# tag_lookup_ctrl

===== src/rtl/tag_lookup_ctrl.sv =====
// rtl/tag_lookup_ctrl.sv - requester-side tag SRAM controller: init sweep, lookup/compare, refill writes
//
// Purpose: after reset, invalidates every set of the per-way tag array. It then
// serves set lookups (tag compare, hit-way and victim-way selection) and
// refill tag writes. A refill takes priority over a lookup in the same cycle.
//
// Ports:
//   clk, rst_n                     clock, asynchronous active-low reset
//   init_done                      invalidation sweep finished
//   lkp_valid/ready/set/tag        lookup request channel
//   rsp_valid/ready/hit/way/victim lookup result channel (one-hot way vectors)
//   fill_valid/ready/set/way/tag   refill tag-write request channel
//   tag_read_valid/ready/set       tag array read request
//   tag_read_rsp                   per-way entries, valid one cycle after the read handshake
//   tag_write_valid/ready/set/way_en/data  tag array write request
module tag_lookup_ctrl #(
  parameter int WAY_NUM   = 4,
  parameter int SET_WIDTH = 6,
  parameter int TAG_WIDTH = 20
) (
  input  logic                                clk,
  input  logic                                rst_n,
  output logic                                init_done,
  input  logic                                lkp_valid,
  output logic                                lkp_ready,
  input  logic [SET_WIDTH-1:0]                lkp_set,
  input  logic [TAG_WIDTH-2:0]                lkp_tag,
  output logic                                rsp_valid,
  input  logic                                rsp_ready,
  output logic                                rsp_hit,
  output logic [WAY_NUM-1:0]                  rsp_way,
  output logic [WAY_NUM-1:0]                  rsp_victim,
  input  logic                                fill_valid,
  output logic                                fill_ready,
  input  logic [SET_WIDTH-1:0]                fill_set,
  input  logic [WAY_NUM-1:0]                  fill_way,
  input  logic [TAG_WIDTH-2:0]                fill_tag,
  output logic                                tag_read_valid,
  input  logic                                tag_read_ready,
  output logic [SET_WIDTH-1:0]                tag_read_set,
  input  logic [WAY_NUM-1:0][TAG_WIDTH-1:0]   tag_read_rsp,
  output logic                                tag_write_valid,
  input  logic                                tag_write_ready,
  output logic [SET_WIDTH-1:0]                tag_write_set,
  output logic [WAY_NUM-1:0]                  tag_write_way_en,
  output logic [TAG_WIDTH-1:0]                tag_write_data
);

  typedef enum logic [1:0] {INIT, IDLE, CMP, RESP} state_t;

  localparam logic [WAY_NUM-1:0]   WAY_ONE = {{(WAY_NUM-1){1'b0}}, 1'b1};
  localparam logic [SET_WIDTH-1:0] SET_ONE = {{(SET_WIDTH-1){1'b0}}, 1'b1};

  state_t               state;
  state_t               state_next;
  logic [SET_WIDTH-1:0] sweep_cnt;
  logic [WAY_NUM-1:0]   rr_ptr;
  logic [TAG_WIDTH-2:0] tag_q;
  // Held response was a miss with every way valid; the pointer advances only
  // when such a response is consumed.
  logic                 rsp_full;

  logic [WAY_NUM-1:0]   way_valid;
  logic [WAY_NUM-1:0]   way_hit;
  logic [WAY_NUM-1:0]   hit_sel;
  logic [WAY_NUM-1:0]   way_inv;
  logic [WAY_NUM-1:0]   inv_sel;
  logic [WAY_NUM-1:0]   victim_sel;

  // Compare against the read data that arrives during CMP.
  always_comb begin
    way_valid = '0;
    way_hit   = '0;
    for (int i = 0; i < WAY_NUM; i++) begin
      way_valid[i] = tag_read_rsp[i][TAG_WIDTH-1];
      way_hit[i]   = tag_read_rsp[i][TAG_WIDTH-1] &&
                     (tag_read_rsp[i][TAG_WIDTH-2:0] == tag_q);
    end
  end

  // x & -x isolates the lowest set bit, i.e. the lowest-index candidate way.
  always_comb begin
    way_inv    = ~way_valid;
    hit_sel    = way_hit & (~way_hit + WAY_ONE);
    inv_sel    = way_inv & (~way_inv + WAY_ONE);
    victim_sel = (|way_inv) ? inv_sel : rr_ptr;
  end

  always_comb begin
    state_next       = state;
    lkp_ready        = 1'b0;
    fill_ready       = 1'b0;
    tag_read_valid   = 1'b0;
    tag_read_set     = lkp_set;
    tag_write_valid  = 1'b0;
    tag_write_set    = fill_set;
    tag_write_way_en = fill_way;
    tag_write_data   = {1'b1, fill_tag};
    case (state)
      INIT: begin
        tag_write_valid  = 1'b1;
        tag_write_set    = sweep_cnt;
        tag_write_way_en = '1;
        tag_write_data   = '0;
        if (tag_write_ready && (sweep_cnt == '1)) begin
          state_next = IDLE;
        end
      end
      IDLE: begin
        if (fill_valid) begin
          tag_write_valid = 1'b1;
          fill_ready      = tag_write_ready;
        end else begin
          tag_read_valid = lkp_valid;
          lkp_ready      = tag_read_ready;
          if (lkp_valid && tag_read_ready) begin
            state_next = CMP;
          end
        end
      end
      CMP: begin
        state_next = RESP;
      end
      RESP: begin
        if (rsp_ready) begin
          state_next = IDLE;
        end
      end
      default: state_next = INIT;
    endcase
  end

  always_ff @(posedge clk or negedge rst_n) begin
    if (!rst_n) begin
      state      <= INIT;
      sweep_cnt  <= '0;
      init_done  <= 1'b0;
      rr_ptr     <= WAY_ONE;
      tag_q      <= '0;
      rsp_full   <= 1'b0;
      rsp_valid  <= 1'b0;
      rsp_hit    <= 1'b0;
      rsp_way    <= '0;
      rsp_victim <= '0;
    end else begin
      state <= state_next;
      case (state)
        INIT: begin
          if (tag_write_ready) begin
            sweep_cnt <= sweep_cnt + SET_ONE;
            if (sweep_cnt == '1) begin
              init_done <= 1'b1;
            end
          end
        end
        IDLE: begin
          if (!fill_valid && lkp_valid && tag_read_ready) begin
            tag_q <= lkp_tag;
          end
        end
        CMP: begin
          rsp_valid  <= 1'b1;
          rsp_hit    <= |way_hit;
          rsp_way    <= hit_sel;
          rsp_victim <= (|way_hit) ? '0 : victim_sel;
          rsp_full   <= !(|way_hit) && (&way_valid);
        end
        RESP: begin
          if (rsp_ready) begin
            rsp_valid <= 1'b0;
            if (rsp_full) begin
              rr_ptr <= {rr_ptr[WAY_NUM-2:0], rr_ptr[WAY_NUM-1]};
            end
          end
        end
        default: ;
      endcase
    end
  end

endmodule


===== config.mk =====
export PLATFORM = sky130hd
export DESIGN_NAME = tag_lookup_ctrl
export DESIGN_NICKNAME = d
export VERILOG_FILES = /design/src/rtl/tag_lookup_ctrl.sv
export SDC_FILE = /design/constraint.sdc
export NUM_CORES = 1
export LEC_CHECK = 0
export CAP_MARGIN = 40
export CORE_ASPECT_RATIO = 0.75
export CORE_MARGIN = 2
export CORE_UTILIZATION = 59
export DETAILED_ROUTE_END_ITERATION = 7
export DONT_BUFFER_PORTS = 1
export GPL_TIMING_DRIVEN = 0
export PLACE_DENSITY = 0.75
export SETUP_SLACK_MARGIN = 0.15
export SYNTH_ARGS = -nofsm -noshare
export SYNTH_HDL_FRONTEND = slang
export SYNTH_SLANG_ARGS = --single-unit

===== constraint.sdc =====
create_clock -name clk -period 3.38 [get_ports clk]
set_input_delay 0.676 -clock clk [delete_from_list [all_inputs] [get_ports clk]]
set_output_delay 0.676 -clock clk [all_outputs]
set_load 0.1 [all_outputs]

==> reports/qor.txt <==
core outline area - 4980 um2
final setup vio count - 0
die area - 5870 um2
largest buffer count on any clock path - 2
mean area per synthesized cell - 10.3 um2
Met1 Routed Length - 3300 um
Pre-antenna DRT Iters - 4
peak ir drop on the vdd network - 886 uV
combinational fraction of the cell area - 45.7%
Pwr top - combinational cells
capturing point of the worst reg2reg path - sweep_cnt[5]
relative max-transition margin - 39.4%
topmost layer with routed signal wires - met4
wire length reported by the detailed router - 8810 um
simple-gate area share of the yosys netlist - 16.6%
Root Driver - sky130_fd_sc_hd__clkbuf_8
power density normalized to cell area - 1070 nW/um2
first-pass GRT wire length - 13200 um
share of final-layout standard cells stronger than drive strength 1 - 38.0%
overall power after layout - 4320 uW
HPWL reported at the end of detailed placement - 7410 um
max reg flops - 19
largest delay contributor family on the critical path - buffers and inverters
top-area cell type share of the netlist area - 33.8%
antenna violations before repair - 2
GP Congestion - 0.884
final hold violation count - 0
Yosys Chip Area - 3110 um2
most common logic cells in the final layout - 42 x sky130_fd_sc_hd__xnor2_1, 42 x sky130_fd_sc_hd__dfrtp_1, 39 x sky130_fd_sc_hd__xor2_1, 32 x sky130_fd_sc_hd__mux2_2, 19 x sky130_fd_sc_hd__nor2b_2
Int Power - 2010 uW
Yosys warnings - 0
Seq pwr share - 19.8%
power dissipated in sequential cells - 856 uW
number of logic stages on the critical path including buffering - 4
global-route usage over all layers - 30.6%
status - finished clean
clock buffer count from CTS - 5
Max Cap Violations - 0
fraction of the core area occupied by cells at floorplan - 62.4%
multi-input combinational cell count - 221
Clock Pin Slew Worst Setup and Hold Paths - 0.08 ns
Worst Tran Pin Value - 0.908 ns
Die Y - 66.9 um
list of cells traversed by the critical path - inv_1 > ha_1 > buf_1 > mux2_2
ranking of synthesized cells by instance count - 42 x sky130_fd_sc_hd__dfrtp_1, 42 x sky130_fd_sc_hd__xnor2_1, 39 x sky130_fd_sc_hd__xor2_1
net switching power - 2310 uW
most crowded layer after global routing - met2
inverters - 9
boundary pin count - 192
Synth mux share - 12.1%
number of vias in the routed layout - 2375
met3 usage - 10.8%
met2 Resource Use GR - 52.3%
sort of element at the end of the critical path - output pin
number of storage elements in the synthesis netlist - 43
total length of routed met2 wires - 4470 um
clock tree from TritonCTS - built
FA/HA/MAJ Cells, Area Fraction - 2.41%
inserted tap cell count - 72
top_reg_cell synth - sky130_fd_sc_hd__dfrtp_1
biggest area consumer among cell classes - combinational gates
standard-cell row count - 22
number of inserted filler cells in the final layout - 309
horizontal die dimension - 87.8 um
summed area of non-filler cells in the final layout - 4040 um2
number of distinct library cell variants in the gate-level netlist after synthesis - 38
register area share after synthesis - 34.6%
GRT overflow - 0
Placed Instances - 406
GR Util met1 - 35.7%
tag_lookup_ctrl, routed clock nets over the placement:
The bar under the picture is 20 um long.
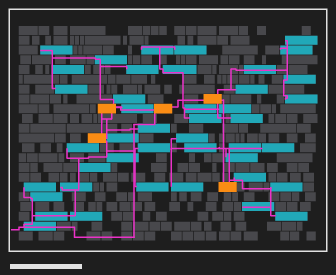
- flip-flops: cyan (count 43)
- clock wires: magenta (length 514 um)
- clock drivers: orange (count 5)
- routed clock nets: 6
power consumed by the clock network: 413 uW
clock network latency to the later pin of the worst-skew pair: 0.29 ns
Clk pwr share: 9.6%
Layout Skew: 0.00544 ns


# addsub_seq_ctrl_flat

**config.mk**
```make
export PLATFORM = sky130hd
export DESIGN_NAME = addsub_seq_ctrl_flat
export DESIGN_NICKNAME = d
export VERILOG_FILES = /design/src/rtl/addsub_seq_ctrl_pkg.sv /design/src/rtl/addsub_seq_ctrl_if.sv /design/src/rtl/addsub_seq_ctrl_operand.sv /design/src/rtl/addsub_seq_ctrl.sv /design/src/flat_wrapper.sv
export SDC_FILE = /design/constraint.sdc
export NUM_CORES = 1
export LEC_CHECK = 0
export ABC_AREA = 1
export CORE_MARGIN = 5
export CORE_UTILIZATION = 45
export DETAILED_ROUTE_END_ITERATION = 10
export GPL_TIMING_DRIVEN = 0
export PLACE_DENSITY_LB_ADDON = 0.3
export SKIP_LAST_GASP = 1
export SLEW_MARGIN = 5
export SYNTH_ARGS = -nofsm -noshare
export SYNTH_HDL_FRONTEND = slang
export SYNTH_SLANG_ARGS = --single-unit
```
**constraint.sdc**
```tcl
create_clock -name clk -period 1.7 [get_ports clk]
set_input_delay 0.34 -clock clk [delete_from_list [all_inputs] [get_ports clk]]
set_output_delay 0.34 -clock clk [all_outputs]
set_load 0.005 [all_outputs]
```
**src/rtl/addsub_seq_ctrl_pkg.sv**
```systemverilog
// Shared types and constants for the add/sub sequencing front end.
package addsub_pkg;

    typedef enum logic [1:0] {
        IDLE = 2'd0,
        EXEC = 2'd1,
        HOLD = 2'd2
    } state_e;

    localparam logic OP_ADD = 1'b0;
    localparam logic OP_SUB = 1'b1;

    // Signed extremes for a two's-complement word of w bits (w <= 32).
    function automatic logic [31:0] SMAX(input int unsigned w);
        SMAX = (32'h1 << (w - 1)) - 32'h1;
    endfunction

    function automatic logic [31:0] SMIN(input int unsigned w);
        SMIN = 32'h1 << (w - 1);
    endfunction

endpackage

```
**src/rtl/addsub_seq_ctrl_if.sv**
```systemverilog
// Request/result handshake bundle between a requester and the add/sub sequencer.
interface addsub_seq_ctrl_if #(
    parameter int WIDTH = 16
);
    logic             in_valid;
    logic             in_ready;
    logic             in_op;
    logic             in_acc;
    logic [WIDTH-1:0] in_a;
    logic [WIDTH-1:0] in_b;
    logic             out_valid;
    logic             out_ready;
    logic [WIDTH-1:0] out_result;
    logic             out_ovf;

    modport master (
        output in_valid, in_op, in_acc, in_a, in_b, out_ready,
        input  in_ready, out_valid, out_result, out_ovf
    );

    modport slave (
        input  in_valid, in_op, in_acc, in_a, in_b, out_ready,
        output in_ready, out_valid, out_result, out_ovf
    );
endinterface

```
**src/rtl/addsub_seq_ctrl_operand.sv**
```systemverilog
// Operand B preparation: negate for subtract and flag the MIN-negation corner.
module addsub_operand_prep
    import addsub_pkg::*;
#(
    parameter int WIDTH = 16
) (
    input  logic             op_i,
    input  logic [WIDTH-1:0] b_i,
    input  logic             a_sign_i,
    output logic [WIDTH-1:0] add_b_o,
    output logic             min_neg_o,
    output logic             min_ovf_o
);
    localparam logic [WIDTH-1:0] MINV = WIDTH'(SMIN(WIDTH));

    always_comb begin
        add_b_o   = (op_i == OP_SUB) ? (~b_i + WIDTH'(1)) : b_i;
        min_neg_o = (op_i == OP_SUB) && (b_i == MINV);
        // -MIN wraps to MIN; A - MIN truly overflows exactly when A is non-negative.
        min_ovf_o = min_neg_o & ~a_sign_i;
    end
endmodule

```
**src/rtl/addsub_seq_ctrl.sv**
```systemverilog
// Add/sub sequencer: accepts requests, drives the external adder, captures,
// optionally saturates, and returns results; keeps accumulator and sticky overflow.
module addsub_seq_ctrl
    import addsub_pkg::*;
#(
    parameter int WIDTH    = 16,
    parameter bit SATURATE = 1'b0
) (
    input  logic                 clk,
    input  logic                 rst,
    addsub_seq_ctrl_if.slave     bus,
    input  logic                 acc_clr,
    output logic [WIDTH-1:0]     add_a,
    output logic [WIDTH-1:0]     add_b,
    input  logic [WIDTH-1:0]     add_sum,
    input  logic                 add_ovf,
    output logic                 sticky_ovf,
    input  logic                 sticky_clr
);
    localparam logic [WIDTH-1:0] MAXV = WIDTH'(SMAX(WIDTH));
    localparam logic [WIDTH-1:0] MINV = WIDTH'(SMIN(WIDTH));

    state_e           state_q, state_d;
    logic [WIDTH-1:0] a_q, b_q, res_q, acc_q;
    logic             min_neg_q, min_ovf_q, ovf_q, sticky_q;

    logic             in_ready_c, out_valid_c;
    logic             accept, deliver;
    logic [WIDTH-1:0] acc_fwd, a_sel, b_prep, res_d;
    logic             min_neg, min_ovf, ovf_d;

    always_comb begin
        state_d     = state_q;
        in_ready_c  = 1'b0;
        out_valid_c = 1'b0;
        case (state_q)
            IDLE: begin
                in_ready_c = 1'b1;
                if (bus.in_valid) state_d = EXEC;
            end
            EXEC: state_d = HOLD;
            HOLD: begin
                out_valid_c = 1'b1;
                in_ready_c  = bus.out_ready;
                if (bus.out_ready) state_d = bus.in_valid ? EXEC : IDLE;
            end
            default: state_d = IDLE;
        endcase
    end

    assign accept  = bus.in_valid & in_ready_c;
    assign deliver = out_valid_c & bus.out_ready;

    // A request taken while a result is leaving must see that result as the accumulator.
    assign acc_fwd = acc_clr ? '0 : (deliver ? res_q : acc_q);
    assign a_sel   = bus.in_acc ? acc_fwd : bus.in_a;

    addsub_operand_prep #(.WIDTH(WIDTH)) u_prep (
        .op_i      (bus.in_op),
        .b_i       (bus.in_b),
        .a_sign_i  (a_sel[WIDTH-1]),
        .add_b_o   (b_prep),
        .min_neg_o (min_neg),
        .min_ovf_o (min_ovf)
    );

    // On overflow the true result carries the sign of A.
    assign ovf_d = min_neg_q ? min_ovf_q : add_ovf;
    assign res_d = (SATURATE && ovf_d) ? (a_q[WIDTH-1] ? MINV : MAXV) : add_sum;

    always_ff @(posedge clk) begin
        if (rst) begin
            state_q   <= IDLE;
            a_q       <= '0;
            b_q       <= '0;
            min_neg_q <= 1'b0;
            min_ovf_q <= 1'b0;
            res_q     <= '0;
            ovf_q     <= 1'b0;
            acc_q     <= '0;
            sticky_q  <= 1'b0;
        end else begin
            state_q <= state_d;
            if (accept) begin
                a_q       <= a_sel;
                b_q       <= b_prep;
                min_neg_q <= min_neg;
                min_ovf_q <= min_ovf;
            end
            if (state_q == EXEC) begin
                res_q <= res_d;
                ovf_q <= ovf_d;
            end
            acc_q    <= acc_fwd;
            sticky_q <= (deliver & ovf_q) | (sticky_q & ~sticky_clr);
        end
    end

    assign bus.in_ready   = in_ready_c;
    assign bus.out_valid  = out_valid_c;
    assign bus.out_result = res_q;
    assign bus.out_ovf    = ovf_q;
    assign add_a          = a_q;
    assign add_b          = b_q;
    assign sticky_ovf     = sticky_q;
endmodule

```
**src/flat_wrapper.sv**
```systemverilog
// flat-port wrapper written by rule: the top's interface ports become plain ports
module addsub_seq_ctrl_flat import addsub_pkg::*;
#(
    parameter int WIDTH    = 16,
    parameter bit SATURATE = 1'b0
)
  (clk, rst, acc_clr, add_a, add_b, add_sum, add_ovf, sticky_ovf, sticky_clr, bus_in_valid, bus_in_op, bus_in_acc, bus_in_a, bus_in_b, bus_out_ready, bus_in_ready, bus_out_valid, bus_out_result, bus_out_ovf);
  addsub_seq_ctrl_if #(.WIDTH(WIDTH)) bus_i ();
  input  logic clk;
  input  logic rst;
  input  logic acc_clr;
  output logic [WIDTH-1:0] add_a;
  output logic [WIDTH-1:0] add_b;
  input  logic [WIDTH-1:0] add_sum;
  input  logic add_ovf;
  output logic sticky_ovf;
  input  logic sticky_clr;
  input wire logic [$bits(bus_i.in_valid)-1:0] bus_in_valid;
  input wire logic [$bits(bus_i.in_op)-1:0] bus_in_op;
  input wire logic [$bits(bus_i.in_acc)-1:0] bus_in_acc;
  input wire logic [$bits(bus_i.in_a)-1:0] bus_in_a;
  input wire logic [$bits(bus_i.in_b)-1:0] bus_in_b;
  input wire logic [$bits(bus_i.out_ready)-1:0] bus_out_ready;
  output wire logic [$bits(bus_i.in_ready)-1:0] bus_in_ready;
  output wire logic [$bits(bus_i.out_valid)-1:0] bus_out_valid;
  output wire logic [$bits(bus_i.out_result)-1:0] bus_out_result;
  output wire logic [$bits(bus_i.out_ovf)-1:0] bus_out_ovf;
  assign bus_i.in_valid = bus_in_valid;
  assign bus_i.in_op = bus_in_op;
  assign bus_i.in_acc = bus_in_acc;
  assign bus_i.in_a = bus_in_a;
  assign bus_i.in_b = bus_in_b;
  assign bus_i.out_ready = bus_out_ready;
  assign bus_in_ready = bus_i.in_ready;
  assign bus_out_valid = bus_i.out_valid;
  assign bus_out_result = bus_i.out_result;
  assign bus_out_ovf = bus_i.out_ovf;
  addsub_seq_ctrl #(.WIDTH(WIDTH), .SATURATE(SATURATE)) u_core (.clk(clk), .rst(rst), .bus(bus_i), .acc_clr(acc_clr), .add_a(add_a), .add_b(add_b), .add_sum(add_sum), .add_ovf(add_ovf), .sticky_ovf(sticky_ovf), .sticky_clr(sticky_clr));
endmodule
```
addsub_seq_ctrl_flat, wire density map:
19 x 19 tiles, from dark blue (low) to red (high), scaled to the fullest tile. Values are wire area over tile area, all layers added.
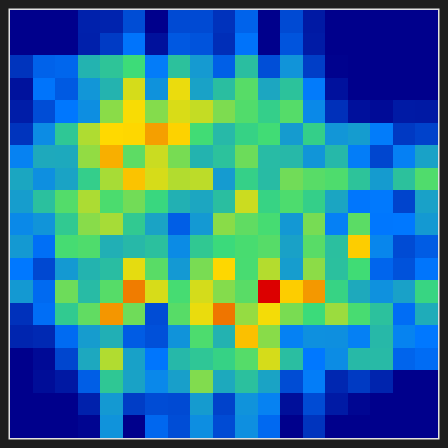
- densest ninth of the die: centre
- nearly empty tiles: 14%
- emptiest ninth of the die: upper right
- tiles over half the peak: 25%
- mean over tiles: 0.17
WL per Instance: 14.1 um
number of vias in the routed layout: 3330

addsub_seq_ctrl_flat, cell placement:
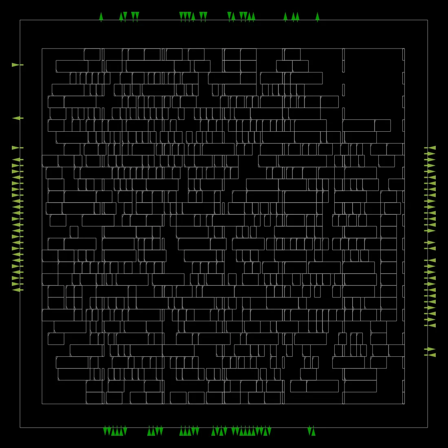
inserted tap cell count: 96
core outline area: 6790 um2
standard-cell row count: 30
number of inserted filler cells in the final layout: 607

==> reports/qor.txt <==
status - finished clean
crit-path max cell delay - 0.53 ns
Netlist Area Pre-Place - 3150 um2
final worst hold slack - 0.329 ns
list of cells traversed by the critical path - clkdlybuf4s50_1
DP Worst Slack - -0.333 ns
topmost layer with routed signal wires - met4
Critical-path top delay cell - sky130_fd_sc_hd__clkdlybuf4s50_1
Placed Instances - 655
mean area per synthesized cell - 6.94 um2
power density normalized to cell area - 881 nW/um2
most crowded layer after global routing - met2
fraction of power consumed by combinational cells - 18.3%
Met1 Routed Length - 4200 um
first-pass GRT wire length - 15500 um
Hold Path Depth - 3
fraction of the core area occupied by cells at floorplan - 46.3%
number of storage elements in the synthesis netlist - 70
worst hold path type - in -> reg
Die Y - 93.6 um
sequential cell count - 70
register area share after synthesis - 44.6%
Synth mux share - 0%
number of buffers inserted by port buffering - 106
data required time at the worst endpoint - 1.36 ns
horizontal die dimension - 93.6 um
GR Util met1 - 27.9%
ranking of synthesized cells by instance count - 106 x sky130_fd_sc_hd__nor2_1, 70 x sky130_fd_sc_hd__dfxtp_1, 67 x sky130_fd_sc_hd__nand2_1
boundary pin count - 109
area share of xor/xnor cells in the synthesized design - 1.11%
Antenna Diode Count - 0
number of logic stages on the critical path including buffering - 1
clock buffer count from CTS - 9
instance tally after logic synthesis - 453
FA/HA/MAJ Cells, Area Fraction - 0.398%
end point of the critical path - bus_out_result[15]
worst setup path start - u_core.bus.out_result[15]
Clock Pin Slew Worst Setup and Hold Paths - 0.07 ns
Pre-antenna DRT Iters - 4
placed cell areas - 4330 um2
worst-path maximum fanout - 3
total length of routed met2 wires - 4480 um
final layout net count - 628
peak ir drop on the vdd network - 500 uV
final critical-path setup slack - 0.0804 ns
most common logic cells in the final layout - 105 x sky130_fd_sc_hd__nor2_1, 103 x sky130_fd_sc_hd__clkdlybuf4s50_1, 70 x sky130_fd_sc_hd__dfxtp_1, 67 x sky130_fd_sc_hd__nand2_1, 53 x sky130_fd_sc_hd__o21ai_0
number of global-route vias before repair - 3277
share of final-layout standard cells stronger than drive strength 1 - 6.97%
clock network latency to the later pin of the worst-skew pair - 0.34 ns
Critical R2R Launch - u_core.state_q[0]
wire length reported by the detailed router - 9450 um
AO/OA Area Share - 18.2%
unrepaired setup endpoints after global routing - no
remaining routing DRC violations - 0
Data buffer area share - 26.1%
clock tree from TritonCTS - built
post-route insts no fill - 670
final setup vio count - 0
top-area cell type share of the netlist area - 44.6%
met3 usage - 4.99%
most frequent cell after synthesis - sky130_fd_sc_hd__nor2_1
MI comb area - 1510 um2
HPWL reported at the end of detailed placement - 7040 um
power dissipated in sequential cells - 1810 uW
proportion of cell area occupied by registers - 30.8%
Root Driver - sky130_fd_sc_hd__clkbuf_8
maximum number of pins on one net before global-route repair - 12
sequential cell area - 1400 um2
max-slew violation count - 0
addsub_seq_ctrl_flat, routed clock nets over the placement:
The bar under the picture is 20 um long.
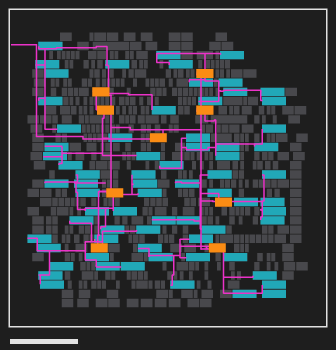
- clock drivers: orange (count 9)
- clock wires: magenta (length 834 um)
- flip-flops: cyan (count 70)
- routed clock nets: 10
power consumed by the clock network: 1470 uW
Clk pwr share: 36.6%
Layout Skew: 0.00465 ns


# instruction_prefetch_unit

instruction_prefetch_unit, close-up of the layout:
The bar under the picture is 10 um long. Region (71, 105) to (96, 130) um. Cells in grey, sequential cells in the stronger grey; small squares are vias.
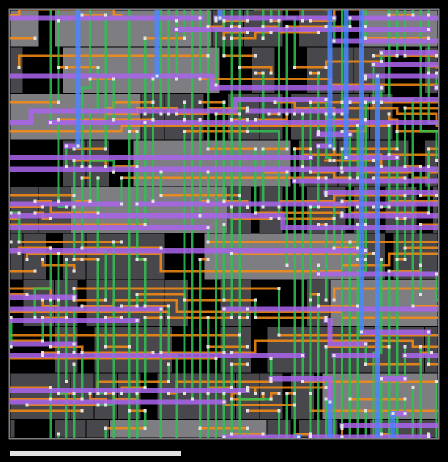
instruction_prefetch_unit, wire density map:
33 x 33 tiles, from dark blue (low) to red (high), scaled to the fullest tile. Values are wire area over tile area, all layers added.
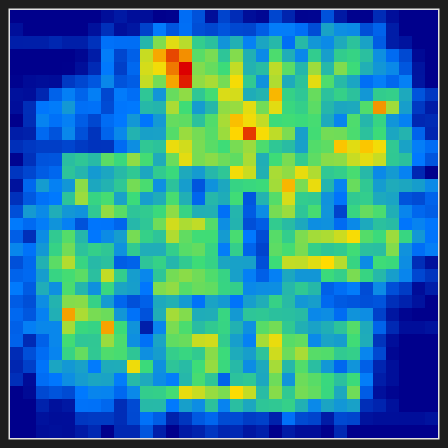
instruction_prefetch_unit, sizing map:
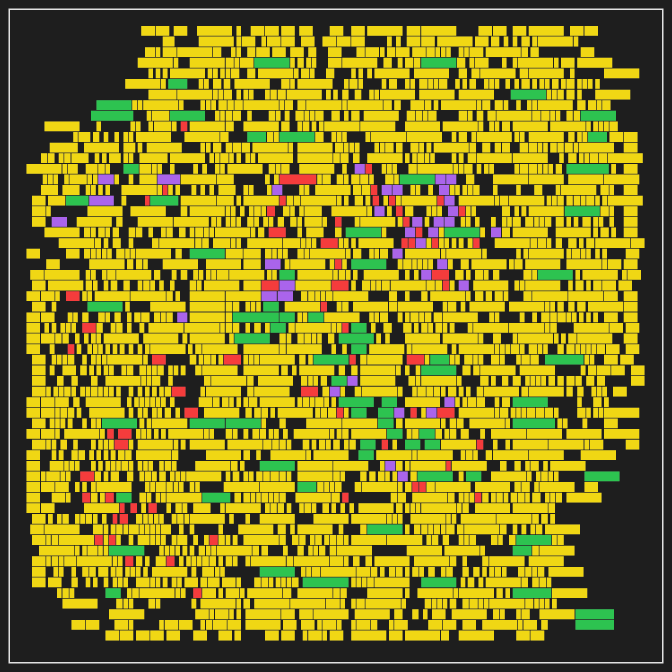
==> config.mk <==
export PLATFORM = sky130hd
export DESIGN_NAME = instruction_prefetch_unit
export DESIGN_NICKNAME = d
export VERILOG_FILES = /design/src/rtl/ipu_pkg.sv /design/src/rtl/ipu_entry_queue.sv /design/src/rtl/instruction_prefetch_unit.sv
export SDC_FILE = /design/constraint.sdc
export NUM_CORES = 1
export LEC_CHECK = 0
export ABC_AREA = 1
export ABC_CLOCK_PERIOD_IN_PS = 4100
export CORE_MARGIN = 4
export CORE_UTILIZATION = 61
export CTS_CLUSTER_SIZE = 25
export DETAILED_ROUTE_END_ITERATION = 10
export GPL_TIMING_DRIVEN = 0
export PLACE_DENSITY = 0.85
export SLEW_MARGIN = 40
export SYNTH_ARGS = -nofsm -noshare
export SYNTH_HDL_FRONTEND = slang
export SYNTH_HIERARCHICAL = 1
export SYNTH_SLANG_ARGS = --single-unit
==> constraint.sdc <==
create_clock -name clk -period 4.1 [get_ports clk]
set_input_delay 1.23 -clock clk [delete_from_list [all_inputs] [get_ports clk]]
set_output_delay 1.23 -clock clk [all_outputs]
set_load 0.005 [all_outputs]
==> src/rtl/ipu_pkg.sv <==
// Shared types and constants for the instruction prefetch unit.
package ipu_pkg;

    localparam int unsigned ENTRY_XLEN = 32;
    localparam int unsigned PC_INCR    = 4;

    typedef struct packed {
        logic [ENTRY_XLEN-1:0] pc;
        logic [ENTRY_XLEN-1:0] instr;
        logic                  filled;
    } entry_t;

    // Occupancy needs one extra bit so that a full queue is distinct from empty.
    function automatic int unsigned occ_width(input int unsigned depth);
        return $clog2(depth) + 1;
    endfunction

endpackage

==> src/rtl/ipu_entry_queue.sv <==
// Prefetch queue storage: in-order allocate, fill and pop with separate pointers.
module ipu_entry_queue
    import ipu_pkg::*;
#(
    parameter  int unsigned DEPTH = 4,
    localparam int unsigned OW    = occ_width(DEPTH)
) (
    input  logic                  clk,
    input  logic                  reset_n,
    input  logic                  flush,
    input  logic                  alloc,
    input  logic [ENTRY_XLEN-1:0] alloc_pc,
    input  logic                  fill,
    input  logic [ENTRY_XLEN-1:0] fill_data,
    input  logic                  pop,
    output entry_t                head,
    output logic [OW-1:0]         occupancy,
    output logic [OW-1:0]         unfilled
);

    localparam int unsigned PW = $clog2(DEPTH);

    entry_t          entries [DEPTH];
    logic [PW-1:0]   alloc_ptr;
    logic [PW-1:0]   fill_ptr;
    logic [PW-1:0]   head_ptr;
    logic            fill_ok;

    // Responses only ever target the oldest allocated-but-unfilled entry.
    assign fill_ok = fill && (unfilled != '0);
    assign head    = entries[head_ptr];

    always_ff @(posedge clk or negedge reset_n) begin
        if (!reset_n) begin
            for (int unsigned i = 0; i < DEPTH; i++) begin
                entries[i] <= '0;
            end
            alloc_ptr <= '0;
            fill_ptr  <= '0;
            head_ptr  <= '0;
            occupancy <= '0;
            unfilled  <= '0;
        end else if (flush) begin
            for (int unsigned i = 0; i < DEPTH; i++) begin
                entries[i].filled <= 1'b0;
            end
            alloc_ptr <= '0;
            fill_ptr  <= '0;
            head_ptr  <= '0;
            occupancy <= '0;
            unfilled  <= '0;
        end else begin
            if (alloc) begin
                entries[alloc_ptr].pc     <= alloc_pc;
                entries[alloc_ptr].filled <= 1'b0;
                alloc_ptr                 <= alloc_ptr + 1'b1;
            end
            if (fill_ok) begin
                entries[fill_ptr].instr  <= fill_data;
                entries[fill_ptr].filled <= 1'b1;
                fill_ptr                 <= fill_ptr + 1'b1;
            end
            if (pop) begin
                entries[head_ptr].filled <= 1'b0;
                head_ptr                 <= head_ptr + 1'b1;
            end
            occupancy <= occupancy + OW'(alloc) - OW'(pop);
            unfilled  <= unfilled + OW'(alloc) - OW'(fill_ok);
        end
    end

endmodule

==> src/rtl/instruction_prefetch_unit.sv <==
// Instruction prefetch unit: fetch PC, redirect/drop control and the entry queue.
// Define IPU_BRANCH_ADDER_EN to form the redirect target as base + offset.
module instruction_prefetch_unit
    import ipu_pkg::*;
#(
    parameter int unsigned     XLEN     = 32,
    parameter int unsigned     DEPTH    = 4,
    parameter logic [XLEN-1:0] RESET_PC = '0
) (
    input  logic                          clk,
    input  logic                          reset_n,
    input  logic                          stall,
    input  logic                          redirect_valid,
`ifdef IPU_BRANCH_ADDER_EN
    input  logic [XLEN-1:0]               redirect_base_pc,
    input  logic [XLEN-1:0]               redirect_offset,
`else
    input  logic [XLEN-1:0]               redirect_target,
`endif
    output logic                          imem_req_valid,
    input  logic                          imem_req_ready,
    output logic [XLEN-1:0]               imem_req_addr,
    input  logic                          imem_rsp_valid,
    input  logic [XLEN-1:0]               imem_rsp_data,
    output logic                          if_valid,
    input  logic                          if_ready,
    output logic [XLEN-1:0]               if_instr,
    output logic [XLEN-1:0]               if_pc,
    output logic [occ_width(DEPTH)-1:0]   occupancy
);

    localparam int unsigned OW = occ_width(DEPTH);

    if (XLEN != ENTRY_XLEN) begin : g_bad_xlen
        $error("instruction_prefetch_unit: XLEN must equal ipu_pkg::ENTRY_XLEN");
    end

    logic [XLEN-1:0] fetch_pc;
    logic [XLEN-1:0] target;
    logic [OW-1:0]   drop_cnt;
    logic [OW-1:0]   unfilled;
    logic            req_fire;
    logic            fill;
    logic            pop;
    logic            rsp_drop;
    entry_t          head;

`ifdef IPU_BRANCH_ADDER_EN
    assign target = redirect_base_pc + redirect_offset;
`else
    assign target = redirect_target;
`endif

    // Gated by reset_n so the request drops combinationally while reset is held.
    assign imem_req_valid = reset_n && !stall && !redirect_valid
                          && (occupancy < OW'(DEPTH)) && (drop_cnt == '0);
    assign imem_req_addr  = fetch_pc;
    assign req_fire       = imem_req_valid && imem_req_ready;

    assign rsp_drop = imem_rsp_valid && (drop_cnt != '0);
    assign fill     = imem_rsp_valid && (drop_cnt == '0) && !redirect_valid;
    assign pop      = if_valid && if_ready && !redirect_valid;

    assign if_valid = head.filled;
    assign if_pc    = head.pc;
    assign if_instr = head.instr;

    // On redirect, every unanswered request (older drops included) must be
    // discarded, minus the response landing in the redirect cycle itself.
    always_ff @(posedge clk or negedge reset_n) begin
        if (!reset_n) begin
            fetch_pc <= RESET_PC;
            drop_cnt <= '0;
        end else if (redirect_valid) begin
            fetch_pc <= target;
            drop_cnt <= drop_cnt + unfilled - OW'(imem_rsp_valid);
        end else begin
            if (req_fire) begin
                fetch_pc <= fetch_pc + XLEN'(PC_INCR);
            end
            if (rsp_drop) begin
                drop_cnt <= drop_cnt - 1'b1;
            end
        end
    end

    ipu_entry_queue #(
        .DEPTH (DEPTH)
    ) u_queue (
        .clk       (clk),
        .reset_n   (reset_n),
        .flush     (redirect_valid),
        .alloc     (req_fire),
        .alloc_pc  (fetch_pc),
        .fill      (fill),
        .fill_data (imem_rsp_data),
        .pop       (pop),
        .head      (head),
        .occupancy (occupancy),
        .unfilled  (unfilled)
    );

endmodule

==> reports/qor.txt <==
area share of xor/xnor cells in the synthesized design - 0.566%
sequential cell count - 307
syn_nets - 2019
Clock Pin Slew Worst Setup and Hold Paths - 0.06 ns
top logic cell by instance count in the layout - sky130_fd_sc_hd__nand2_1
standard-cell row count - 58
capturing point of the worst reg2reg path - u_queue/occupancy[2]
antenna violations before repair - 0
combinational fraction of the cell area - 35.3%
library cell with the largest summed area after synthesis - sky130_fd_sc_hd__dfrtp_1
share of final-layout standard cells stronger than drive strength 1 - 8.13%
Max Cap Violations - 0
inverters - 99
Met1 Routed Length - 18400 um
WL met3 - 6310 um
Die Y - 167 um
power density normalized to cell area - 382 nW/um2
setup bufs post-CTS - 0
Placed Instances - 2429
count of tool warnings - 37
MI comb area - 6650 um2
status - finished clean
topmost layer with routed signal wires - met4
power dissipated in sequential cells - 3320 uW
number of distinct library cell variants in the gate-level netlist after synthesis - 36
final worst hold slack - 0.478 ns
wire length reported by the detailed router - 49500 um
end point of the critical path - imem_req_valid
share of synthesized registers carrying an async set or reset - 100%
unrepaired setup endpoints after global routing - no
worst setup path start - redirect_valid
top-area cell type share of the netlist area - 49.7%
clock buffer count from CTS - 31
net switching power - 1860 uW
startpoint type of the worst setup path - input port
About 'close-up of the layout' of instruction_prefetch_unit:
- metal 1: orange
- metal 4: blue
- metal 3: purple
- metal 2: green
- most frequent: nand2_1 (17), dfrtp_1 (7), nand4_1 (6)
- cells with their middle in the window: 58
- netlist names of flops here include: u_queue/head_ptr (2)
- sequential cells in the window: 8

About 'wire density map' of instruction_prefetch_unit:
- emptiest ninth of the die: upper left
- tiles over half the peak: 22%
- fullest tile: 0.92
- mean over tiles: 0.31
number of vias in the routed layout: 15500
global-route usage over all layers: 34.6%

About 'sizing map' of instruction_prefetch_unit:
- _3 and _4 cells: purple (cells 37)
- _6 and larger: green (cells 72)
- _2 cells: red (cells 66)
- _0 and _1 cells: yellow (cells 1977)
final critical-path setup slack: 0.0467 ns
Repair and plain buffers: 312
P&R area growth vs syn: 22.0%


# pe_skid_stage

File: src/rtl/pe_skid_stage.sv
// Two-entry skid stage: main register drives out_data, skid absorbs one beat.
// Handshake outputs come straight from registers so no combinational path crosses the stage.
module pe_skid_stage #(
    parameter int DATA_W = 32,
    parameter int CNT_W  = 16
) (
    input  logic              clk,
    input  logic              rst,
    input  logic              in_valid,
    input  logic [DATA_W-1:0] in_data,
    output logic              in_ready,
    output logic              out_valid,
    output logic [DATA_W-1:0] out_data,
    input  logic              out_ready,
    output logic [CNT_W-1:0]  beat_count,
    output logic [1:0]        occupancy
);

    typedef enum logic [1:0] {
        EMPTY = 2'd0,
        HOLD  = 2'd1,
        FULL  = 2'd2
    } state_t;

    state_t            state_q;
    state_t            state_d;
    logic [DATA_W-1:0] main_q;
    logic [DATA_W-1:0] main_d;
    logic [DATA_W-1:0] skid_q;
    logic [DATA_W-1:0] skid_d;
    logic [CNT_W-1:0]  cnt_q;
    logic [CNT_W-1:0]  cnt_d;
    logic              in_ready_q;
    logic              in_ready_d;
    logic              out_valid_q;
    logic              out_valid_d;

    logic in_hs;
    logic out_hs;

    assign in_hs  = in_valid && in_ready_q;
    assign out_hs = out_valid_q && out_ready;

    // Next state, data movement and registered handshake flags.
    always_comb begin
        state_d = state_q;
        main_d  = main_q;
        skid_d  = skid_q;
        cnt_d   = cnt_q;
        if (out_hs) begin
            cnt_d = cnt_q + {{(CNT_W-1){1'b0}}, 1'b1};
        end
        unique case (state_q)
            EMPTY: begin
                if (in_hs) begin
                    state_d = HOLD;
                    main_d  = in_data;
                end
            end
            HOLD: begin
                unique case (1'b1)
                    (in_hs && !out_hs): begin
                        state_d = FULL;
                        skid_d  = in_data;
                    end
                    (!in_hs && out_hs): begin
                        state_d = EMPTY;
                    end
                    (in_hs && out_hs): begin
                        main_d = in_data;
                    end
                    default: begin
                        state_d = HOLD;
                    end
                endcase
            end
            FULL: begin
                if (out_hs) begin
                    state_d = HOLD;
                    main_d  = skid_q;
                end
            end
            default: begin
                state_d = EMPTY;
            end
        endcase
        in_ready_d  = (state_d != FULL);
        out_valid_d = (state_d != EMPTY);
    end

    // State and storage registers; reset wins over any handshake.
    always_ff @(posedge clk) begin
        if (rst) begin
            state_q     <= EMPTY;
            main_q      <= '0;
            skid_q      <= '0;
            cnt_q       <= '0;
            in_ready_q  <= 1'b1;
            out_valid_q <= 1'b0;
        end else begin
            state_q     <= state_d;
            main_q      <= main_d;
            skid_q      <= skid_d;
            cnt_q       <= cnt_d;
            in_ready_q  <= in_ready_d;
            out_valid_q <= out_valid_d;
        end
    end

    assign in_ready   = in_ready_q;
    assign out_valid  = out_valid_q;
    assign out_data   = main_q;
    assign beat_count = cnt_q;
    assign occupancy  = state_q;

endmodule

File: config.mk
export PLATFORM = sky130hd
export DESIGN_NAME = pe_skid_stage
export DESIGN_NICKNAME = d
export VERILOG_FILES = /design/src/rtl/pe_skid_stage.sv
export SDC_FILE = /design/constraint.sdc
export NUM_CORES = 1
export LEC_CHECK = 0
export CORE_MARGIN = 2
export CORE_UTILIZATION = 53
export DETAILED_ROUTE_END_ITERATION = 10
export PLACE_DENSITY = 0.88
export SLEW_MARGIN = 20
export SYNTH_ARGS = -nofsm -noshare
export SYNTH_HDL_FRONTEND = slang
export SYNTH_SLANG_ARGS = --single-unit
File: constraint.sdc
create_clock -name clk -period 4.1 [get_ports clk]
set_input_delay 0.82 -clock clk [delete_from_list [all_inputs] [get_ports clk]]
set_output_delay 0.82 -clock clk [all_outputs]
set_load 0.05 [all_outputs]
pe_skid_stage, routed clock nets over the placement:
The bar under the picture is 20 um long.
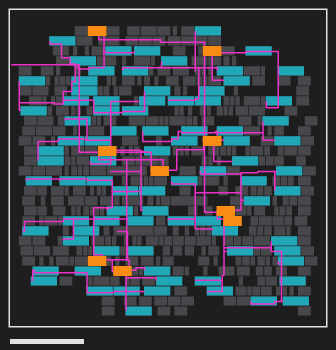
- clock wires: magenta (length 966 um)
- flip-flops: cyan (count 84)
- clock drivers: orange (count 9)
- flops lie: widely spread
- routed clock nets: 10
power consumed by the clock network: 641 uW
Layout Skew: 0.0107 ns

pe_skid_stage, register map, names as in the netlist:
The bar under the picture is 20 um long.
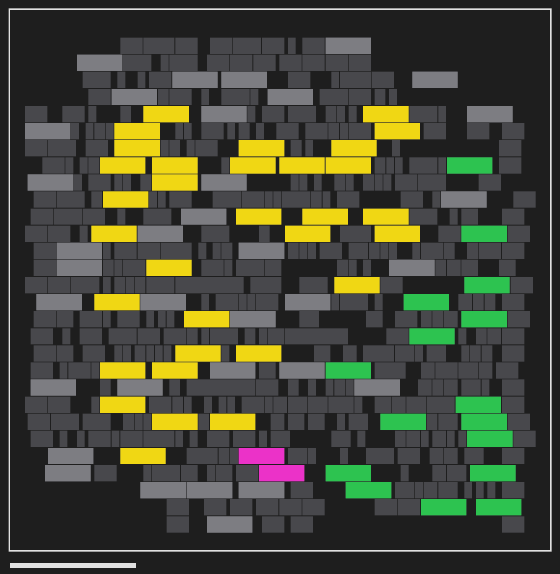
- occupancy: magenta (placed flops 2)
- beat_count: green (placed flops 16)
- skid_q: yellow (placed flops 32)
- not coloured: 34
power dissipated in sequential cells: 928 uW
sequential cell area: 1680 um2

pe_skid_stage, wire density map:
17 x 17 tiles, from dark blue (low) to red (high), scaled to the fullest tile. Values are wire area over tile area, all layers added.
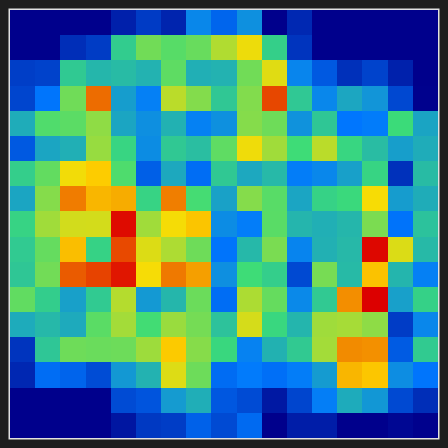
- tiles over half the peak: 33%
- nearly empty tiles: 11%
- densest ninth of the die: middle left
wire length reported by the detailed router: 7810 um
global-route usage over all layers: 21.7%
WL per Instance: 14.4 um
number of vias in the routed layout: 2948

==> reports/qor.txt <==
Critical-path top delay cell - sky130_fd_sc_hd__clkdlybuf4s50_1
share of synthesized registers carrying an async set or reset - 0%
number of flops mapped to enable cells by yosys - 0
top-area cell type share of the netlist area - 47.3%
multi-input combinational cell count - 269
total length of routed met2 wires - 3720 um
Critical R2R Launch - occupancy[1]
fraction of power consumed by combinational cells - 26.5%
largest delay contributor family on the critical path - buffers and inverters
Die Y - 85.9 um
topmost layer with routed signal wires - met4
number of buffers added to fix hold violations after cts - 0
number of cells upsized or downsized after cts - 0
H-tree lvl count - 3
DP Worst Slack - 1.46 ns
Placed Instances - 525
register area share after synthesis - 47.3%
post-route insts no fill - 541
Clock Pin Slew Worst Setup and Hold Paths - 0.08 ns
core outline area - 6420 um2
Worst Tran Pin Value - 0.978 ns
Pre-antenna DRT Iters - 4
list of cells traversed by the critical path - clkdlybuf4s50_1
HPWL reported at the end of detailed placement - 5210 um
instance tally after logic synthesis - 383
final sum of negative setup slack - 0 ns
worst hold path type - reg -> reg
FA/HA/MAJ Cells, Area Fraction - 0.352%
biggest area consumer among cell classes - combinational gates
Data buffer area share - 19.6%
overall power after layout - 2140 uW
max-slew violation count - 0
Int Power - 1430 uW
final layout net count - 496
largest buffer count on any clock path - 2
met2 Resource Use GR - 35.2%
clock buffer count from CTS - 9
fraction of the core area occupied by cells at floorplan - 55.4%
relative max-transition margin - 34.8%
final critical-path setup slack - 1.58 ns
worst setup path start - beat_count[2]
buffering stage count on the worst path with inverters included - 1
Seq pwr share - 43.5%
unrepaired setup endpoints after global routing - no
GP Congestion - 0.796
horizontal die dimension - 85.9 um
net switching fraction of the power - 32.8%
top logic cell by instance count in the layout - sky130_fd_sc_hd__clkdlybuf4s50_1
post-route core utilization - 72.1%
met3 usage - 6.35%
status - finished clean
tally of clock buffers in the finished layout - 10
leading cell types by total area after synthesis - sky130_fd_sc_hd__dfxtp_1 47%, sky130_fd_sc_hd__a211oi_2 9.8%, sky130_fd_sc_hd__mux2i_1 9.0%, sky130_fd_sc_hd__nand2_1 7.8%, sky130_fd_sc_hd__a21oi_1 5.6%

# instr_issue_unit

instr_issue_unit, wire density map:
35 x 35 tiles, from dark blue (low) to red (high), scaled to the fullest tile. Values are wire area over tile area, all layers added.
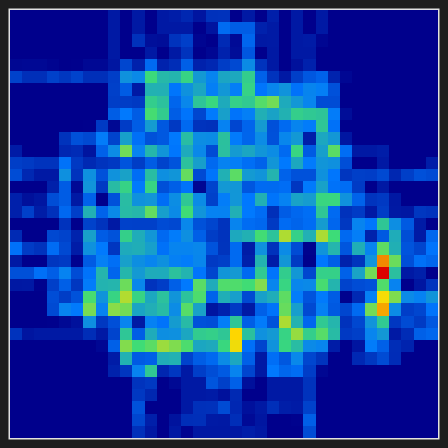
instr_issue_unit, sizing map:
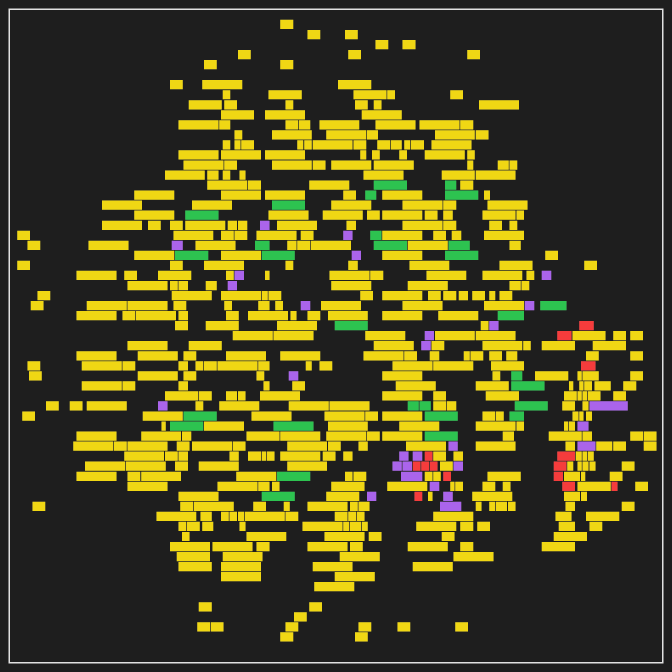
### config.mk
export PLATFORM = sky130hd
export DESIGN_NAME = instr_issue_unit
export DESIGN_NICKNAME = d
export VERILOG_FILES = /design/src/rtl/isa_pkg.sv /design/src/rtl/prog_mem.sv /design/src/rtl/instr_issue_unit.sv
export SDC_FILE = /design/constraint.sdc
export NUM_CORES = 1
export LEC_CHECK = 0
export CAP_MARGIN = 20
export CORE_UTILIZATION = 25
export CTS_CLUSTER_SIZE = 16
export DETAILED_ROUTE_END_ITERATION = 16
export PLACE_DENSITY = 0.49
export SETUP_SLACK_MARGIN = 0.05
export SYNTH_ARGS = -nofsm -noshare
export SYNTH_HDL_FRONTEND = slang
export SYNTH_HIERARCHICAL = 1
export SYNTH_SLANG_ARGS = --single-unit
### constraint.sdc
create_clock -name clk -period 2.9 [get_ports clk]
set_clock_uncertainty 0.05 [all_clocks]
set_input_delay 0.29 -clock clk [delete_from_list [all_inputs] [get_ports clk]]
set_output_delay 0.29 -clock clk [all_outputs]
set_load 0.01 [all_outputs]
### src/rtl/isa_pkg.sv
// Shared ISA constants and issue-sequencer state encoding for the
// instruction issue path.
package isa_pkg;

  localparam int unsigned IW  = 16;
  localparam int unsigned OPW = 4;

  localparam logic [OPW-1:0] OP_LOAD = 4'b0001;
  localparam logic [OPW-1:0] OP_HALT = 4'b1111;

  typedef enum logic [1:0] {
    ST_IDLE  = 2'd0,
    ST_FETCH = 2'd1,
    ST_ISSUE = 2'd2,
    ST_DONE  = 2'd3
  } issue_state_t;

endpackage

### src/rtl/prog_mem.sv
// Program store: DEPTH x W register array with one synchronous write port
// and one registered read port. The array itself is never reset.
module prog_mem #(
  parameter int unsigned DEPTH = 8,
  parameter int unsigned W     = 20
) (
  input  logic                     clk,
  input  logic                     rst_n,
  input  logic                     wr_en,
  input  logic [$clog2(DEPTH)-1:0] wr_addr,
  input  logic [W-1:0]             wr_data,
  input  logic                     rd_en,
  input  logic [$clog2(DEPTH)-1:0] rd_addr,
  output logic [W-1:0]             rd_data
);

  logic [W-1:0] mem_q [DEPTH];
  logic [W-1:0] rd_data_q;
  logic [W-1:0] rd_data_d;

  // Read register holds its value until the next read so the issued word stays stable.
  always_comb begin
    rd_data_d = rd_data_q;
    if (rd_en) begin
      rd_data_d = mem_q[rd_addr];
    end
  end

  always_ff @(posedge clk) begin
    if (wr_en) begin
      mem_q[wr_addr] <= wr_data;
    end
  end

  always_ff @(posedge clk or negedge rst_n) begin
    if (!rst_n) begin
      rd_data_q <= '0;
    end else begin
      rd_data_q <= rd_data_d;
    end
  end

  assign rd_data = rd_data_q;

endmodule

### src/rtl/instr_issue_unit.sv
// Program sequencer: walks the program store from address 0 and presents one
// {pc, op, instruction} bundle per valid/ready handshake to decode.
module instr_issue_unit #(
  parameter int unsigned DEPTH = 8,
  parameter int unsigned IW    = isa_pkg::IW,
  parameter int unsigned OPW   = isa_pkg::OPW,
  parameter int unsigned WRAP  = 0
) (
  input  logic                     clk,
  input  logic                     rst_n,
  input  logic                     load_en,
  input  logic [$clog2(DEPTH)-1:0] load_addr,
  input  logic [IW-1:0]            load_instr,
  input  logic [OPW-1:0]           load_op,
  input  logic                     start,
  input  logic                     halt_req,
  output logic                     issue_valid,
  input  logic                     issue_ready,
  output logic [$clog2(DEPTH)-1:0] pc,
  output logic [OPW-1:0]           op,
  output logic [IW-1:0]            instruction,
  output logic                     busy,
  output logic                     done
);

  import isa_pkg::*;

  localparam int unsigned AW = $clog2(DEPTH);
  localparam int unsigned WW = OPW + IW;
  localparam logic [AW-1:0] LAST_PC = AW'(DEPTH - 1);

  issue_state_t  state_q, state_d;
  logic [AW-1:0] fetch_addr_q, fetch_addr_d;
  logic [AW-1:0] pc_q, pc_d;
  logic          issue_valid_q, issue_valid_d;
  logic          busy_q, busy_d;
  logic          done_q, done_d;
  logic          wr_en_c;
  logic          rd_en_c;
  logic          handshake_c;
  logic          stop_c;
  logic [WW-1:0] rd_word;

  assign handshake_c = issue_valid_q && issue_ready;
  // A HALT opcode is still issued; the stop only takes effect once it is accepted.
  assign stop_c = (op == OPW'(OP_HALT)) || halt_req || ((pc_q == LAST_PC) && (WRAP == 0));

  prog_mem #(
    .DEPTH (DEPTH),
    .W     (WW)
  ) u_prog_mem (
    .clk     (clk),
    .rst_n   (rst_n),
    .wr_en   (wr_en_c),
    .wr_addr (load_addr),
    .wr_data ({load_op, load_instr}),
    .rd_en   (rd_en_c),
    .rd_addr (fetch_addr_q),
    .rd_data (rd_word)
  );

  // Next-state, fetch address and issued pc.
  always_comb begin
    state_d      = state_q;
    fetch_addr_d = fetch_addr_q;
    pc_d         = pc_q;
    wr_en_c      = 1'b0;
    rd_en_c      = 1'b0;

    unique case (state_q)
      ST_IDLE, ST_DONE: begin
        wr_en_c = load_en;
        if (start) begin
          fetch_addr_d = '0;
          state_d      = ST_FETCH;
        end
      end
      ST_FETCH: begin
        if (halt_req) begin
          state_d = ST_DONE;
        end else begin
          rd_en_c = 1'b1;
          pc_d    = fetch_addr_q;
          state_d = ST_ISSUE;
        end
      end
      ST_ISSUE: begin
        if (handshake_c) begin
          if (stop_c) begin
            state_d = ST_DONE;
          end else begin
            fetch_addr_d = pc_q + AW'(1);
            state_d      = ST_FETCH;
          end
        end
      end
      default: begin
        state_d = ST_IDLE;
      end
    endcase

    issue_valid_d = (state_d == ST_ISSUE);
    busy_d        = (state_d == ST_FETCH) || (state_d == ST_ISSUE);
    done_d        = (state_d == ST_DONE);
  end

  always_ff @(posedge clk or negedge rst_n) begin
    if (!rst_n) begin
      state_q       <= ST_IDLE;
      fetch_addr_q  <= '0;
      pc_q          <= '0;
      issue_valid_q <= 1'b0;
      busy_q        <= 1'b0;
      done_q        <= 1'b0;
    end else begin
      state_q       <= state_d;
      fetch_addr_q  <= fetch_addr_d;
      pc_q          <= pc_d;
      issue_valid_q <= issue_valid_d;
      busy_q        <= busy_d;
      done_q        <= done_d;
    end
  end

  assign issue_valid = issue_valid_q;
  assign busy        = busy_q;
  assign done        = done_q;
  assign pc          = pc_q;
  assign op          = rd_word[WW-1:IW];
  assign instruction = rd_word[IW-1:0];

endmodule

==> reports/qor.txt <==
Met1 Routed Length - 7750 um
power consumed by the clock network - 2280 uW
instance tally after logic synthesis - 455
Critical-path top delay cell - sky130_fd_sc_hd__dfrtp_1
violation tally from detailed-route iteration zero - 286
Int Power - 5340 uW
H-tree lvl count - 4
peak ir drop on the vdd network - 431 uV
P&R area growth vs syn - 22.1%
share of synthesized registers carrying an async set or reset - 16.2%
sort of element at the end of the critical path - register
inverters - 3
end point of the critical path - u_prog_mem/mem_q[2][18]
register area share after synthesis - 73.2%
post-route insts no fill - 929
Tmin final - 2.14 ns
Yosys Chip Area - 7620 um2
Data buffer area share - 7.91%
AO/OA Area Share - 8.34%
clock buffer count from CTS - 17
Pwr top - sequential cells
simple-gate area share of the yosys netlist - 6.63%
mean area per synthesized cell - 16.8 um2
Placed Instances - 896
standard-cell row count - 63
Clock Pin Slew Worst Setup and Hold Paths - 0.07 ns
fraction of power consumed by combinational cells - 21.6%
HPWL reported at the end of detailed placement - 10600 um
final layout net count - 561
GR Util met1 - 14.6%
WS Path Type - reg -> reg
total length of routed met2 wires - 8120 um
final worst hold slack - 0.467 ns
net switching power - 2060 uW
Root Driver - sky130_fd_sc_hd__clkbuf_16
post-route core utilization - 31.2%
most crowded layer after global routing - met2
WL per Instance - 18.0 um
top logic cell by instance count in the layout - sky130_fd_sc_hd__edfxtp_1
power density normalized to cell area - 795 nW/um2
crit-path max cell delay - 0.41 ns
number of inserted filler cells in the final layout - 2907
status - finished clean
unrepaired setup endpoints after global routing - no
maximum achievable frequency - 467 MHz
number of buffers added to fix hold violations after cts - 1
net switching fraction of the power - 27.8%
vias per cell - 4.46
met2 Resource Use GR - 18.3%
Notes on 'wire density map' of instr_issue_unit above:
- nearly empty tiles: 33%
- densest ninth of the die: centre
- mean over tiles: 0.082
- fullest tile: 0.52
- tiles over half the peak: 4.1%
global-route usage over all layers: 11.2%
number of vias in the routed layout: 4144

Notes on 'sizing map' of instr_issue_unit above:
- _2 cells: red (cells 14)
- _6 and larger: green (cells 29)
- _0 and _1 cells: yellow (cells 468)
- _3 and _4 cells: purple (cells 28)
Repair and plain buffers: 77
summed area of non-filler cells in the final layout: 9310 um2


# instr_encoder

`src/rtl/instr_encoder.sv`:
```
// Instruction encoder and loader: packs abstract instruction requests into
// 32-bit MIPS words, queues them in a small FIFO and streams them into
// instruction memory at sequential word addresses.
module instr_encoder #(
  parameter int                ADDR_W   = 8,
  parameter int                DEPTH    = 4,
  parameter logic [ADDR_W-1:0] BASE_RST = '0
) (
  input  logic              clk,
  input  logic              rst_n,
  input  logic              req_valid,
  output logic              req_ready,
  input  logic [3:0]        req_op,
  input  logic [4:0]        req_rs,
  input  logic [4:0]        req_rt,
  input  logic [4:0]        req_rd,
  input  logic [25:0]       req_imm,
  input  logic              load_base,
  input  logic [ADDR_W-1:0] base_addr,
  input  logic              flush,
  output logic              mem_we,
  output logic [ADDR_W-1:0] mem_addr,
  output logic [31:0]       mem_wdata,
  input  logic              mem_ack,
  output logic              err_illegal,
  output logic              wrapped,
  output logic [ADDR_W:0]   count
);

  localparam int PW = (DEPTH > 1) ? $clog2(DEPTH) : 1;
  localparam logic [PW:0]     FULL_OCC = (PW+1)'(DEPTH);
  localparam logic [PW:0]     OCC_ONE  = 1;
  localparam logic [PW-1:0]   PTR_ONE  = 1;
  localparam logic [ADDR_W-1:0] ADDR_ONE = 1;
  localparam logic [ADDR_W:0] CNT_ONE  = 1;

  typedef enum logic {S_IDLE, S_WRITE} state_t;

  state_t          state, state_nx;
  logic [31:0]     fifo_mem [DEPTH];
  logic [PW-1:0]   wr_ptr, rd_ptr;
  logic [PW:0]     occ;
  logic            empty, full;
  logic            accept, illegal, push, pop, drop_all;
  logic            flush_pend;
  logic [31:0]     enc_word;

  function automatic logic [31:0] encode(input logic [3:0] op, input logic [4:0] rs,
                                         input logic [4:0] rt, input logic [4:0] rd,
                                         input logic [25:0] imm);
    logic [31:0] w;
    w = '0;
    case (op)
      4'd0:    w = {6'b000000, rs, rt, rd, 5'b0, 6'b100000};
      4'd1:    w = {6'b000000, rs, rt, rd, 5'b0, 6'b100010};
      4'd2:    w = {6'b000000, rs, rt, rd, 5'b0, 6'b100100};
      4'd3:    w = {6'b000000, rs, rt, rd, 5'b0, 6'b100101};
      4'd4:    w = {6'b000000, rs, rt, rd, 5'b0, 6'b101010};
      4'd5:    w = {6'b100011, rs, rt, imm[15:0]};
      4'd6:    w = {6'b101011, rs, rt, imm[15:0]};
      4'd7:    w = {6'b000100, rs, rt, imm[15:0]};
      4'd8:    w = {6'b001000, rs, rt, imm[15:0]};
      4'd9:    w = {6'b001100, rs, rt, imm[15:0]};
      4'd10:   w = {6'b001101, rs, rt, imm[15:0]};
      4'd11:   w = {6'b001110, rs, rt, imm[15:0]};
      4'd12:   w = {6'b001010, rs, rt, imm[15:0]};
      4'd13:   w = {6'b000010, imm};
      default: w = '0;
    endcase
    return w;
  endfunction

  assign enc_word  = encode(req_op, req_rs, req_rt, req_rd, req_imm);
  assign empty     = (occ == '0);
  assign full      = (occ == FULL_OCC);
  assign req_ready = !full;
  assign accept    = req_valid && req_ready;
  assign illegal   = accept && (req_op == 4'd15);
  // A request arriving together with flush is thrown away with the queue.
  assign push      = accept && !illegal && !flush;
  assign pop       = (state == S_WRITE) && mem_ack;
  // Queue is emptied by flush in IDLE, or after the in-flight write lands.
  assign drop_all  = ((state == S_IDLE) && flush) || (pop && (flush || flush_pend));
  assign mem_we    = (state == S_WRITE);

  // FIFO storage: data only, no reset needed.
  always_ff @(posedge clk) begin
    if (push) fifo_mem[wr_ptr] <= enc_word;
  end

  // FIFO pointers and occupancy.
  always_ff @(posedge clk or negedge rst_n) begin
    if (!rst_n) begin
      wr_ptr <= '0;
      rd_ptr <= '0;
      occ    <= '0;
    end else if (drop_all) begin
      rd_ptr <= wr_ptr;
      occ    <= '0;
    end else begin
      if (push) wr_ptr <= wr_ptr + PTR_ONE;
      if (pop)  rd_ptr <= rd_ptr + PTR_ONE;
      case ({push, pop})
        2'b10:   occ <= occ + OCC_ONE;
        2'b01:   occ <= occ - OCC_ONE;
        default: occ <= occ;
      endcase
    end
  end

  // FSM state register.
  always_ff @(posedge clk or negedge rst_n) begin
    if (!rst_n) state <= S_IDLE;
    else        state <= state_nx;
  end

  // FSM next state: stay in WRITE only while more words remain after this ack.
  always_comb begin
    state_nx = state;
    case (state)
      S_IDLE:  if (!empty && !flush) state_nx = S_WRITE;
      S_WRITE: if (mem_ack) begin
                 if (flush || flush_pend || (occ <= OCC_ONE)) state_nx = S_IDLE;
                 else                                          state_nx = S_WRITE;
               end
      default: state_nx = S_IDLE;
    endcase
  end

  // Write-port registers: address, data, progress counters and status flags.
  always_ff @(posedge clk or negedge rst_n) begin
    if (!rst_n) begin
      mem_addr    <= BASE_RST;
      mem_wdata   <= '0;
      count       <= '0;
      wrapped     <= 1'b0;
      err_illegal <= 1'b0;
      flush_pend  <= 1'b0;
    end else begin
      err_illegal <= illegal;
      if (pop)                              flush_pend <= 1'b0;
      else if ((state == S_WRITE) && flush) flush_pend <= 1'b1;
      if ((state == S_IDLE) && (state_nx == S_WRITE))
        mem_wdata <= fifo_mem[rd_ptr];
      else if (pop && (state_nx == S_WRITE))
        mem_wdata <= fifo_mem[rd_ptr + PTR_ONE];
      if ((state == S_IDLE) && load_base) begin
        mem_addr <= base_addr;
        count    <= '0;
        wrapped  <= 1'b0;
      end else if (pop) begin
        mem_addr <= mem_addr + ADDR_ONE;
        count    <= count + CNT_ONE;
        if (mem_addr == '1) wrapped <= 1'b1;
      end
    end
  end

endmodule

```
`config.mk`:
```
export PLATFORM = sky130hd
export DESIGN_NAME = instr_encoder
export DESIGN_NICKNAME = d
export VERILOG_FILES = /design/src/rtl/instr_encoder.sv
export SDC_FILE = /design/constraint.sdc
export NUM_CORES = 1
export LEC_CHECK = 0
export ABC_AREA = 1
export CORE_ASPECT_RATIO = 1.75
export CORE_MARGIN = 5
export CORE_UTILIZATION = 59
export CTS_BUF_LIST = sky130_fd_sc_hd__clkbuf_4 sky130_fd_sc_hd__clkbuf_8 sky130_fd_sc_hd__clkbuf_16
export CTS_CLUSTER_SIZE = 14
export DETAILED_ROUTE_END_ITERATION = 8
export GPL_ROUTABILITY_DRIVEN = 0
export GPL_TIMING_DRIVEN = 1
export PLACE_DENSITY = 0.93
export SYNTH_ARGS = -nofsm -noshare
export SYNTH_HDL_FRONTEND = slang
export SYNTH_SLANG_ARGS = --single-unit
```
`constraint.sdc`:
```
create_clock -name clk -period 5.2 [get_ports clk]
set_input_delay 1.04 -clock clk [delete_from_list [all_inputs] [get_ports clk]]
set_output_delay 1.04 -clock clk [all_outputs]
set_load 0.01 [all_outputs]
```
instr_encoder, cell placement:
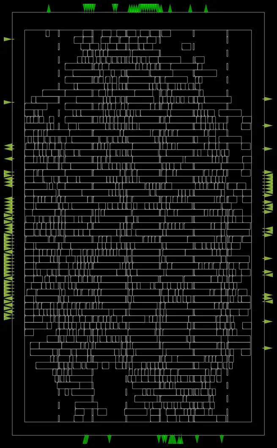
inserted tap cell count: 183
number of inserted filler cells in the final layout: 949
post-route insts no fill: 1252

instr_encoder, routed clock nets over the placement:
The bar under the picture is 20 um long.
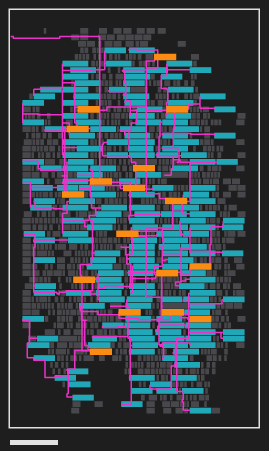
- clock wires: magenta (length 2040 um)
- clock drivers: orange (count 17)
- flip-flops: cyan (count 183)
- routed clock nets: 18
Clk pwr share: 23.4%
power consumed by the clock network: 1330 uW

==> reports/qor.txt <==
status - finished clean
summed area of non-filler cells in the final layout - 10700 um2
clock tree sinks - 183
list of cells traversed by the critical path - clkdlybuf4s50_1 > nor2_2 > nor2_1 > nor2_1 > inv_2 > nand2_1 > nor2_1
horizontal die dimension - 103 um
post-route core utilization - 71.7%
Power Combinational - 2190 uW
worst hold path type - reg -> reg
top-area cell type share of the netlist area - 41.5%
clock tree from TritonCTS - built
data required time at the worst endpoint - 5.37 ns
max reg flops - 124
Yosys Chip Area - 8980 um2
multi-input combinational cell count - 626
Layout Skew - 0.00772 ns
total length of routed met2 wires - 12700 um
inverters - 111
Worst Hold End - mem_wdata[27]
peak ir drop on the vdd network - 481 uV
Pwr top - combinational cells
register area share after synthesis - 57.9%
WL per Instance - 19.6 um
final critical-path setup slack - 2.13 ns
number of logic stages on the critical path including buffering - 7
power dissipated in sequential cells - 2170 uW
most numerous cell on the critical path - sky130_fd_sc_hd__nor2_1
final worst hold slack - 0.493 ns
number of vias in the routed layout - 7787
first-pass GRT wire length - 38900 um
final setup vio count - 0
sequential cell count - 183
biggest area consumer among cell classes - registers
Critical-path top delay cell - sky130_fd_sc_hd__clkdlybuf4s50_1
die area - 17900 um2
capturing point of the worst reg2reg path - mem_wdata[21]
P&R area growth vs syn - 19.0%
Final Cycle Share - 59.0%
remaining routing DRC violations - 0
GR Util met1 - 31.2%
final hold violation count - 0
most common logic cells in the final layout - 184 x sky130_fd_sc_hd__nand2_1, 125 x sky130_fd_sc_hd__o21ai_0, 124 x sky130_fd_sc_hd__edfxtp_1, 109 x sky130_fd_sc_hd__clkdlybuf4s50_1, 106 x sky130_fd_sc_hd__nor2_1
combinational fraction of the cell area - 28.8%
number of storage elements in the synthesis netlist - 183
simple-gate area share of the yosys netlist - 16.9%
number of global-route vias before repair - 7886
violation tally from detailed-route iteration zero - 855
Netlist Area Pre-Place - 8980 um2
fraction of the core area occupied by cells at floorplan - 60.2%
main combinational cell family by area after synthesis - simple AND/OR/NAND/NOR gates
top logic cell by instance count in the layout - sky130_fd_sc_hd__nand2_1
Data buffer area share - 10.8%
net switching fraction of the power - 38.8%
number of buffers added to fix hold violations after cts - 0
end point of the critical path - fifo_mem[0][4]
H-tree lvl count - 4
leading cell types by total area after synthesis - sky130_fd_sc_hd__edfxtp_1 41%, sky130_fd_sc_hd__dfrtp_1 16%, sky130_fd_sc_hd__nand2_1 7.7%, sky130_fd_sc_hd__o21ai_0 7.0%, sky130_fd_sc_hd__nor2_1 4.6%
final layout net count - 1125
met3 usage - 7.10%
largest delay contributor family on the critical path - simple AND/OR/NAND/NOR gates
relative max-transition margin - 25.3%
Antenna Diode Count - 0

# rx_fifo

rx_fifo, cell placement:
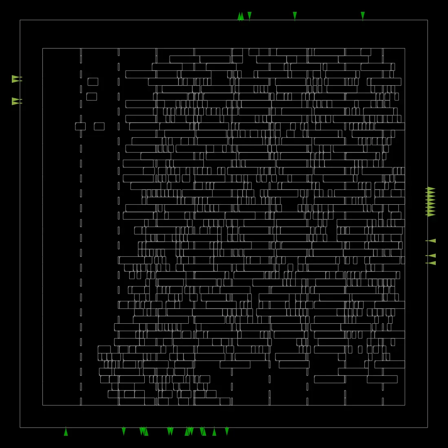
rx_fifo, wire density map:
30 x 30 tiles, from dark blue (low) to red (high), scaled to the fullest tile. Values are wire area over tile area, all layers added.
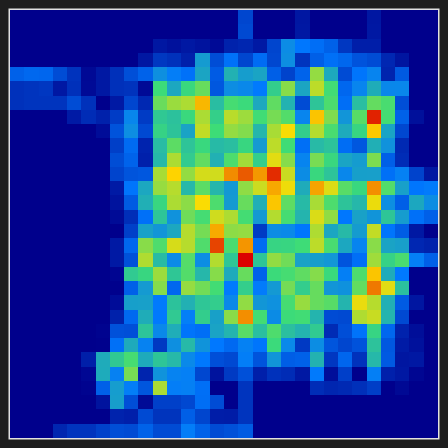
==> src/rtl/uart_defines.sv <==
// Shared UART receiver defaults: character width and receive FIFO depth.
`ifndef UART_DEFINES_SV
`define UART_DEFINES_SV

`define DATA_WIDTH 8
`define FIFO_DEPTH 16

`endif

==> src/rtl/rx_fifo_pkg.sv <==
// Common parameters for the receive FIFO, taken from the shared UART defines.
`include "uart_defines.sv"

package rx_fifo_pkg;

   localparam int DEFAULT_DATA_WIDTH = `DATA_WIDTH;
   localparam int DEFAULT_DEPTH      = `FIFO_DEPTH;

   // Entry layout: {parity_err, stop_err, data}
   localparam int FLAG_BITS = 2;

endpackage

==> src/rtl/rx_fifo_ram.sv <==
// Storage array for the receive FIFO: one synchronous write port, one asynchronous read port.
module rx_fifo_ram #(
   parameter int WIDTH = 10,
   parameter int DEPTH = 16,
   parameter int AW    = $clog2(DEPTH)
) (
   input  logic             clk,
   input  logic             we_i,
   input  logic [AW-1:0]    waddr_i,
   input  logic [WIDTH-1:0] wdata_i,
   input  logic [AW-1:0]    raddr_i,
   output logic [WIDTH-1:0] rdata_o
);

   logic [WIDTH-1:0] mem_q [DEPTH];

   // NOTE: storage is deliberately not reset; validity is tracked by the pointers,
   // and a reset-free array maps onto plain RAM cells.
   always_ff @(posedge clk) begin
      if (we_i) mem_q[waddr_i] <= wdata_i;
   end

   assign rdata_o = mem_q[raddr_i];

endmodule

==> src/rtl/rx_fifo.sv <==
// Receive FIFO holding each character with its parity/stop error flags; first-word fall-through.
module rx_fifo
   import rx_fifo_pkg::*;
#(
   parameter int DATA_WIDTH = DEFAULT_DATA_WIDTH,
   parameter int DEPTH      = DEFAULT_DEPTH
) (
   input  logic                      clk,
   input  logic                      rst_n,
   input  logic                      wr_valid,
   input  logic [DATA_WIDTH-1:0]     wr_data,
   input  logic                      wr_parity_err,
   input  logic                      wr_stop_err,
   input  logic                      rd_ready,
   output logic                      rd_valid,
   output logic [DATA_WIDTH-1:0]     rd_data,
   output logic                      rd_parity_err,
   output logic                      rd_stop_err,
   output logic [$clog2(DEPTH):0]    count,
   output logic                      full,
   output logic                      empty,
   output logic                      overrun,
   input  logic                      overrun_clr
);

   localparam int AW = $clog2(DEPTH);
   localparam int EW = DATA_WIDTH + FLAG_BITS;

   logic [AW:0]   wr_ptr_q, wr_ptr_d;
   logic [AW:0]   rd_ptr_q, rd_ptr_d;
   logic [AW:0]   count_q, count_d;
   logic          overrun_q, overrun_d;
   logic          wr_fire, rd_fire;
   logic [EW-1:0] rd_entry;

   // Extra MSB on the pointers separates full (laps differ) from empty (identical).
   assign empty = (wr_ptr_q == rd_ptr_q);
   assign full  = (wr_ptr_q[AW-1:0] == rd_ptr_q[AW-1:0]) && (wr_ptr_q[AW] != rd_ptr_q[AW]);

   assign rd_fire = !empty && rd_ready;
   assign wr_fire = wr_valid && (!full || rd_fire);

   // NOTE: every always_comb output gets a default first so no path can infer a latch.
   always_comb begin
      wr_ptr_d  = wr_ptr_q;
      rd_ptr_d  = rd_ptr_q;
      count_d   = count_q;
      overrun_d = overrun_q;

      if (wr_fire) wr_ptr_d = wr_ptr_q + 1'b1;
      if (rd_fire) rd_ptr_d = rd_ptr_q + 1'b1;

      case ({wr_fire, rd_fire})
         2'b10:   count_d = count_q + 1'b1;
         2'b01:   count_d = count_q - 1'b1;
         default: count_d = count_q;
      endcase

      // A dropped frame outranks a clear arriving on the same edge.
      if (wr_valid && !wr_fire) overrun_d = 1'b1;
      else if (overrun_clr)     overrun_d = 1'b0;
   end

   // NOTE: sequential state uses non-blocking assignments so all registers update together.
   always_ff @(posedge clk or negedge rst_n) begin
      if (!rst_n) begin
         wr_ptr_q  <= '0;
         rd_ptr_q  <= '0;
         count_q   <= '0;
         overrun_q <= 1'b0;
      end else begin
         wr_ptr_q  <= wr_ptr_d;
         rd_ptr_q  <= rd_ptr_d;
         count_q   <= count_d;
         overrun_q <= overrun_d;
      end
   end

   rx_fifo_ram #(
      .WIDTH (EW),
      .DEPTH (DEPTH),
      .AW    (AW)
   ) u_ram (
      .clk     (clk),
      .we_i    (wr_fire),
      .waddr_i (wr_ptr_q[AW-1:0]),
      .wdata_i ({wr_parity_err, wr_stop_err, wr_data}),
      .raddr_i (rd_ptr_q[AW-1:0]),
      .rdata_o (rd_entry)
   );

   assign rd_valid      = !empty;
   assign rd_parity_err = rd_entry[EW-1];
   assign rd_stop_err   = rd_entry[EW-2];
   assign rd_data       = rd_entry[DATA_WIDTH-1:0];
   assign count         = count_q;
   assign overrun       = overrun_q;

endmodule

==> config.mk <==
export PLATFORM = sky130hd
export DESIGN_NAME = rx_fifo
export DESIGN_NICKNAME = d
export VERILOG_FILES = /design/src/rtl/rx_fifo_pkg.sv /design/src/rtl/rx_fifo_ram.sv /design/src/rtl/rx_fifo.sv
export VERILOG_INCLUDE_DIRS = /design/src /design/src/rtl
export SDC_FILE = /design/constraint.sdc
export NUM_CORES = 1
export LEC_CHECK = 0
export ABC_AREA = 1
export ABC_CLOCK_PERIOD_IN_PS = 5200
export CAP_MARGIN = 20
export CORE_MARGIN = 8
export CORE_UTILIZATION = 45
export CTS_BUF_LIST = sky130_fd_sc_hd__clkbuf_4
export DETAILED_ROUTE_END_ITERATION = 10
export PLACE_DENSITY = 0.72
export SLEW_MARGIN = 15
export SYNTH_ARGS = -nofsm -noshare
export SYNTH_HDL_FRONTEND = slang
export SYNTH_HIERARCHICAL = 1
export SYNTH_SLANG_ARGS = --single-unit
==> constraint.sdc <==
create_clock -name clk -period 5.2 [get_ports clk]
set_clock_uncertainty 0.15 [all_clocks]
set_input_delay 1.04 -clock clk [delete_from_list [all_inputs] [get_ports clk]]
set_output_delay 1.04 -clock clk [all_outputs]
set_load 0.01 [all_outputs]
==> reports/qor.txt <==
status - finished clean
combinational fraction of the cell area - 22.9%
vias per cell - 5.06
remaining routing DRC violations - 0
GRT overflow - 0
worst min-delay path startpoint - rd_ptr_q[4]
instance tally after logic synthesis - 785
final sum of negative setup slack - 0 ns
syn_nets - 806
Int Power - 2770 uW
placed cell areas - 8480 um2
FA/HA/MAJ Cells, Area Fraction - 1.04%
peak ir drop on the vdd network - 296 uV
number of flops mapped to enable cells by yosys - 160
antenna violations before repair - 1
Final Cycle Share - 81.5%
final hold violation count - 0
max reg flops - 160
P&R area growth vs syn - 10.6%
Data arrival, critical path - 3.05 ns
post-route insts no fill - 1061
number of storage elements in the synthesis netlist - 176
end point of the critical path - rd_data[7]
Max Cap Violations - 0
core outline area - 17300 um2
Met1 Routed Length - 7150 um
final worst hold slack - 0.357 ns
number of distinct library cell variants in the gate-level netlist after synthesis - 32
fraction of power consumed by combinational cells - 41.2%
number of cells upsized or downsized after cts - 0
net switching power - 1760 uW
crit-path max cell delay - 0.70 ns
Placed Instances - 1024
worst-path maximum fanout - 40
number of logic stages on the critical path including buffering - 6
max-slew violation count - 0
clock tree from TritonCTS - built
summed area of non-filler cells in the final layout - 8820 um2
data required time at the worst endpoint - 4.01 ns
main combinational cell family by area after synthesis - simple AND/OR/NAND/NOR gates
number of buffers added to fix hold violations after cts - 0
leading cell types by total area after synthesis - sky130_fd_sc_hd__edfxtp_1 60%, sky130_fd_sc_hd__nand2_1 11%, sky130_fd_sc_hd__nand3_1 8.2%, sky130_fd_sc_hd__inv_1 6.5%, sky130_fd_sc_hd__dfrtp_1 5.0%
area share of xor/xnor cells in the synthesized design - 1.41%
fraction of the core area occupied by cells at floorplan - 46.1%
DP Worst Slack - 1.60 ns
top-area cell type share of the netlist area - 60.3%
count of tool warnings - 26
Die Y - 149 um
maximum number of pins on one net before global-route repair - 81
number of buffers inserted by port buffering - 33
most common logic cells in the final layout - 242 x sky130_fd_sc_hd__nand2_1, 160 x sky130_fd_sc_hd__edfxtp_1, 137 x sky130_fd_sc_hd__inv_1, 130 x sky130_fd_sc_hd__nand3_1, 33 x sky130_fd_sc_hd__clkdlybuf4s50_1
violation tally from detailed-route iteration zero - 556
share of synthesized registers carrying an async set or reset - 9.09%
HPWL reported at the end of detailed placement - 10700 um
H-tree lvl count - 4
Clock Pin Slew Worst Setup and Hold Paths - 0.12 ns
most numerous cell on the critical path - sky130_fd_sc_hd__nand3_1
power consumed by the clock network - 818 uW
Notes on 'cell placement' of rx_fifo above:
standard-cell row count: 48
post-route core utilization: 51.0%
sequential cell count: 176
proportion of cell area occupied by registers: 59.0%
inserted tap cell count: 225

Notes on 'wire density map' of rx_fifo above:
- fullest tile: 0.56
- densest ninth of the die: centre
- emptiest ninth of the die: upper left
- tiles over half the peak: 17%
- nearly empty tiles: 34%
- mean over tiles: 0.13
number of vias in the routed layout: 5367
WL per Instance: 16.2 um
wire length reported by the detailed router: 17200 um
global-route usage over all layers: 16.0%


# io_handshake_responder_flat

`src/rtl/io_handshake_responder_pkg.sv`:
```
// Shared constants for the processor-side handshake responder.
package io_handshake_responder_pkg;

  localparam int DEF_WIDTH = 8;
  localparam int DEF_DEPTH = 4;

  typedef enum logic [1:0] {
    ST_IDLE    = 2'd0,
    ST_ACK     = 2'd1,
    ST_RELEASE = 2'd2
  } state_t;

endpackage

```
`src/rtl/io_handshake_responder_if.sv`:
```
// Four-phase processor handshake bundle: the processor is master, the responder is slave.
interface io_handshake_responder_if import io_handshake_responder_pkg::*; #(
  parameter int WIDTH = DEF_WIDTH
) ();
  logic             hs_out;
  logic             xfer_dir;
  logic [WIDTH-1:0] bus_out;
  logic             hs_in;
  logic [WIDTH-1:0] bus_in;

  modport master (output hs_out, xfer_dir, bus_out, input hs_in, bus_in);
  modport slave  (input hs_out, xfer_dir, bus_out, output hs_in, bus_in);
endinterface

```
`src/rtl/io_handshake_responder_sync_fifo.sv`:
```
// Single-clock FIFO. Overflowing pushes and underflowing pops are dropped.
// The head is read combinationally from storage.
module sync_fifo import io_handshake_responder_pkg::*; #(
  parameter int WIDTH = DEF_WIDTH,
  parameter int DEPTH = DEF_DEPTH
) (
  input  logic             clk,
  input  logic             clr,
  input  logic             push,
  input  logic [WIDTH-1:0] din,
  input  logic             pop,
  output logic             full,
  output logic             empty,
  output logic [WIDTH-1:0] head
);
  localparam int AW = $clog2(DEPTH);

  logic [WIDTH-1:0] mem [DEPTH];
  logic [AW-1:0]    wptr, rptr;
  logic [AW:0]      cnt;
  logic             do_push, do_pop;

  assign full    = (cnt == (AW+1)'(DEPTH));
  assign empty   = (cnt == '0);
  assign do_push = push & ~full;
  assign do_pop  = pop & ~empty;
  assign head    = mem[rptr];

  // Pointers wrap naturally at DEPTH; a push and a pop together leave the count unchanged.
  always_ff @(posedge clk) begin
    if (clr) begin
      wptr <= '0;
      rptr <= '0;
      cnt  <= '0;
    end else begin
      if (do_push) wptr <= wptr + 1'b1;
      if (do_pop)  rptr <= rptr + 1'b1;
      cnt <= cnt + (AW+1)'(do_push) - (AW+1)'(do_pop);
    end
  end

  // Storage needs no reset; emptiness is tracked by the count alone.
  always_ff @(posedge clk) begin
    if (do_push) mem[wptr] <= din;
  end
endmodule

```
`src/rtl/io_handshake_responder.sv`:
```
// Responder side of a four-phase processor handshake. OUT transfers land in the
// RX FIFO for the host; IN transfers are served from the host-filled TX FIFO.
module io_handshake_responder import io_handshake_responder_pkg::*; #(
  parameter int WIDTH = DEF_WIDTH,
  parameter int DEPTH = DEF_DEPTH
) (
  input  logic                     g_clk,
  input  logic                     g_clr,
  io_handshake_responder_if.slave  proc,
  input  logic                     tx_wr,
  input  logic [WIDTH-1:0]         tx_data,
  output logic                     tx_full,
  input  logic                     rx_rd,
  output logic [WIDTH-1:0]         rx_data,
  output logic                     rx_empty,
  output logic [7:0]               stall_cnt
);
  state_t           state, state_nxt;
  logic [WIDTH-1:0] bus_in_q;
  logic [WIDTH-1:0] tx_head;
  logic             tx_empty, rx_full;
  logic             tx_pop, rx_push, stall;

  sync_fifo #(.WIDTH(WIDTH), .DEPTH(DEPTH)) u_tx (
    .clk(g_clk), .clr(g_clr),
    .push(tx_wr), .din(tx_data), .pop(tx_pop),
    .full(tx_full), .empty(tx_empty), .head(tx_head)
  );

  sync_fifo #(.WIDTH(WIDTH), .DEPTH(DEPTH)) u_rx (
    .clk(g_clk), .clr(g_clr),
    .push(rx_push), .din(proc.bus_out), .pop(rx_rd),
    .full(rx_full), .empty(rx_empty), .head(rx_data)
  );

  // Ack is a pure function of the registered state, so it rises one cycle after acceptance.
  assign proc.hs_in  = (state == ST_ACK);
  assign proc.bus_in = bus_in_q;

  // Next state plus the single FIFO side effect of an accepted request.
  always_comb begin
    state_nxt = state;
    tx_pop    = 1'b0;
    rx_push   = 1'b0;
    stall     = 1'b0;
    case (state)
      ST_IDLE: begin
        if (proc.hs_out) begin
          if (proc.xfer_dir ? !rx_full : !tx_empty) begin
            rx_push   = proc.xfer_dir;
            tx_pop    = !proc.xfer_dir;
            state_nxt = ST_ACK;
          end else begin
            stall = 1'b1;
          end
        end
      end
      ST_ACK:     if (!proc.hs_out) state_nxt = ST_RELEASE;
      ST_RELEASE: state_nxt = ST_IDLE;
      default:    state_nxt = ST_IDLE;
    endcase
  end

  // State, held read data and saturating stall counter.
  always_ff @(posedge g_clk) begin
    if (g_clr) begin
      state     <= ST_IDLE;
      bus_in_q  <= '0;
      stall_cnt <= '0;
    end else begin
      state <= state_nxt;
      if (tx_pop) bus_in_q <= tx_head;
      if (stall && stall_cnt != 8'hFF) stall_cnt <= stall_cnt + 8'd1;
    end
  end
endmodule

```
`src/flat_wrapper.sv`:
```
// flat-port wrapper written by rule: the top's interface ports become plain ports
module io_handshake_responder_flat import io_handshake_responder_pkg::*;
#(
  parameter int WIDTH = DEF_WIDTH,
  parameter int DEPTH = DEF_DEPTH
)
  (g_clk, g_clr, tx_wr, tx_data, tx_full, rx_rd, rx_data, rx_empty, stall_cnt, proc_hs_out, proc_xfer_dir, proc_bus_out, proc_hs_in, proc_bus_in);
  io_handshake_responder_if #(.WIDTH(WIDTH)) proc_i ();
  input  logic g_clk;
  input  logic g_clr;
  input  logic tx_wr;
  input  logic [WIDTH-1:0] tx_data;
  output logic tx_full;
  input  logic rx_rd;
  output logic [WIDTH-1:0] rx_data;
  output logic rx_empty;
  output logic [7:0] stall_cnt;
  input wire logic [$bits(proc_i.hs_out)-1:0] proc_hs_out;
  input wire logic [$bits(proc_i.xfer_dir)-1:0] proc_xfer_dir;
  input wire logic [$bits(proc_i.bus_out)-1:0] proc_bus_out;
  output wire logic [$bits(proc_i.hs_in)-1:0] proc_hs_in;
  output wire logic [$bits(proc_i.bus_in)-1:0] proc_bus_in;
  assign proc_i.hs_out = proc_hs_out;
  assign proc_i.xfer_dir = proc_xfer_dir;
  assign proc_i.bus_out = proc_bus_out;
  assign proc_hs_in = proc_i.hs_in;
  assign proc_bus_in = proc_i.bus_in;
  io_handshake_responder #(.WIDTH(WIDTH), .DEPTH(DEPTH)) u_core (.g_clk(g_clk), .g_clr(g_clr), .proc(proc_i), .tx_wr(tx_wr), .tx_data(tx_data), .tx_full(tx_full), .rx_rd(rx_rd), .rx_data(rx_data), .rx_empty(rx_empty), .stall_cnt(stall_cnt));
endmodule
```
`config.mk`:
```
export PLATFORM = sky130hd
export DESIGN_NAME = io_handshake_responder_flat
export DESIGN_NICKNAME = d
export VERILOG_FILES = /design/src/rtl/io_handshake_responder_pkg.sv /design/src/rtl/io_handshake_responder_if.sv /design/src/rtl/io_handshake_responder_sync_fifo.sv /design/src/rtl/io_handshake_responder.sv /design/src/flat_wrapper.sv
export SDC_FILE = /design/constraint.sdc
export NUM_CORES = 1
export LEC_CHECK = 0
export CAP_MARGIN = 20
export CORE_MARGIN = 2
export CORE_UTILIZATION = 50
export CTS_CLUSTER_SIZE = 20
export DETAILED_ROUTE_END_ITERATION = 12
export PLACE_DENSITY = 0.76
export SYNTH_ARGS = -nofsm -noshare
export SYNTH_HDL_FRONTEND = slang
export SYNTH_HIERARCHICAL = 1
export SYNTH_SLANG_ARGS = --single-unit
```
`constraint.sdc`:
```
create_clock -name g_clk -period 3.21 [get_ports g_clk]
set_input_delay 0.4815 -clock g_clk [delete_from_list [all_inputs] [get_ports g_clk]]
set_output_delay 0.4815 -clock g_clk [all_outputs]
set_load 0.03 [all_outputs]
```
==> reports/qor.txt <==
status - finished clean
Die Y - 94.0 um
reg-to-reg setup timing slack - 0.51 ns
library cell with the largest summed area after synthesis - sky130_fd_sc_hd__edfxtp_1
topmost layer with routed signal wires - met4
capturing point of the worst reg2reg path - u_core/u_tx/cnt[2]
list of cells traversed by the critical path - clkdlybuf4s50_1 > or3b_1 > or3_2 > inv_1 > o31ai_2 > inv_1 > ha_1 > inv_1 > ha_1 > fa_1 > xnor2_1 > xnor2_1 > nor2_1
number of global-route vias before repair - 2286
overall power after layout - 3210 uW
wire length reported by the detailed router - 6590 um
Repair and plain buffers - 55
FA/HA/MAJ Cells, Area Fraction - 5.00%
number of antenna-violating nets in the routed design - 0
relative area of clock buffers and inverters in the final design - 3.95%
net switching power - 943 uW
H-tree lvl count - 3
Met1 Routed Length - 3070 um
number of vias in the routed layout - 2248
MI comb area - 1280 um2
Antenna Diode Count - 0
biggest area consumer among cell classes - registers
Int Power - 2270 uW
final setup vio count - 0
count of tool warnings - 32
Data arrival, critical path - 3.17 ns
remaining routing DRC violations - 0
Clk pwr share - 24.2%
number of cells upsized or downsized after cts - 0
post-route insts no fill - 429
simple-gate area share of the yosys netlist - 10.2%
Seq pwr share - 50.6%
largest delay contributor family on the critical path - simple AND/OR/NAND/NOR gates
vias per cell - 5.24
syn_nets - 304
clock buffer count from CTS - 9
worst setup path start - proc_hs_out
cell count in the Yosys report - 267
summed area of non-filler cells in the final layout - 4840 um2
worst-path maximum fanout - 3
Worst Reg-to-Reg Cells - 12
clock network latency to the later pin of the worst-skew pair - 0.36 ns
standard-cell row count - 32
DP Worst Slack - -0.0952 ns
power density normalized to cell area - 664 nW/um2
global-route usage over all layers - 16.3%
Critical R2R Launch - u_core/state[1]
Power Combinational - 812 uW
Hold Path Depth - 1
Placed Instances - 413
Worst Tran Pin Value - 0.909 ns
Yosys warnings - 6
Tmin final - 2.94 ns
horizontal die dimension - 94.0 um
Netlist Area Pre-Place - 4050 um2
Worst Hold End - u_core/state[1]
Pre-antenna DRT Iters - 4
HPWL reported at the end of detailed placement - 4600 um
worst min-delay path startpoint - u_core/state[1]
violation tally from detailed-route iteration zero - 74
io_handshake_responder_flat, cell placement:
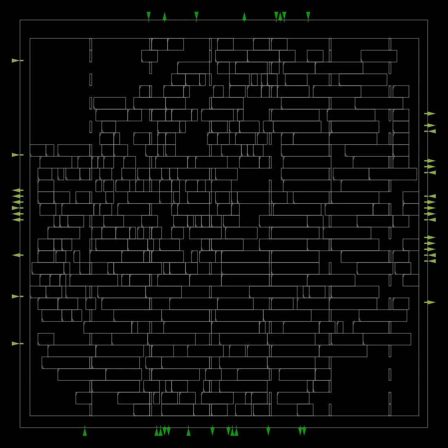
core outline area: 7810 um2
number of inserted filler cells in the final layout: 600
proportion of cell area occupied by registers: 54.6%
inserted tap cell count: 102
sequential cell count: 100


# alu_cmd_driver_flat

alu_cmd_driver_flat, wire density map:
20 x 20 tiles, from dark blue (low) to red (high), scaled to the fullest tile. Values are wire area over tile area, all layers added.
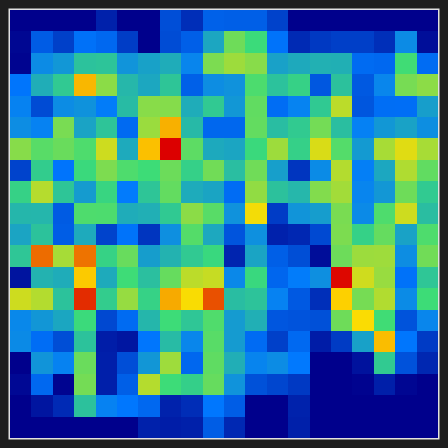
alu_cmd_driver_flat, register map, names as in the netlist:
The bar under the picture is 20 um long.
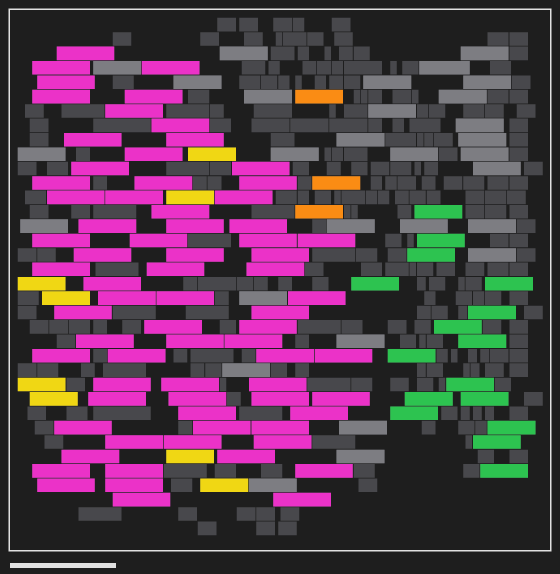
alu_cmd_driver_flat, routed clock nets over the placement:
The bar under the picture is 20 um long.
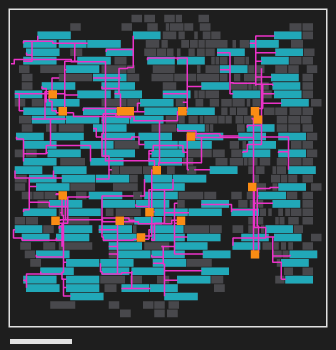
==> src/rtl/alu_cmd_driver_if.sv <==
// rtl/alu_cmd_driver_if.sv - command, ALU and response signals of alu_cmd_driver
interface alu_cmd_driver_if;
  // command stream into the block
  logic        cmd_valid;
  logic        cmd_ready;
  logic [7:0]  cmd_a;
  logic [7:0]  cmd_b;
  logic [1:0]  cmd_op;
  // operands out to the ALU and its answer back
  logic [7:0]  a;
  logic [7:0]  b;
  logic [1:0]  op_code;
  logic [7:0]  result;
  logic        carry_out;
  // captured response stream
  logic        rsp_valid;
  logic        rsp_ready;
  logic [7:0]  rsp_result;
  logic        rsp_carry;
  // status
  logic        busy;
  logic [15:0] op_count;

  modport slave (
    input  cmd_valid, cmd_a, cmd_b, cmd_op, result, carry_out, rsp_ready,
    output cmd_ready, a, b, op_code, rsp_valid, rsp_result, rsp_carry, busy, op_count
  );

  modport master (
    output cmd_valid, cmd_a, cmd_b, cmd_op, result, carry_out, rsp_ready,
    input  cmd_ready, a, b, op_code, rsp_valid, rsp_result, rsp_carry, busy, op_count
  );
endinterface

==> src/rtl/alu_cmd_driver.sv <==
// rtl/alu_cmd_driver.sv - command FIFO feeding an ALU one operation at a time, with response capture
module alu_cmd_driver #(
  parameter int DEPTH       = 4,
  parameter int ALU_LATENCY = 1
) (
  input  logic            clk,
  input  logic            rst,
  alu_cmd_driver_if.slave bus
);
  localparam int PTR_W = $clog2(DEPTH);
  localparam int CNT_W = PTR_W + 1;

  typedef enum logic [1:0] {
    S_IDLE = 2'd0,
    S_WAIT = 2'd1,
    S_RESP = 2'd2
  } state_t;

  state_t            state_q, state_d;

  // FIFO entry layout: {op[1:0], a[7:0], b[7:0]}
  logic [17:0]       mem_q [DEPTH];
  logic [PTR_W-1:0]  wr_ptr_q, wr_ptr_d;
  logic [PTR_W-1:0]  rd_ptr_q, rd_ptr_d;
  logic [CNT_W-1:0]  fill_q, fill_d;

  logic [2:0]        wait_q, wait_d;
  logic [7:0]        a_q, a_d;
  logic [7:0]        b_q, b_d;
  logic [1:0]        op_q, op_d;
  logic              rsp_valid_q, rsp_valid_d;
  logic [7:0]        rsp_result_q, rsp_result_d;
  logic              rsp_carry_q, rsp_carry_d;
  logic [15:0]       op_count_q, op_count_d;

  logic              fifo_empty;
  logic              fifo_full;
  logic              push;
  logic              issue;
  logic              capture;
  logic              complete;
  logic [17:0]       head;

  assign fifo_empty    = (fill_q == '0);
  assign fifo_full     = (fill_q == CNT_W'(DEPTH));
  assign head          = mem_q[rd_ptr_q];
  // Readiness is a pure function of fill; held low while reset is applied.
  assign bus.cmd_ready = ~fifo_full & ~rst;
  assign push          = bus.cmd_valid & bus.cmd_ready;

  assign bus.a          = a_q;
  assign bus.b          = b_q;
  assign bus.op_code    = op_q;
  assign bus.rsp_valid  = rsp_valid_q;
  assign bus.rsp_result = rsp_result_q;
  assign bus.rsp_carry  = rsp_carry_q;
  assign bus.op_count   = op_count_q;
  assign bus.busy       = (state_q != S_IDLE) | ~fifo_empty;

  // FIFO storage write; contents need no reset since the pointers define validity
  always_ff @(posedge clk) begin
    if (push) begin
      mem_q[wr_ptr_q] <= {bus.cmd_op, bus.cmd_a, bus.cmd_b};
    end
  end

  // FSM state register
  always_ff @(posedge clk or posedge rst) begin
    if (rst) begin
      state_q <= S_IDLE;
    end else begin
      state_q <= state_d;
    end
  end

  // FSM next-state: a single operation is in flight between issue and response acceptance
  always_comb begin
    state_d = state_q;
    case (state_q)
      S_IDLE: if (!fifo_empty) state_d = S_WAIT;
      S_WAIT: if (wait_q == 3'd0) state_d = S_RESP;
      S_RESP: if (bus.rsp_ready) state_d = fifo_empty ? S_IDLE : S_WAIT;
      default: state_d = S_IDLE;
    endcase
  end

  // FSM outputs: issue pops the head, capture samples the ALU, complete retires the response
  always_comb begin
    issue    = 1'b0;
    capture  = 1'b0;
    complete = 1'b0;
    case (state_q)
      S_IDLE: issue = ~fifo_empty;
      S_WAIT: capture = (wait_q == 3'd0);
      S_RESP: begin
        complete = bus.rsp_ready;
        issue    = bus.rsp_ready & ~fifo_empty;
      end
      default: ;
    endcase
  end

  // Datapath next-state: FIFO pointers, wait counter, ALU operands, response and counter
  always_comb begin
    wr_ptr_d     = wr_ptr_q;
    rd_ptr_d     = rd_ptr_q;
    fill_d       = fill_q;
    wait_d       = wait_q;
    a_d          = a_q;
    b_d          = b_q;
    op_d         = op_q;
    rsp_valid_d  = rsp_valid_q;
    rsp_result_d = rsp_result_q;
    rsp_carry_d  = rsp_carry_q;
    op_count_d   = op_count_q;

    if (push)  wr_ptr_d = wr_ptr_q + PTR_W'(1);
    if (issue) rd_ptr_d = rd_ptr_q + PTR_W'(1);
    case ({push, issue})
      2'b10:   fill_d = fill_q + CNT_W'(1);
      2'b01:   fill_d = fill_q - CNT_W'(1);
      default: ;
    endcase

    // Operands only move on an issue edge so the ALU sees stable inputs otherwise.
    if (issue) begin
      op_d   = head[17:16];
      a_d    = head[15:8];
      b_d    = head[7:0];
      wait_d = 3'(ALU_LATENCY);
    end else if ((state_q == S_WAIT) && (wait_q != 3'd0)) begin
      wait_d = wait_q - 3'd1;
    end

    // Accepting a response always drops valid; a back-to-back issue re-raises it only on capture.
    if (capture) begin
      rsp_valid_d  = 1'b1;
      rsp_result_d = bus.result;
      rsp_carry_d  = bus.carry_out;
    end else if (complete) begin
      rsp_valid_d  = 1'b0;
    end

    if (complete) op_count_d = op_count_q + 16'd1;
  end

  // Datapath registers with asynchronous reset to an empty, idle block
  always_ff @(posedge clk or posedge rst) begin
    if (rst) begin
      wr_ptr_q     <= '0;
      rd_ptr_q     <= '0;
      fill_q       <= '0;
      wait_q       <= 3'd0;
      a_q          <= 8'd0;
      b_q          <= 8'd0;
      op_q         <= 2'd0;
      rsp_valid_q  <= 1'b0;
      rsp_result_q <= 8'd0;
      rsp_carry_q  <= 1'b0;
      op_count_q   <= 16'd0;
    end else begin
      wr_ptr_q     <= wr_ptr_d;
      rd_ptr_q     <= rd_ptr_d;
      fill_q       <= fill_d;
      wait_q       <= wait_d;
      a_q          <= a_d;
      b_q          <= b_d;
      op_q         <= op_d;
      rsp_valid_q  <= rsp_valid_d;
      rsp_result_q <= rsp_result_d;
      rsp_carry_q  <= rsp_carry_d;
      op_count_q   <= op_count_d;
    end
  end
endmodule

==> src/flat_wrapper.sv <==
// flat-port wrapper written by rule: the top's interface ports become plain ports
module alu_cmd_driver_flat 
#(
  parameter int DEPTH       = 4,
  parameter int ALU_LATENCY = 1
)
  (clk, rst, bus_cmd_valid, bus_cmd_a, bus_cmd_b, bus_cmd_op, bus_result, bus_carry_out, bus_rsp_ready, bus_cmd_ready, bus_a, bus_b, bus_op_code, bus_rsp_valid, bus_rsp_result, bus_rsp_carry, bus_busy, bus_op_count);
  alu_cmd_driver_if bus_i ();
  input  logic clk;
  input  logic rst;
  input wire logic [$bits(bus_i.cmd_valid)-1:0] bus_cmd_valid;
  input wire logic [$bits(bus_i.cmd_a)-1:0] bus_cmd_a;
  input wire logic [$bits(bus_i.cmd_b)-1:0] bus_cmd_b;
  input wire logic [$bits(bus_i.cmd_op)-1:0] bus_cmd_op;
  input wire logic [$bits(bus_i.result)-1:0] bus_result;
  input wire logic [$bits(bus_i.carry_out)-1:0] bus_carry_out;
  input wire logic [$bits(bus_i.rsp_ready)-1:0] bus_rsp_ready;
  output wire logic [$bits(bus_i.cmd_ready)-1:0] bus_cmd_ready;
  output wire logic [$bits(bus_i.a)-1:0] bus_a;
  output wire logic [$bits(bus_i.b)-1:0] bus_b;
  output wire logic [$bits(bus_i.op_code)-1:0] bus_op_code;
  output wire logic [$bits(bus_i.rsp_valid)-1:0] bus_rsp_valid;
  output wire logic [$bits(bus_i.rsp_result)-1:0] bus_rsp_result;
  output wire logic [$bits(bus_i.rsp_carry)-1:0] bus_rsp_carry;
  output wire logic [$bits(bus_i.busy)-1:0] bus_busy;
  output wire logic [$bits(bus_i.op_count)-1:0] bus_op_count;
  assign bus_i.cmd_valid = bus_cmd_valid;
  assign bus_i.cmd_a = bus_cmd_a;
  assign bus_i.cmd_b = bus_cmd_b;
  assign bus_i.cmd_op = bus_cmd_op;
  assign bus_i.result = bus_result;
  assign bus_i.carry_out = bus_carry_out;
  assign bus_i.rsp_ready = bus_rsp_ready;
  assign bus_cmd_ready = bus_i.cmd_ready;
  assign bus_a = bus_i.a;
  assign bus_b = bus_i.b;
  assign bus_op_code = bus_i.op_code;
  assign bus_rsp_valid = bus_i.rsp_valid;
  assign bus_rsp_result = bus_i.rsp_result;
  assign bus_rsp_carry = bus_i.rsp_carry;
  assign bus_busy = bus_i.busy;
  assign bus_op_count = bus_i.op_count;
  alu_cmd_driver #(.DEPTH(DEPTH), .ALU_LATENCY(ALU_LATENCY)) u_core (.clk(clk), .rst(rst), .bus(bus_i));
endmodule
==> config.mk <==
export PLATFORM = sky130hd
export DESIGN_NAME = alu_cmd_driver_flat
export DESIGN_NICKNAME = d
export VERILOG_FILES = /design/src/rtl/alu_cmd_driver_if.sv /design/src/rtl/alu_cmd_driver.sv /design/src/flat_wrapper.sv
export SDC_FILE = /design/constraint.sdc
export NUM_CORES = 1
export LEC_CHECK = 0
export ABC_CLOCK_PERIOD_IN_PS = 2300
export CORE_MARGIN = 1
export CORE_UTILIZATION = 50
export CTS_BUF_LIST = sky130_fd_sc_hd__clkbuf_4
export CTS_CLUSTER_SIZE = 30
export DETAILED_ROUTE_END_ITERATION = 10
export PLACE_DENSITY = 0.8
export SYNTH_ARGS = -nofsm -noshare
export SYNTH_HDL_FRONTEND = slang
export SYNTH_SLANG_ARGS = --single-unit
==> constraint.sdc <==
create_clock -name clk -period 2.3 [get_ports clk]
set_input_delay 0.46 -clock clk [delete_from_list [all_inputs] [get_ports clk]]
set_output_delay 0.46 -clock clk [all_outputs]
set_load 0.005 [all_outputs]
==> reports/qor.txt <==
net switching fraction of the power - 29.5%
top-area cell type share of the netlist area - 43.2%
final sum of negative setup slack - 0 ns
top logic cell by instance count in the layout - sky130_fd_sc_hd__clkdlybuf4s50_1
Repair and plain buffers - 91
crit-path max cell delay - 0.46 ns
buffering stage count on the worst path with inverters included - 1
violation tally from detailed-route iteration zero - 158
clock tree sinks - 128
die area - 10400 um2
clock buffer count from CTS - 17
met3 usage - 5.27%
tally of clock buffers in the finished layout - 18
list of cells traversed by the critical path - nor3_4 > nand2_1 > clkdlybuf4s50_1
overall power after layout - 7330 uW
fraction of power consumed by combinational cells - 34.1%
horizontal die dimension - 102 um
number of antenna-violating nets in the routed design - 0
total length of routed met2 wires - 4200 um
setup bufs post-CTS - 1
most common logic cells in the final layout - 75 x sky130_fd_sc_hd__clkdlybuf4s50_1, 72 x sky130_fd_sc_hd__edfxtp_1, 55 x sky130_fd_sc_hd__dfrtp_1, 29 x sky130_fd_sc_hd__mux2_2
Worst Reg-to-Reg Cells - 10
register area share after synthesis - 71.2%
final critical-path setup slack - 0.116 ns
Reg with most FFs - u_core.mem_q
number of storage elements in the synthesis netlist - 128
largest buffer count on any clock path - 2
relative max-transition margin - 70.6%
max reg flops - 72
Data buffer area share - 14.7%
Met1 Routed Length - 3700 um
end point of the critical path - bus_busy
Synth mux share - 14.8%
worst-path maximum fanout - 3
post-route insts no fill - 523
status - finished clean
multi-input combinational cell count - 128
Pre-antenna DRT Iters - 4
ranking of synthesized cells by instance count - 72 x sky130_fd_sc_hd__edfxtp_1, 56 x sky130_fd_sc_hd__dfrtp_1, 29 x sky130_fd_sc_hd__mux2_2
P&R area growth vs syn - 27.1%
sort of element at the end of the critical path - output pin
remaining routing DRC violations - 0
GRT overflow - 0
WL met3 - 572 um
Leak - 0.00240 uW
number of global-route vias before repair - 2793
Antenna Diode Count - 0
HPWL reported at the end of detailed placement - 5560 um
Yosys warnings - 0
number of cells upsized or downsized after cts - 2
final worst hold slack - 0.360 ns
Clock Pin Slew Worst Setup and Hold Paths - 0.12 ns
instance tally after logic synthesis - 275
reg-to-reg setup timing slack - 0.36 ns
topmost layer with routed signal wires - met4
GP Congestion - 0.754
most crowded layer after global routing - met2
number of flops mapped to enable cells by yosys - 72
worst hold path type - in -> async
placed cell areas - 6050 um2
## Picture notes: 'wire density map' of alu_cmd_driver_flat
- tiles over half the peak: 25%
- mean over tiles: 0.13
- emptiest ninth of the die: lower right
- fullest tile: 0.39
number of vias in the routed layout: 2678
WL per Instance: 16.4 um
global-route usage over all layers: 18.5%
wire length reported by the detailed router: 8570 um

## Picture notes: 'register map, names as in the netlist' of alu_cmd_driver_flat
- u_core.wait_q: orange (placed flops 3)
- u_core.mem_q: magenta (placed flops 72)
- u_core.bus.a: yellow (placed flops 8)
- u_core.bus.op_count: green (placed flops 16)
- not coloured: 29
sequential cell area: 3560 um2
proportion of cell area occupied by registers: 56.0%
power dissipated in sequential cells: 3280 uW
post-route core utilization: 65.4%

## Picture notes: 'routed clock nets over the placement' of alu_cmd_driver_flat
- flip-flops: cyan (count 128)
- clock wires: magenta (length 1440 um)
- clock drivers: orange (count 17)
- flops lie: widely spread
Clk pwr share: 21.2%
power consumed by the clock network: 1550 uW
clock network latency to the later pin of the worst-skew pair: 0.51 ns


# mfu_dot_seq

mfu_dot_seq, register map, names as in the netlist:
The bar under the picture is 50 um long.
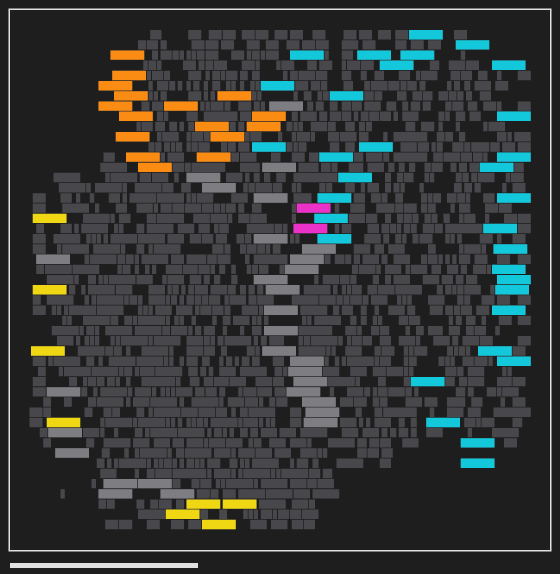
## src/rtl/mfu_pkg.sv

```systemverilog
// Shared definitions for the mFU multiplier and its dot-product sequencer:
// precision mode codes and sequencer state encoding.
package mfu_pkg;

    localparam logic [1:0] MODE_NOOP = 2'b00;
    localparam logic [1:0] MODE_8X8  = 2'b01;
    localparam logic [1:0] MODE_4X4  = 2'b10;
    localparam logic [1:0] MODE_2X2  = 2'b11;

    typedef enum logic [1:0] {
        ST_IDLE  = 2'b00,
        ST_RUN   = 2'b01,
        ST_DRAIN = 2'b10,
        ST_DONE  = 2'b11
    } seq_state_t;

endpackage

```

## src/rtl/mfu.sv

```systemverilog
// Multi-precision signed multiplier: one 8x8, two 4x4 or four 2x2 lane products
// packed into a 16-bit word, registered once.
module mfu
    import mfu_pkg::*;
(
    input  logic        clk,
    input  logic        nrst,
    input  logic [1:0]  i_mode,
    input  logic [7:0]  i_a,
    input  logic [7:0]  i_b,
    output logic [15:0] o_p
);

    logic [15:0] w_p;
    logic [15:0] r_p_p2;

    // Operands are sign-extended to the lane product width; the low bits of an
    // unsigned product of sign-extended values equal the signed product.
    always_comb begin
        w_p = '0;
        case (i_mode)
            MODE_8X8: w_p = {{8{i_a[7]}}, i_a} * {{8{i_b[7]}}, i_b};
            MODE_4X4: begin
                for (int k = 0; k < 2; k++) begin
                    w_p[8*k +: 8] = {{4{i_a[4*k+3]}}, i_a[4*k +: 4]} *
                                    {{4{i_b[4*k+3]}}, i_b[4*k +: 4]};
                end
            end
            MODE_2X2: begin
                for (int k = 0; k < 4; k++) begin
                    w_p[4*k +: 4] = {{2{i_a[2*k+1]}}, i_a[2*k +: 2]} *
                                    {{2{i_b[2*k+1]}}, i_b[2*k +: 2]};
                end
            end
            default: w_p = '0;
        endcase
    end

    // stage p1 -> p2: product register
    always_ff @(posedge clk or negedge nrst) begin
        if (!nrst) r_p_p2 <= '0;
        else       r_p_p2 <= w_p;
    end

    assign o_p = r_p_p2;

endmodule

```

## src/rtl/mfu_lane_reduce.sv

```systemverilog
// Combinational reduction of one mFU product word to a single signed sum,
// each lane sign-extended to ACC_W before adding.
module mfu_lane_reduce
    import mfu_pkg::*;
#(
    parameter int ACC_W = 32
)(
    input  logic [1:0]              i_mode,
    input  logic [15:0]             i_p,
    output logic signed [ACC_W-1:0] o_sum
);

    always_comb begin
        o_sum = '0;
        case (i_mode)
            MODE_8X8: o_sum = ACC_W'($signed(i_p));
            MODE_4X4: o_sum = ACC_W'($signed(i_p[15:8])) + ACC_W'($signed(i_p[7:0]));
            MODE_2X2: begin
                for (int k = 0; k < 4; k++) begin
                    o_sum = o_sum + ACC_W'($signed(i_p[4*k +: 4]));
                end
            end
            default: o_sum = '0;
        endcase
    end

endmodule

```

## src/rtl/mfu_dot_seq.sv

```systemverilog
// Dot-product job sequencer: accepts a job config, streams operand beats
// through the mFU, accumulates lane sums and returns one result per job.
module mfu_dot_seq
    import mfu_pkg::*;
#(
    parameter int ACC_W = 32,
    parameter int LEN_W = 16
)(
    input  logic             clk,
    input  logic             nrst,
    input  logic             cfg_valid,
    output logic             cfg_ready,
    input  logic [1:0]       cfg_mode,
    input  logic [LEN_W-1:0] cfg_len,
    input  logic             op_valid,
    output logic             op_ready,
    input  logic [7:0]       op_a,
    input  logic [7:0]       op_b,
    output logic             res_valid,
    input  logic             res_ready,
    output logic [ACC_W-1:0] res_data,
    output logic             res_ovf,
    output logic             busy
);

    seq_state_t              r_state, w_state_nxt;
    logic [1:0]              r_mode;
    logic [LEN_W-1:0]        r_cnt;
    logic [7:0]              r_a_p1, r_b_p1;
    logic                    r_vld_p1, r_vld_p2;
    logic signed [ACC_W-1:0] r_acc;
    logic                    r_ovf;

    logic                    w_cfg_hs, w_op_hs, w_last;
    logic [1:0]              w_mfu_mode;
    logic [15:0]             w_p_p2;
    logic signed [ACC_W-1:0] w_sum_p2;

    function automatic logic add_ovf(input logic signed [ACC_W-1:0] x,
                                     input logic signed [ACC_W-1:0] y);
        logic signed [ACC_W-1:0] s;
        s = x + y;
        return (x[ACC_W-1] == y[ACC_W-1]) && (s[ACC_W-1] != x[ACC_W-1]);
    endfunction

    assign w_cfg_hs   = cfg_valid && (r_state == ST_IDLE);
    assign w_op_hs    = op_valid && (r_state == ST_RUN);
    assign w_last     = w_op_hs && (r_cnt == LEN_W'(1));
    assign w_mfu_mode = ((r_state == ST_RUN) || (r_state == ST_DRAIN)) ? r_mode : MODE_NOOP;

    // DRAIN exits once stage 1 is empty: whatever sits in stage 2 is accumulated
    // on the same edge, so the result is complete when DONE is entered.
    always_comb begin
        w_state_nxt = r_state;
        cfg_ready   = 1'b0;
        op_ready    = 1'b0;
        res_valid   = 1'b0;
        case (r_state)
            ST_IDLE: begin
                cfg_ready = 1'b1;
                if (cfg_valid) begin
                    if ((cfg_mode == MODE_NOOP) || (cfg_len == '0)) w_state_nxt = ST_DONE;
                    else                                           w_state_nxt = ST_RUN;
                end
            end
            ST_RUN: begin
                op_ready = 1'b1;
                if (w_last) w_state_nxt = ST_DRAIN;
            end
            ST_DRAIN: begin
                if (!r_vld_p1) w_state_nxt = ST_DONE;
            end
            ST_DONE: begin
                res_valid = 1'b1;
                if (res_ready) w_state_nxt = ST_IDLE;
            end
            default: w_state_nxt = ST_IDLE;
        endcase
    end

    always_ff @(posedge clk or negedge nrst) begin
        if (!nrst) begin
            r_state <= ST_IDLE;
            r_mode  <= MODE_NOOP;
            r_cnt   <= '0;
        end else begin
            r_state <= w_state_nxt;
            if (w_cfg_hs) begin
                r_mode <= cfg_mode;
                r_cnt  <= cfg_len;
            end else if (w_op_hs) begin
                r_cnt  <= r_cnt - LEN_W'(1);
            end
        end
    end

    // stage p0 -> p1: operand registers, zero on bubbles
    always_ff @(posedge clk or negedge nrst) begin
        if (!nrst) begin
            r_a_p1   <= '0;
            r_b_p1   <= '0;
            r_vld_p1 <= 1'b0;
            r_vld_p2 <= 1'b0;
        end else begin
            r_a_p1   <= w_op_hs ? op_a : 8'h00;
            r_b_p1   <= w_op_hs ? op_b : 8'h00;
            r_vld_p1 <= w_op_hs;
            r_vld_p2 <= r_vld_p1;
        end
    end

    mfu u_mfu (
        .clk    (clk),
        .nrst   (nrst),
        .i_mode (w_mfu_mode),
        .i_a    (r_a_p1),
        .i_b    (r_b_p1),
        .o_p    (w_p_p2)
    );

    mfu_lane_reduce #(.ACC_W(ACC_W)) u_reduce (
        .i_mode (r_mode),
        .i_p    (w_p_p2),
        .o_sum  (w_sum_p2)
    );

    // stage p2 -> p3: accumulate
    always_ff @(posedge clk or negedge nrst) begin
        if (!nrst) begin
            r_acc <= '0;
            r_ovf <= 1'b0;
        end else if (w_cfg_hs) begin
            r_acc <= '0;
            r_ovf <= 1'b0;
        end else if (r_vld_p2) begin
            r_acc <= r_acc + w_sum_p2;
            if (add_ovf(r_acc, w_sum_p2)) r_ovf <= 1'b1;
        end
    end

    assign res_data = r_acc;
    assign res_ovf  = r_ovf;
    assign busy     = (r_state != ST_IDLE);

endmodule

```

## config.mk

```make
export PLATFORM = sky130hd
export DESIGN_NAME = mfu_dot_seq
export DESIGN_NICKNAME = d
export VERILOG_FILES = /design/src/rtl/mfu_pkg.sv /design/src/rtl/mfu.sv /design/src/rtl/mfu_lane_reduce.sv /design/src/rtl/mfu_dot_seq.sv
export SDC_FILE = /design/constraint.sdc
export NUM_CORES = 1
export LEC_CHECK = 0
export CAP_MARGIN = 30
export CORE_MARGIN = 5
export CORE_UTILIZATION = 57
export CTS_CLUSTER_SIZE = 40
export DETAILED_ROUTE_END_ITERATION = 8
export GPL_TIMING_DRIVEN = 0
export PLACE_DENSITY = 0.81
export SYNTH_ARGS = -nofsm -noshare
export SYNTH_HDL_FRONTEND = slang
export SYNTH_HIERARCHICAL = 1
export SYNTH_SLANG_ARGS = --single-unit
export TNS_END_PERCENT = 30
```

## constraint.sdc

```tcl
create_clock -name clk -period 6.35 [get_ports clk]
set_input_delay 0.9525 -clock clk [delete_from_list [all_inputs] [get_ports clk]]
set_output_delay 0.9525 -clock clk [all_outputs]
set_load 0.02 [all_outputs]
```

==> reports/qor.txt <==
share of final-layout standard cells stronger than drive strength 1 - 6.83%
Repair and plain buffers - 129
number of antenna-violating nets in the routed design - 0
status - finished clean
Yosys Chip Area - 10200 um2
Clock Pin Slew Worst Setup and Hold Paths - 0.07 ns
number of vias in the routed layout - 8127
number of global-route vias before repair - 8465
Worst Hold End - r_vld_p2
top_reg_cell synth - sky130_fd_sc_hd__dfrtp_1
GR Util met1 - 30.5%
combinational fraction of the cell area - 61.9%
worst min-delay path startpoint - r_vld_p1
final worst hold slack - 0.416 ns
fraction of the core area occupied by cells at floorplan - 57.3%
number of buffers added to fix hold violations after cts - 0
Data arrival, critical path - 5.85 ns
area share of xor/xnor cells in the synthesized design - 6.34%
list of cells traversed by the critical path - inv_1 > fa_1 > fa_1 > inv_1 > ha_1 > fa_1 > a21o_1 > a21oi_1 > xor2_1 > o32ai_1 > a311o_1 > ha_1 > nor2_1 > nor3_1 > o31a_1 > nor2_1 > o41ai_1 > a21oi_1 > o21ai_0 > mux2i_1 > nor2_1
final critical-path setup slack - 0.741 ns
relative area of clock buffers and inverters in the final design - 2.45%
share of synthesized registers carrying an async set or reset - 100%
simple-gate area share of the yosys netlist - 14.8%
Leak - 0.00588 uW
Notes on 'register map, names as in the netlist' of mfu_dot_seq above:
- r_cnt: orange (placed flops 16; where upper left)
- res_data: cyan (placed flops 32)
- r_a_p1: yellow (placed flops 8; where lower left)
- r_mode: magenta (placed flops 2)
sequential cell area: 2180 um2
proportion of cell area occupied by registers: 18.8%
post-route core utilization: 64.9%


# vga_pmod_colorizer

### config.mk
export PLATFORM = sky130hd
export DESIGN_NAME = vga_pmod_colorizer
export DESIGN_NICKNAME = d
export VERILOG_FILES = /design/src/rtl/vga_pmod_colorizer_pkg.sv /design/src/rtl/vga_pmod_colorizer_sync_edge_det.sv /design/src/rtl/vga_pmod_colorizer.sv
export SDC_FILE = /design/constraint.sdc
export NUM_CORES = 1
export LEC_CHECK = 0
export ABC_AREA = 1
export CAP_MARGIN = 30
export CORE_AREA = 2 2 80 82
export DETAILED_ROUTE_END_ITERATION = 8
export DIE_AREA = 0 0 82 84
export PLACE_DENSITY = 0.47
export SETUP_SLACK_MARGIN = 0.02
export SYNTH_ARGS = -nofsm -noshare
export SYNTH_HDL_FRONTEND = slang
export SYNTH_HIERARCHICAL = 1
export SYNTH_SLANG_ARGS = --single-unit
### constraint.sdc
create_clock -name clk -period 2 [get_ports clk]
set_input_delay 0.4 -clock clk [delete_from_list [all_inputs] [get_ports clk]]
set_output_delay 0.4 -clock clk [all_outputs]
set_load 0.05 [all_outputs]
### src/rtl/vga_pmod_colorizer_pkg.sv
// quine_vga_pkg: PMOD bit order, RGB222 colour type and palette constants
package quine_vga_pkg;
   localparam int PMOD_HS = 7;
   localparam int PMOD_B0 = 6;
   localparam int PMOD_G0 = 5;
   localparam int PMOD_R0 = 4;
   localparam int PMOD_VS = 3;
   localparam int PMOD_B1 = 2;
   localparam int PMOD_G1 = 1;
   localparam int PMOD_R1 = 0;
   typedef struct packed {
      logic [1:0] r;
      logic [1:0] g;
      logic [1:0] b;
   } rgb222_t;
   typedef enum logic [1:0] {PAL_WHITE, PAL_GREEN, PAL_AMBER, PAL_RAINBOW} pal_e;
   localparam rgb222_t BLACK = 6'b00_00_00;
   localparam rgb222_t WHITE = 6'b11_11_11;
   localparam rgb222_t GREEN = 6'b00_11_00;
   localparam rgb222_t AMBER = 6'b11_10_00;
   localparam rgb222_t RAINBOW [8] = '{
      6'b11_00_00, 6'b11_10_00, 6'b11_11_00, 6'b00_11_00,
      6'b00_11_11, 6'b00_00_11, 6'b10_00_11, 6'b11_00_11
   };
   // Place syncs and colour bits onto the TinyTapeout VGA PMOD pin order
   function automatic logic [7:0] pack_pmod(input logic hs, input logic vs, input rgb222_t c);
      logic [7:0] o;
      o = '0;
      o[PMOD_HS] = hs;
      o[PMOD_VS] = vs;
      o[PMOD_R1] = c.r[1];
      o[PMOD_R0] = c.r[0];
      o[PMOD_G1] = c.g[1];
      o[PMOD_G0] = c.g[0];
      o[PMOD_B1] = c.b[1];
      o[PMOD_B0] = c.b[0];
      return o;
   endfunction
endpackage

### src/rtl/vga_pmod_colorizer_sync_edge_det.sv
// sync_edge_det: registers an active-low sync and flags its falling edge
module sync_edge_det (
   input  logic clk,
   input  logic rst_n,
   input  logic sync_in,
   output logic sync_o,
   output logic fall
);
   logic sync_d, sync_q;
   // Next sample and falling-edge pulse against the previous sample
   always_comb begin
      sync_d = sync_in;
      fall   = sync_q & ~sync_in;
   end
   // Sync register idles inactive (high) out of reset
   always_ff @(posedge clk or negedge rst_n) begin
      if (!rst_n) sync_q <= 1'b1;
      else        sync_q <= sync_d;
   end
   assign sync_o = sync_q;
endmodule

### src/rtl/vga_pmod_colorizer.sv
// vga_pmod_colorizer: realigns pixel to syncs, applies a palette, drives the VGA PMOD
module vga_pmod_colorizer
   import quine_vga_pkg::*;
#(
   parameter int BAND_SHIFT = 3,
   parameter int FRAME_STEP = 8,
   parameter int LINE_W     = 10
) (
   input  logic       clk,
   input  logic       rst_n,
   input  logic       hsync_in,
   input  logic       vsync_in,
   input  logic       pix_in,
   input  logic [1:0] pal_sel,
   output logic [7:0] uo_out
);
   logic              hs_q, vs_q, line_tick, frame_tick, frame_wrap;
   logic              pix1_d, pix1_q, pix2_d, pix2_q;
   logic [LINE_W-1:0] line_cnt_d, line_cnt_q;
   logic [7:0]        frame_cnt_d, frame_cnt_q, uo_d, uo_q;
   logic [2:0]        phase_d, phase_q, band;
   pal_e              pal_d, pal_q;
   rgb222_t           colour;

   sync_edge_det u_hs (.clk(clk), .rst_n(rst_n), .sync_in(hsync_in), .sync_o(hs_q), .fall(line_tick));
   sync_edge_det u_vs (.clk(clk), .rst_n(rst_n), .sync_in(vsync_in), .sync_o(vs_q), .fall(frame_tick));

   // Pixel delay line, scanline/frame counters and frame-latched palette select
   always_comb begin
      pix1_d      = pix_in;
      pix2_d      = pix1_q;
      line_cnt_d  = frame_tick ? '0 :
                    (line_tick && line_cnt_q != '1) ? line_cnt_q + 1'b1 : line_cnt_q;
      frame_wrap  = frame_tick && frame_cnt_q == 8'(FRAME_STEP - 1);
      frame_cnt_d = !frame_tick ? frame_cnt_q : frame_wrap ? '0 : frame_cnt_q + 1'b1;
      phase_d     = phase_q + 3'(frame_wrap);
      pal_d       = frame_tick ? pal_e'(pal_sel) : pal_q;
   end

   // Colour lookup for the delayed pixel, packed with the delayed syncs
   always_comb begin
      band   = 3'(line_cnt_q >> BAND_SHIFT) + phase_q;
      colour = !pix2_q              ? BLACK :
               pal_q == PAL_WHITE   ? WHITE :
               pal_q == PAL_GREEN   ? GREEN :
               pal_q == PAL_AMBER   ? AMBER : RAINBOW[band];
      uo_d   = pack_pmod(hs_q, vs_q, colour);
   end

   // State registers; output idles with both syncs inactive
   always_ff @(posedge clk or negedge rst_n) begin
      if (!rst_n) begin
         pix1_q      <= 1'b0;
         pix2_q      <= 1'b0;
         line_cnt_q  <= '0;
         frame_cnt_q <= '0;
         phase_q     <= '0;
         pal_q       <= PAL_WHITE;
         uo_q        <= 8'h88;
      end else begin
         pix1_q      <= pix1_d;
         pix2_q      <= pix2_d;
         line_cnt_q  <= line_cnt_d;
         frame_cnt_q <= frame_cnt_d;
         phase_q     <= phase_d;
         pal_q       <= pal_d;
         uo_q        <= uo_d;
      end
   end

   assign uo_out = uo_q;
endmodule
vga_pmod_colorizer, wire density map:
16 x 17 tiles, from dark blue (low) to red (high), scaled to the fullest tile. Values are wire area over tile area, all layers added.
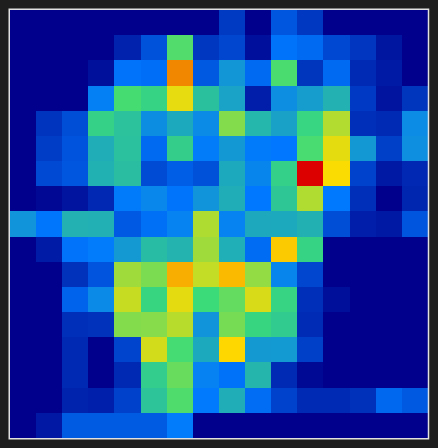
- mean over tiles: 0.070
- densest ninth of the die: centre
- fullest tile: 0.32
- nearly empty tiles: 29%
- emptiest ninth of the die: lower right
- tiles over half the peak: 13%
wire length reported by the detailed router: 3140 um
global-route usage over all layers: 10.7%
WL per Instance: 10.4 um

==> reports/qor.txt <==
final hold violation count - 0
status - finished clean
inserted tap cell count - 77
clock tree from TritonCTS - built
max reg flops - 10
Repair and plain buffers - 19
Hold Path Depth - 0
biggest area consumer among cell classes - registers
Yosys Chip Area - 1750 um2
list of cells traversed by the critical path - clkdlybuf4s50_1
maximum number of pins on one net before global-route repair - 35
standard-cell row count - 29
fraction of the core area occupied by cells at floorplan - 28.7%
FA/HA/MAJ Cells, Area Fraction - 4.73%
maximum achievable frequency - 549 MHz
GR Util met1 - 13.4%
simple-gate area share of the yosys netlist - 27.3%
crit-path max cell delay - 0.80 ns
Clock Pin Slew Worst Setup and Hold Paths - 0.07 ns
Yosys warnings - 6
net switching fraction of the power - 27.5%
Data arrival, critical path - 1.42 ns
AO/OA Area Share - 8.02%
Die Y - 84 um
remaining routing DRC violations - 0
clock tree sinks - 34
number of buffers inserted by port buffering - 14
worst-path maximum fanout - 2
main combinational cell family by area after synthesis - simple AND/OR/NAND/NOR gates
Met1 Routed Length - 1540 um
proportion of cell area occupied by registers - 40.3%
Root Driver - sky130_fd_sc_hd__clkbuf_8
largest buffer count on any clock path - 2
leading cell types by total area after synthesis - sky130_fd_sc_hd__dfrtp_1 43%, sky130_fd_sc_hd__nand2_1 11%, sky130_fd_sc_hd__nand3_1 6.6%, sky130_fd_sc_hd__dfstp_2 6.0%, sky130_fd_sc_hd__inv_1 6.0%
share of synthesized registers carrying an async set or reset - 100%
MI comb area - 734 um2
Seq pwr share - 44.3%
Layout Skew - 0.00283 ns
power density normalized to cell area - 931 nW/um2
ranking of synthesized cells by instance count - 51 x sky130_fd_sc_hd__nand2_1, 30 x sky130_fd_sc_hd__dfrtp_1, 28 x sky130_fd_sc_hd__inv_1
P&R area growth vs syn - 21.5%
data required time at the worst endpoint - 1.60 ns
Placed Instances - 292
library cell with the largest summed area after synthesis - sky130_fd_sc_hd__dfrtp_1
multi-input combinational cell count - 133
number of flops mapped to enable cells by yosys - 0
setup bufs post-CTS - 0
relative max-transition margin - 67.3%
number of global-route vias before repair - 1268
post-route insts no fill - 301
clock buffer count from CTS - 5
Worst Reg-to-Reg Cells - 7
number of distinct library cell variants in the gate-level netlist after synthesis - 31
WS Path Type - reg -> out
Max Cap Violations - 0
fraction of power consumed by combinational cells - 17.1%
vias per cell - 4.34
total length of routed met2 wires - 1460 um
Data buffer area share - 8.14%
Final Cycle Share - 91.1%
number of inserted filler cells in the final layout - 656
tally of clock buffers in the finished layout - 5
Tmin final - 1.82 ns
largest delay contributor family on the critical path - buffers and inverters
die area - 6890 um2
number of cells upsized or downsized after cts - 0


==> gallery <==
Wire density map.
(a)
29 x 29 tiles, from dark blue (low) to red (high), scaled to the fullest tile. Values are wire area over tile area, all layers added.
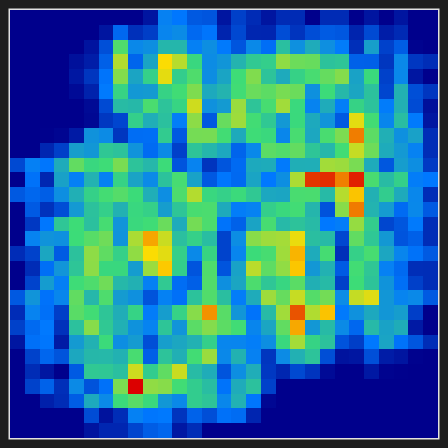
(b)
19 x 19 tiles, from dark blue (low) to red (high), scaled to the fullest tile. Values are wire area over tile area, all layers added.
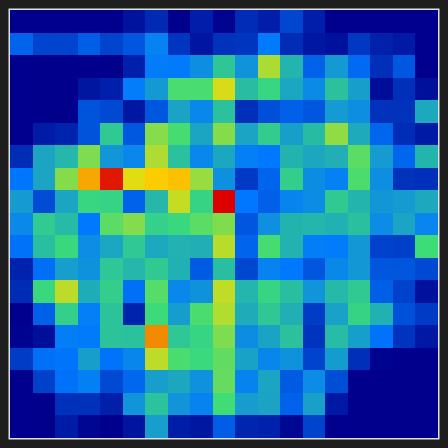
(c)
21 x 35 tiles, from dark blue (low) to red (high), scaled to the fullest tile. Values are wire area over tile area, all layers added.
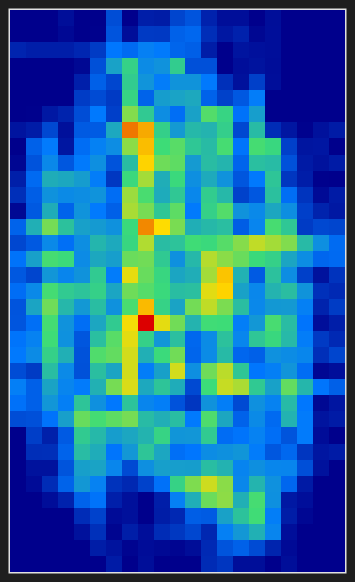
(d)
18 x 13 tiles, from dark blue (low) to red (high), scaled to the fullest tile. Values are wire area over tile area, all layers added.
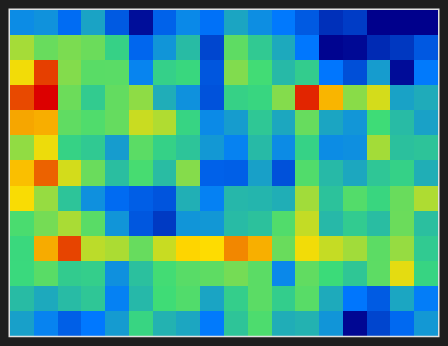
(b) is io_handshake_responder_flat.
(d) is tag_lookup_ctrl.
(c) is instr_encoder.
(a) is mfu_dot_seq.


==> layout pictures side by side <==
Cell placement.
image #1
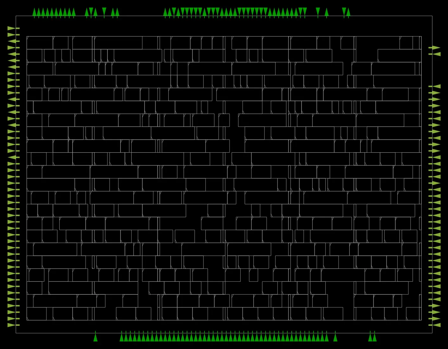
image #2
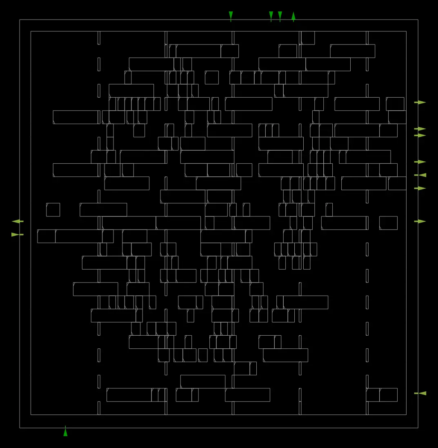
image #3
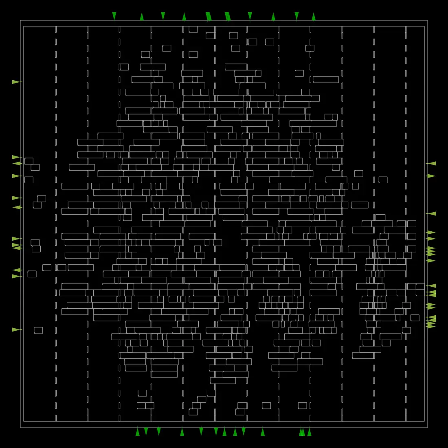
image #4
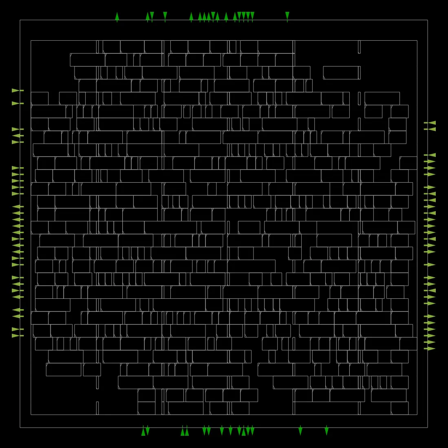
image #5
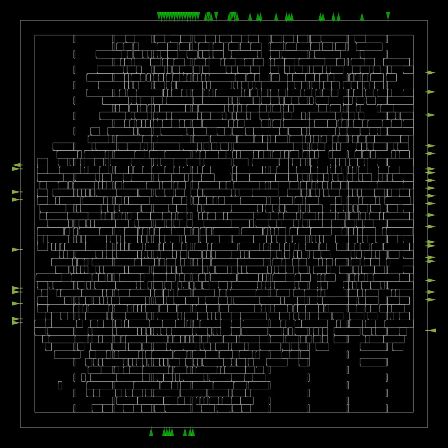
image #6
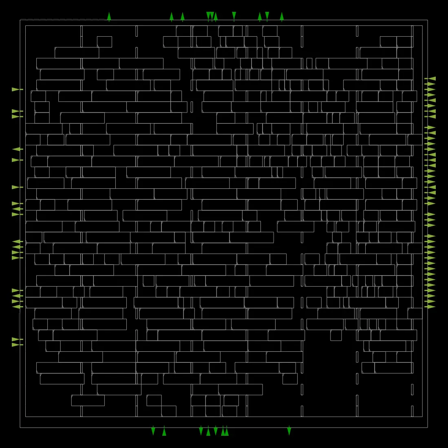
Of these, fewest sequential cells: image #2
- image #1 = tag_lookup_ctrl
- image #6 = alu_cmd_driver_flat
- image #4 = pe_skid_stage
- image #3 = instr_issue_unit
- image #2 = vga_pmod_colorizer
- image #5 = mfu_dot_seq

Power is estimated from default activity; no workload was simulated.
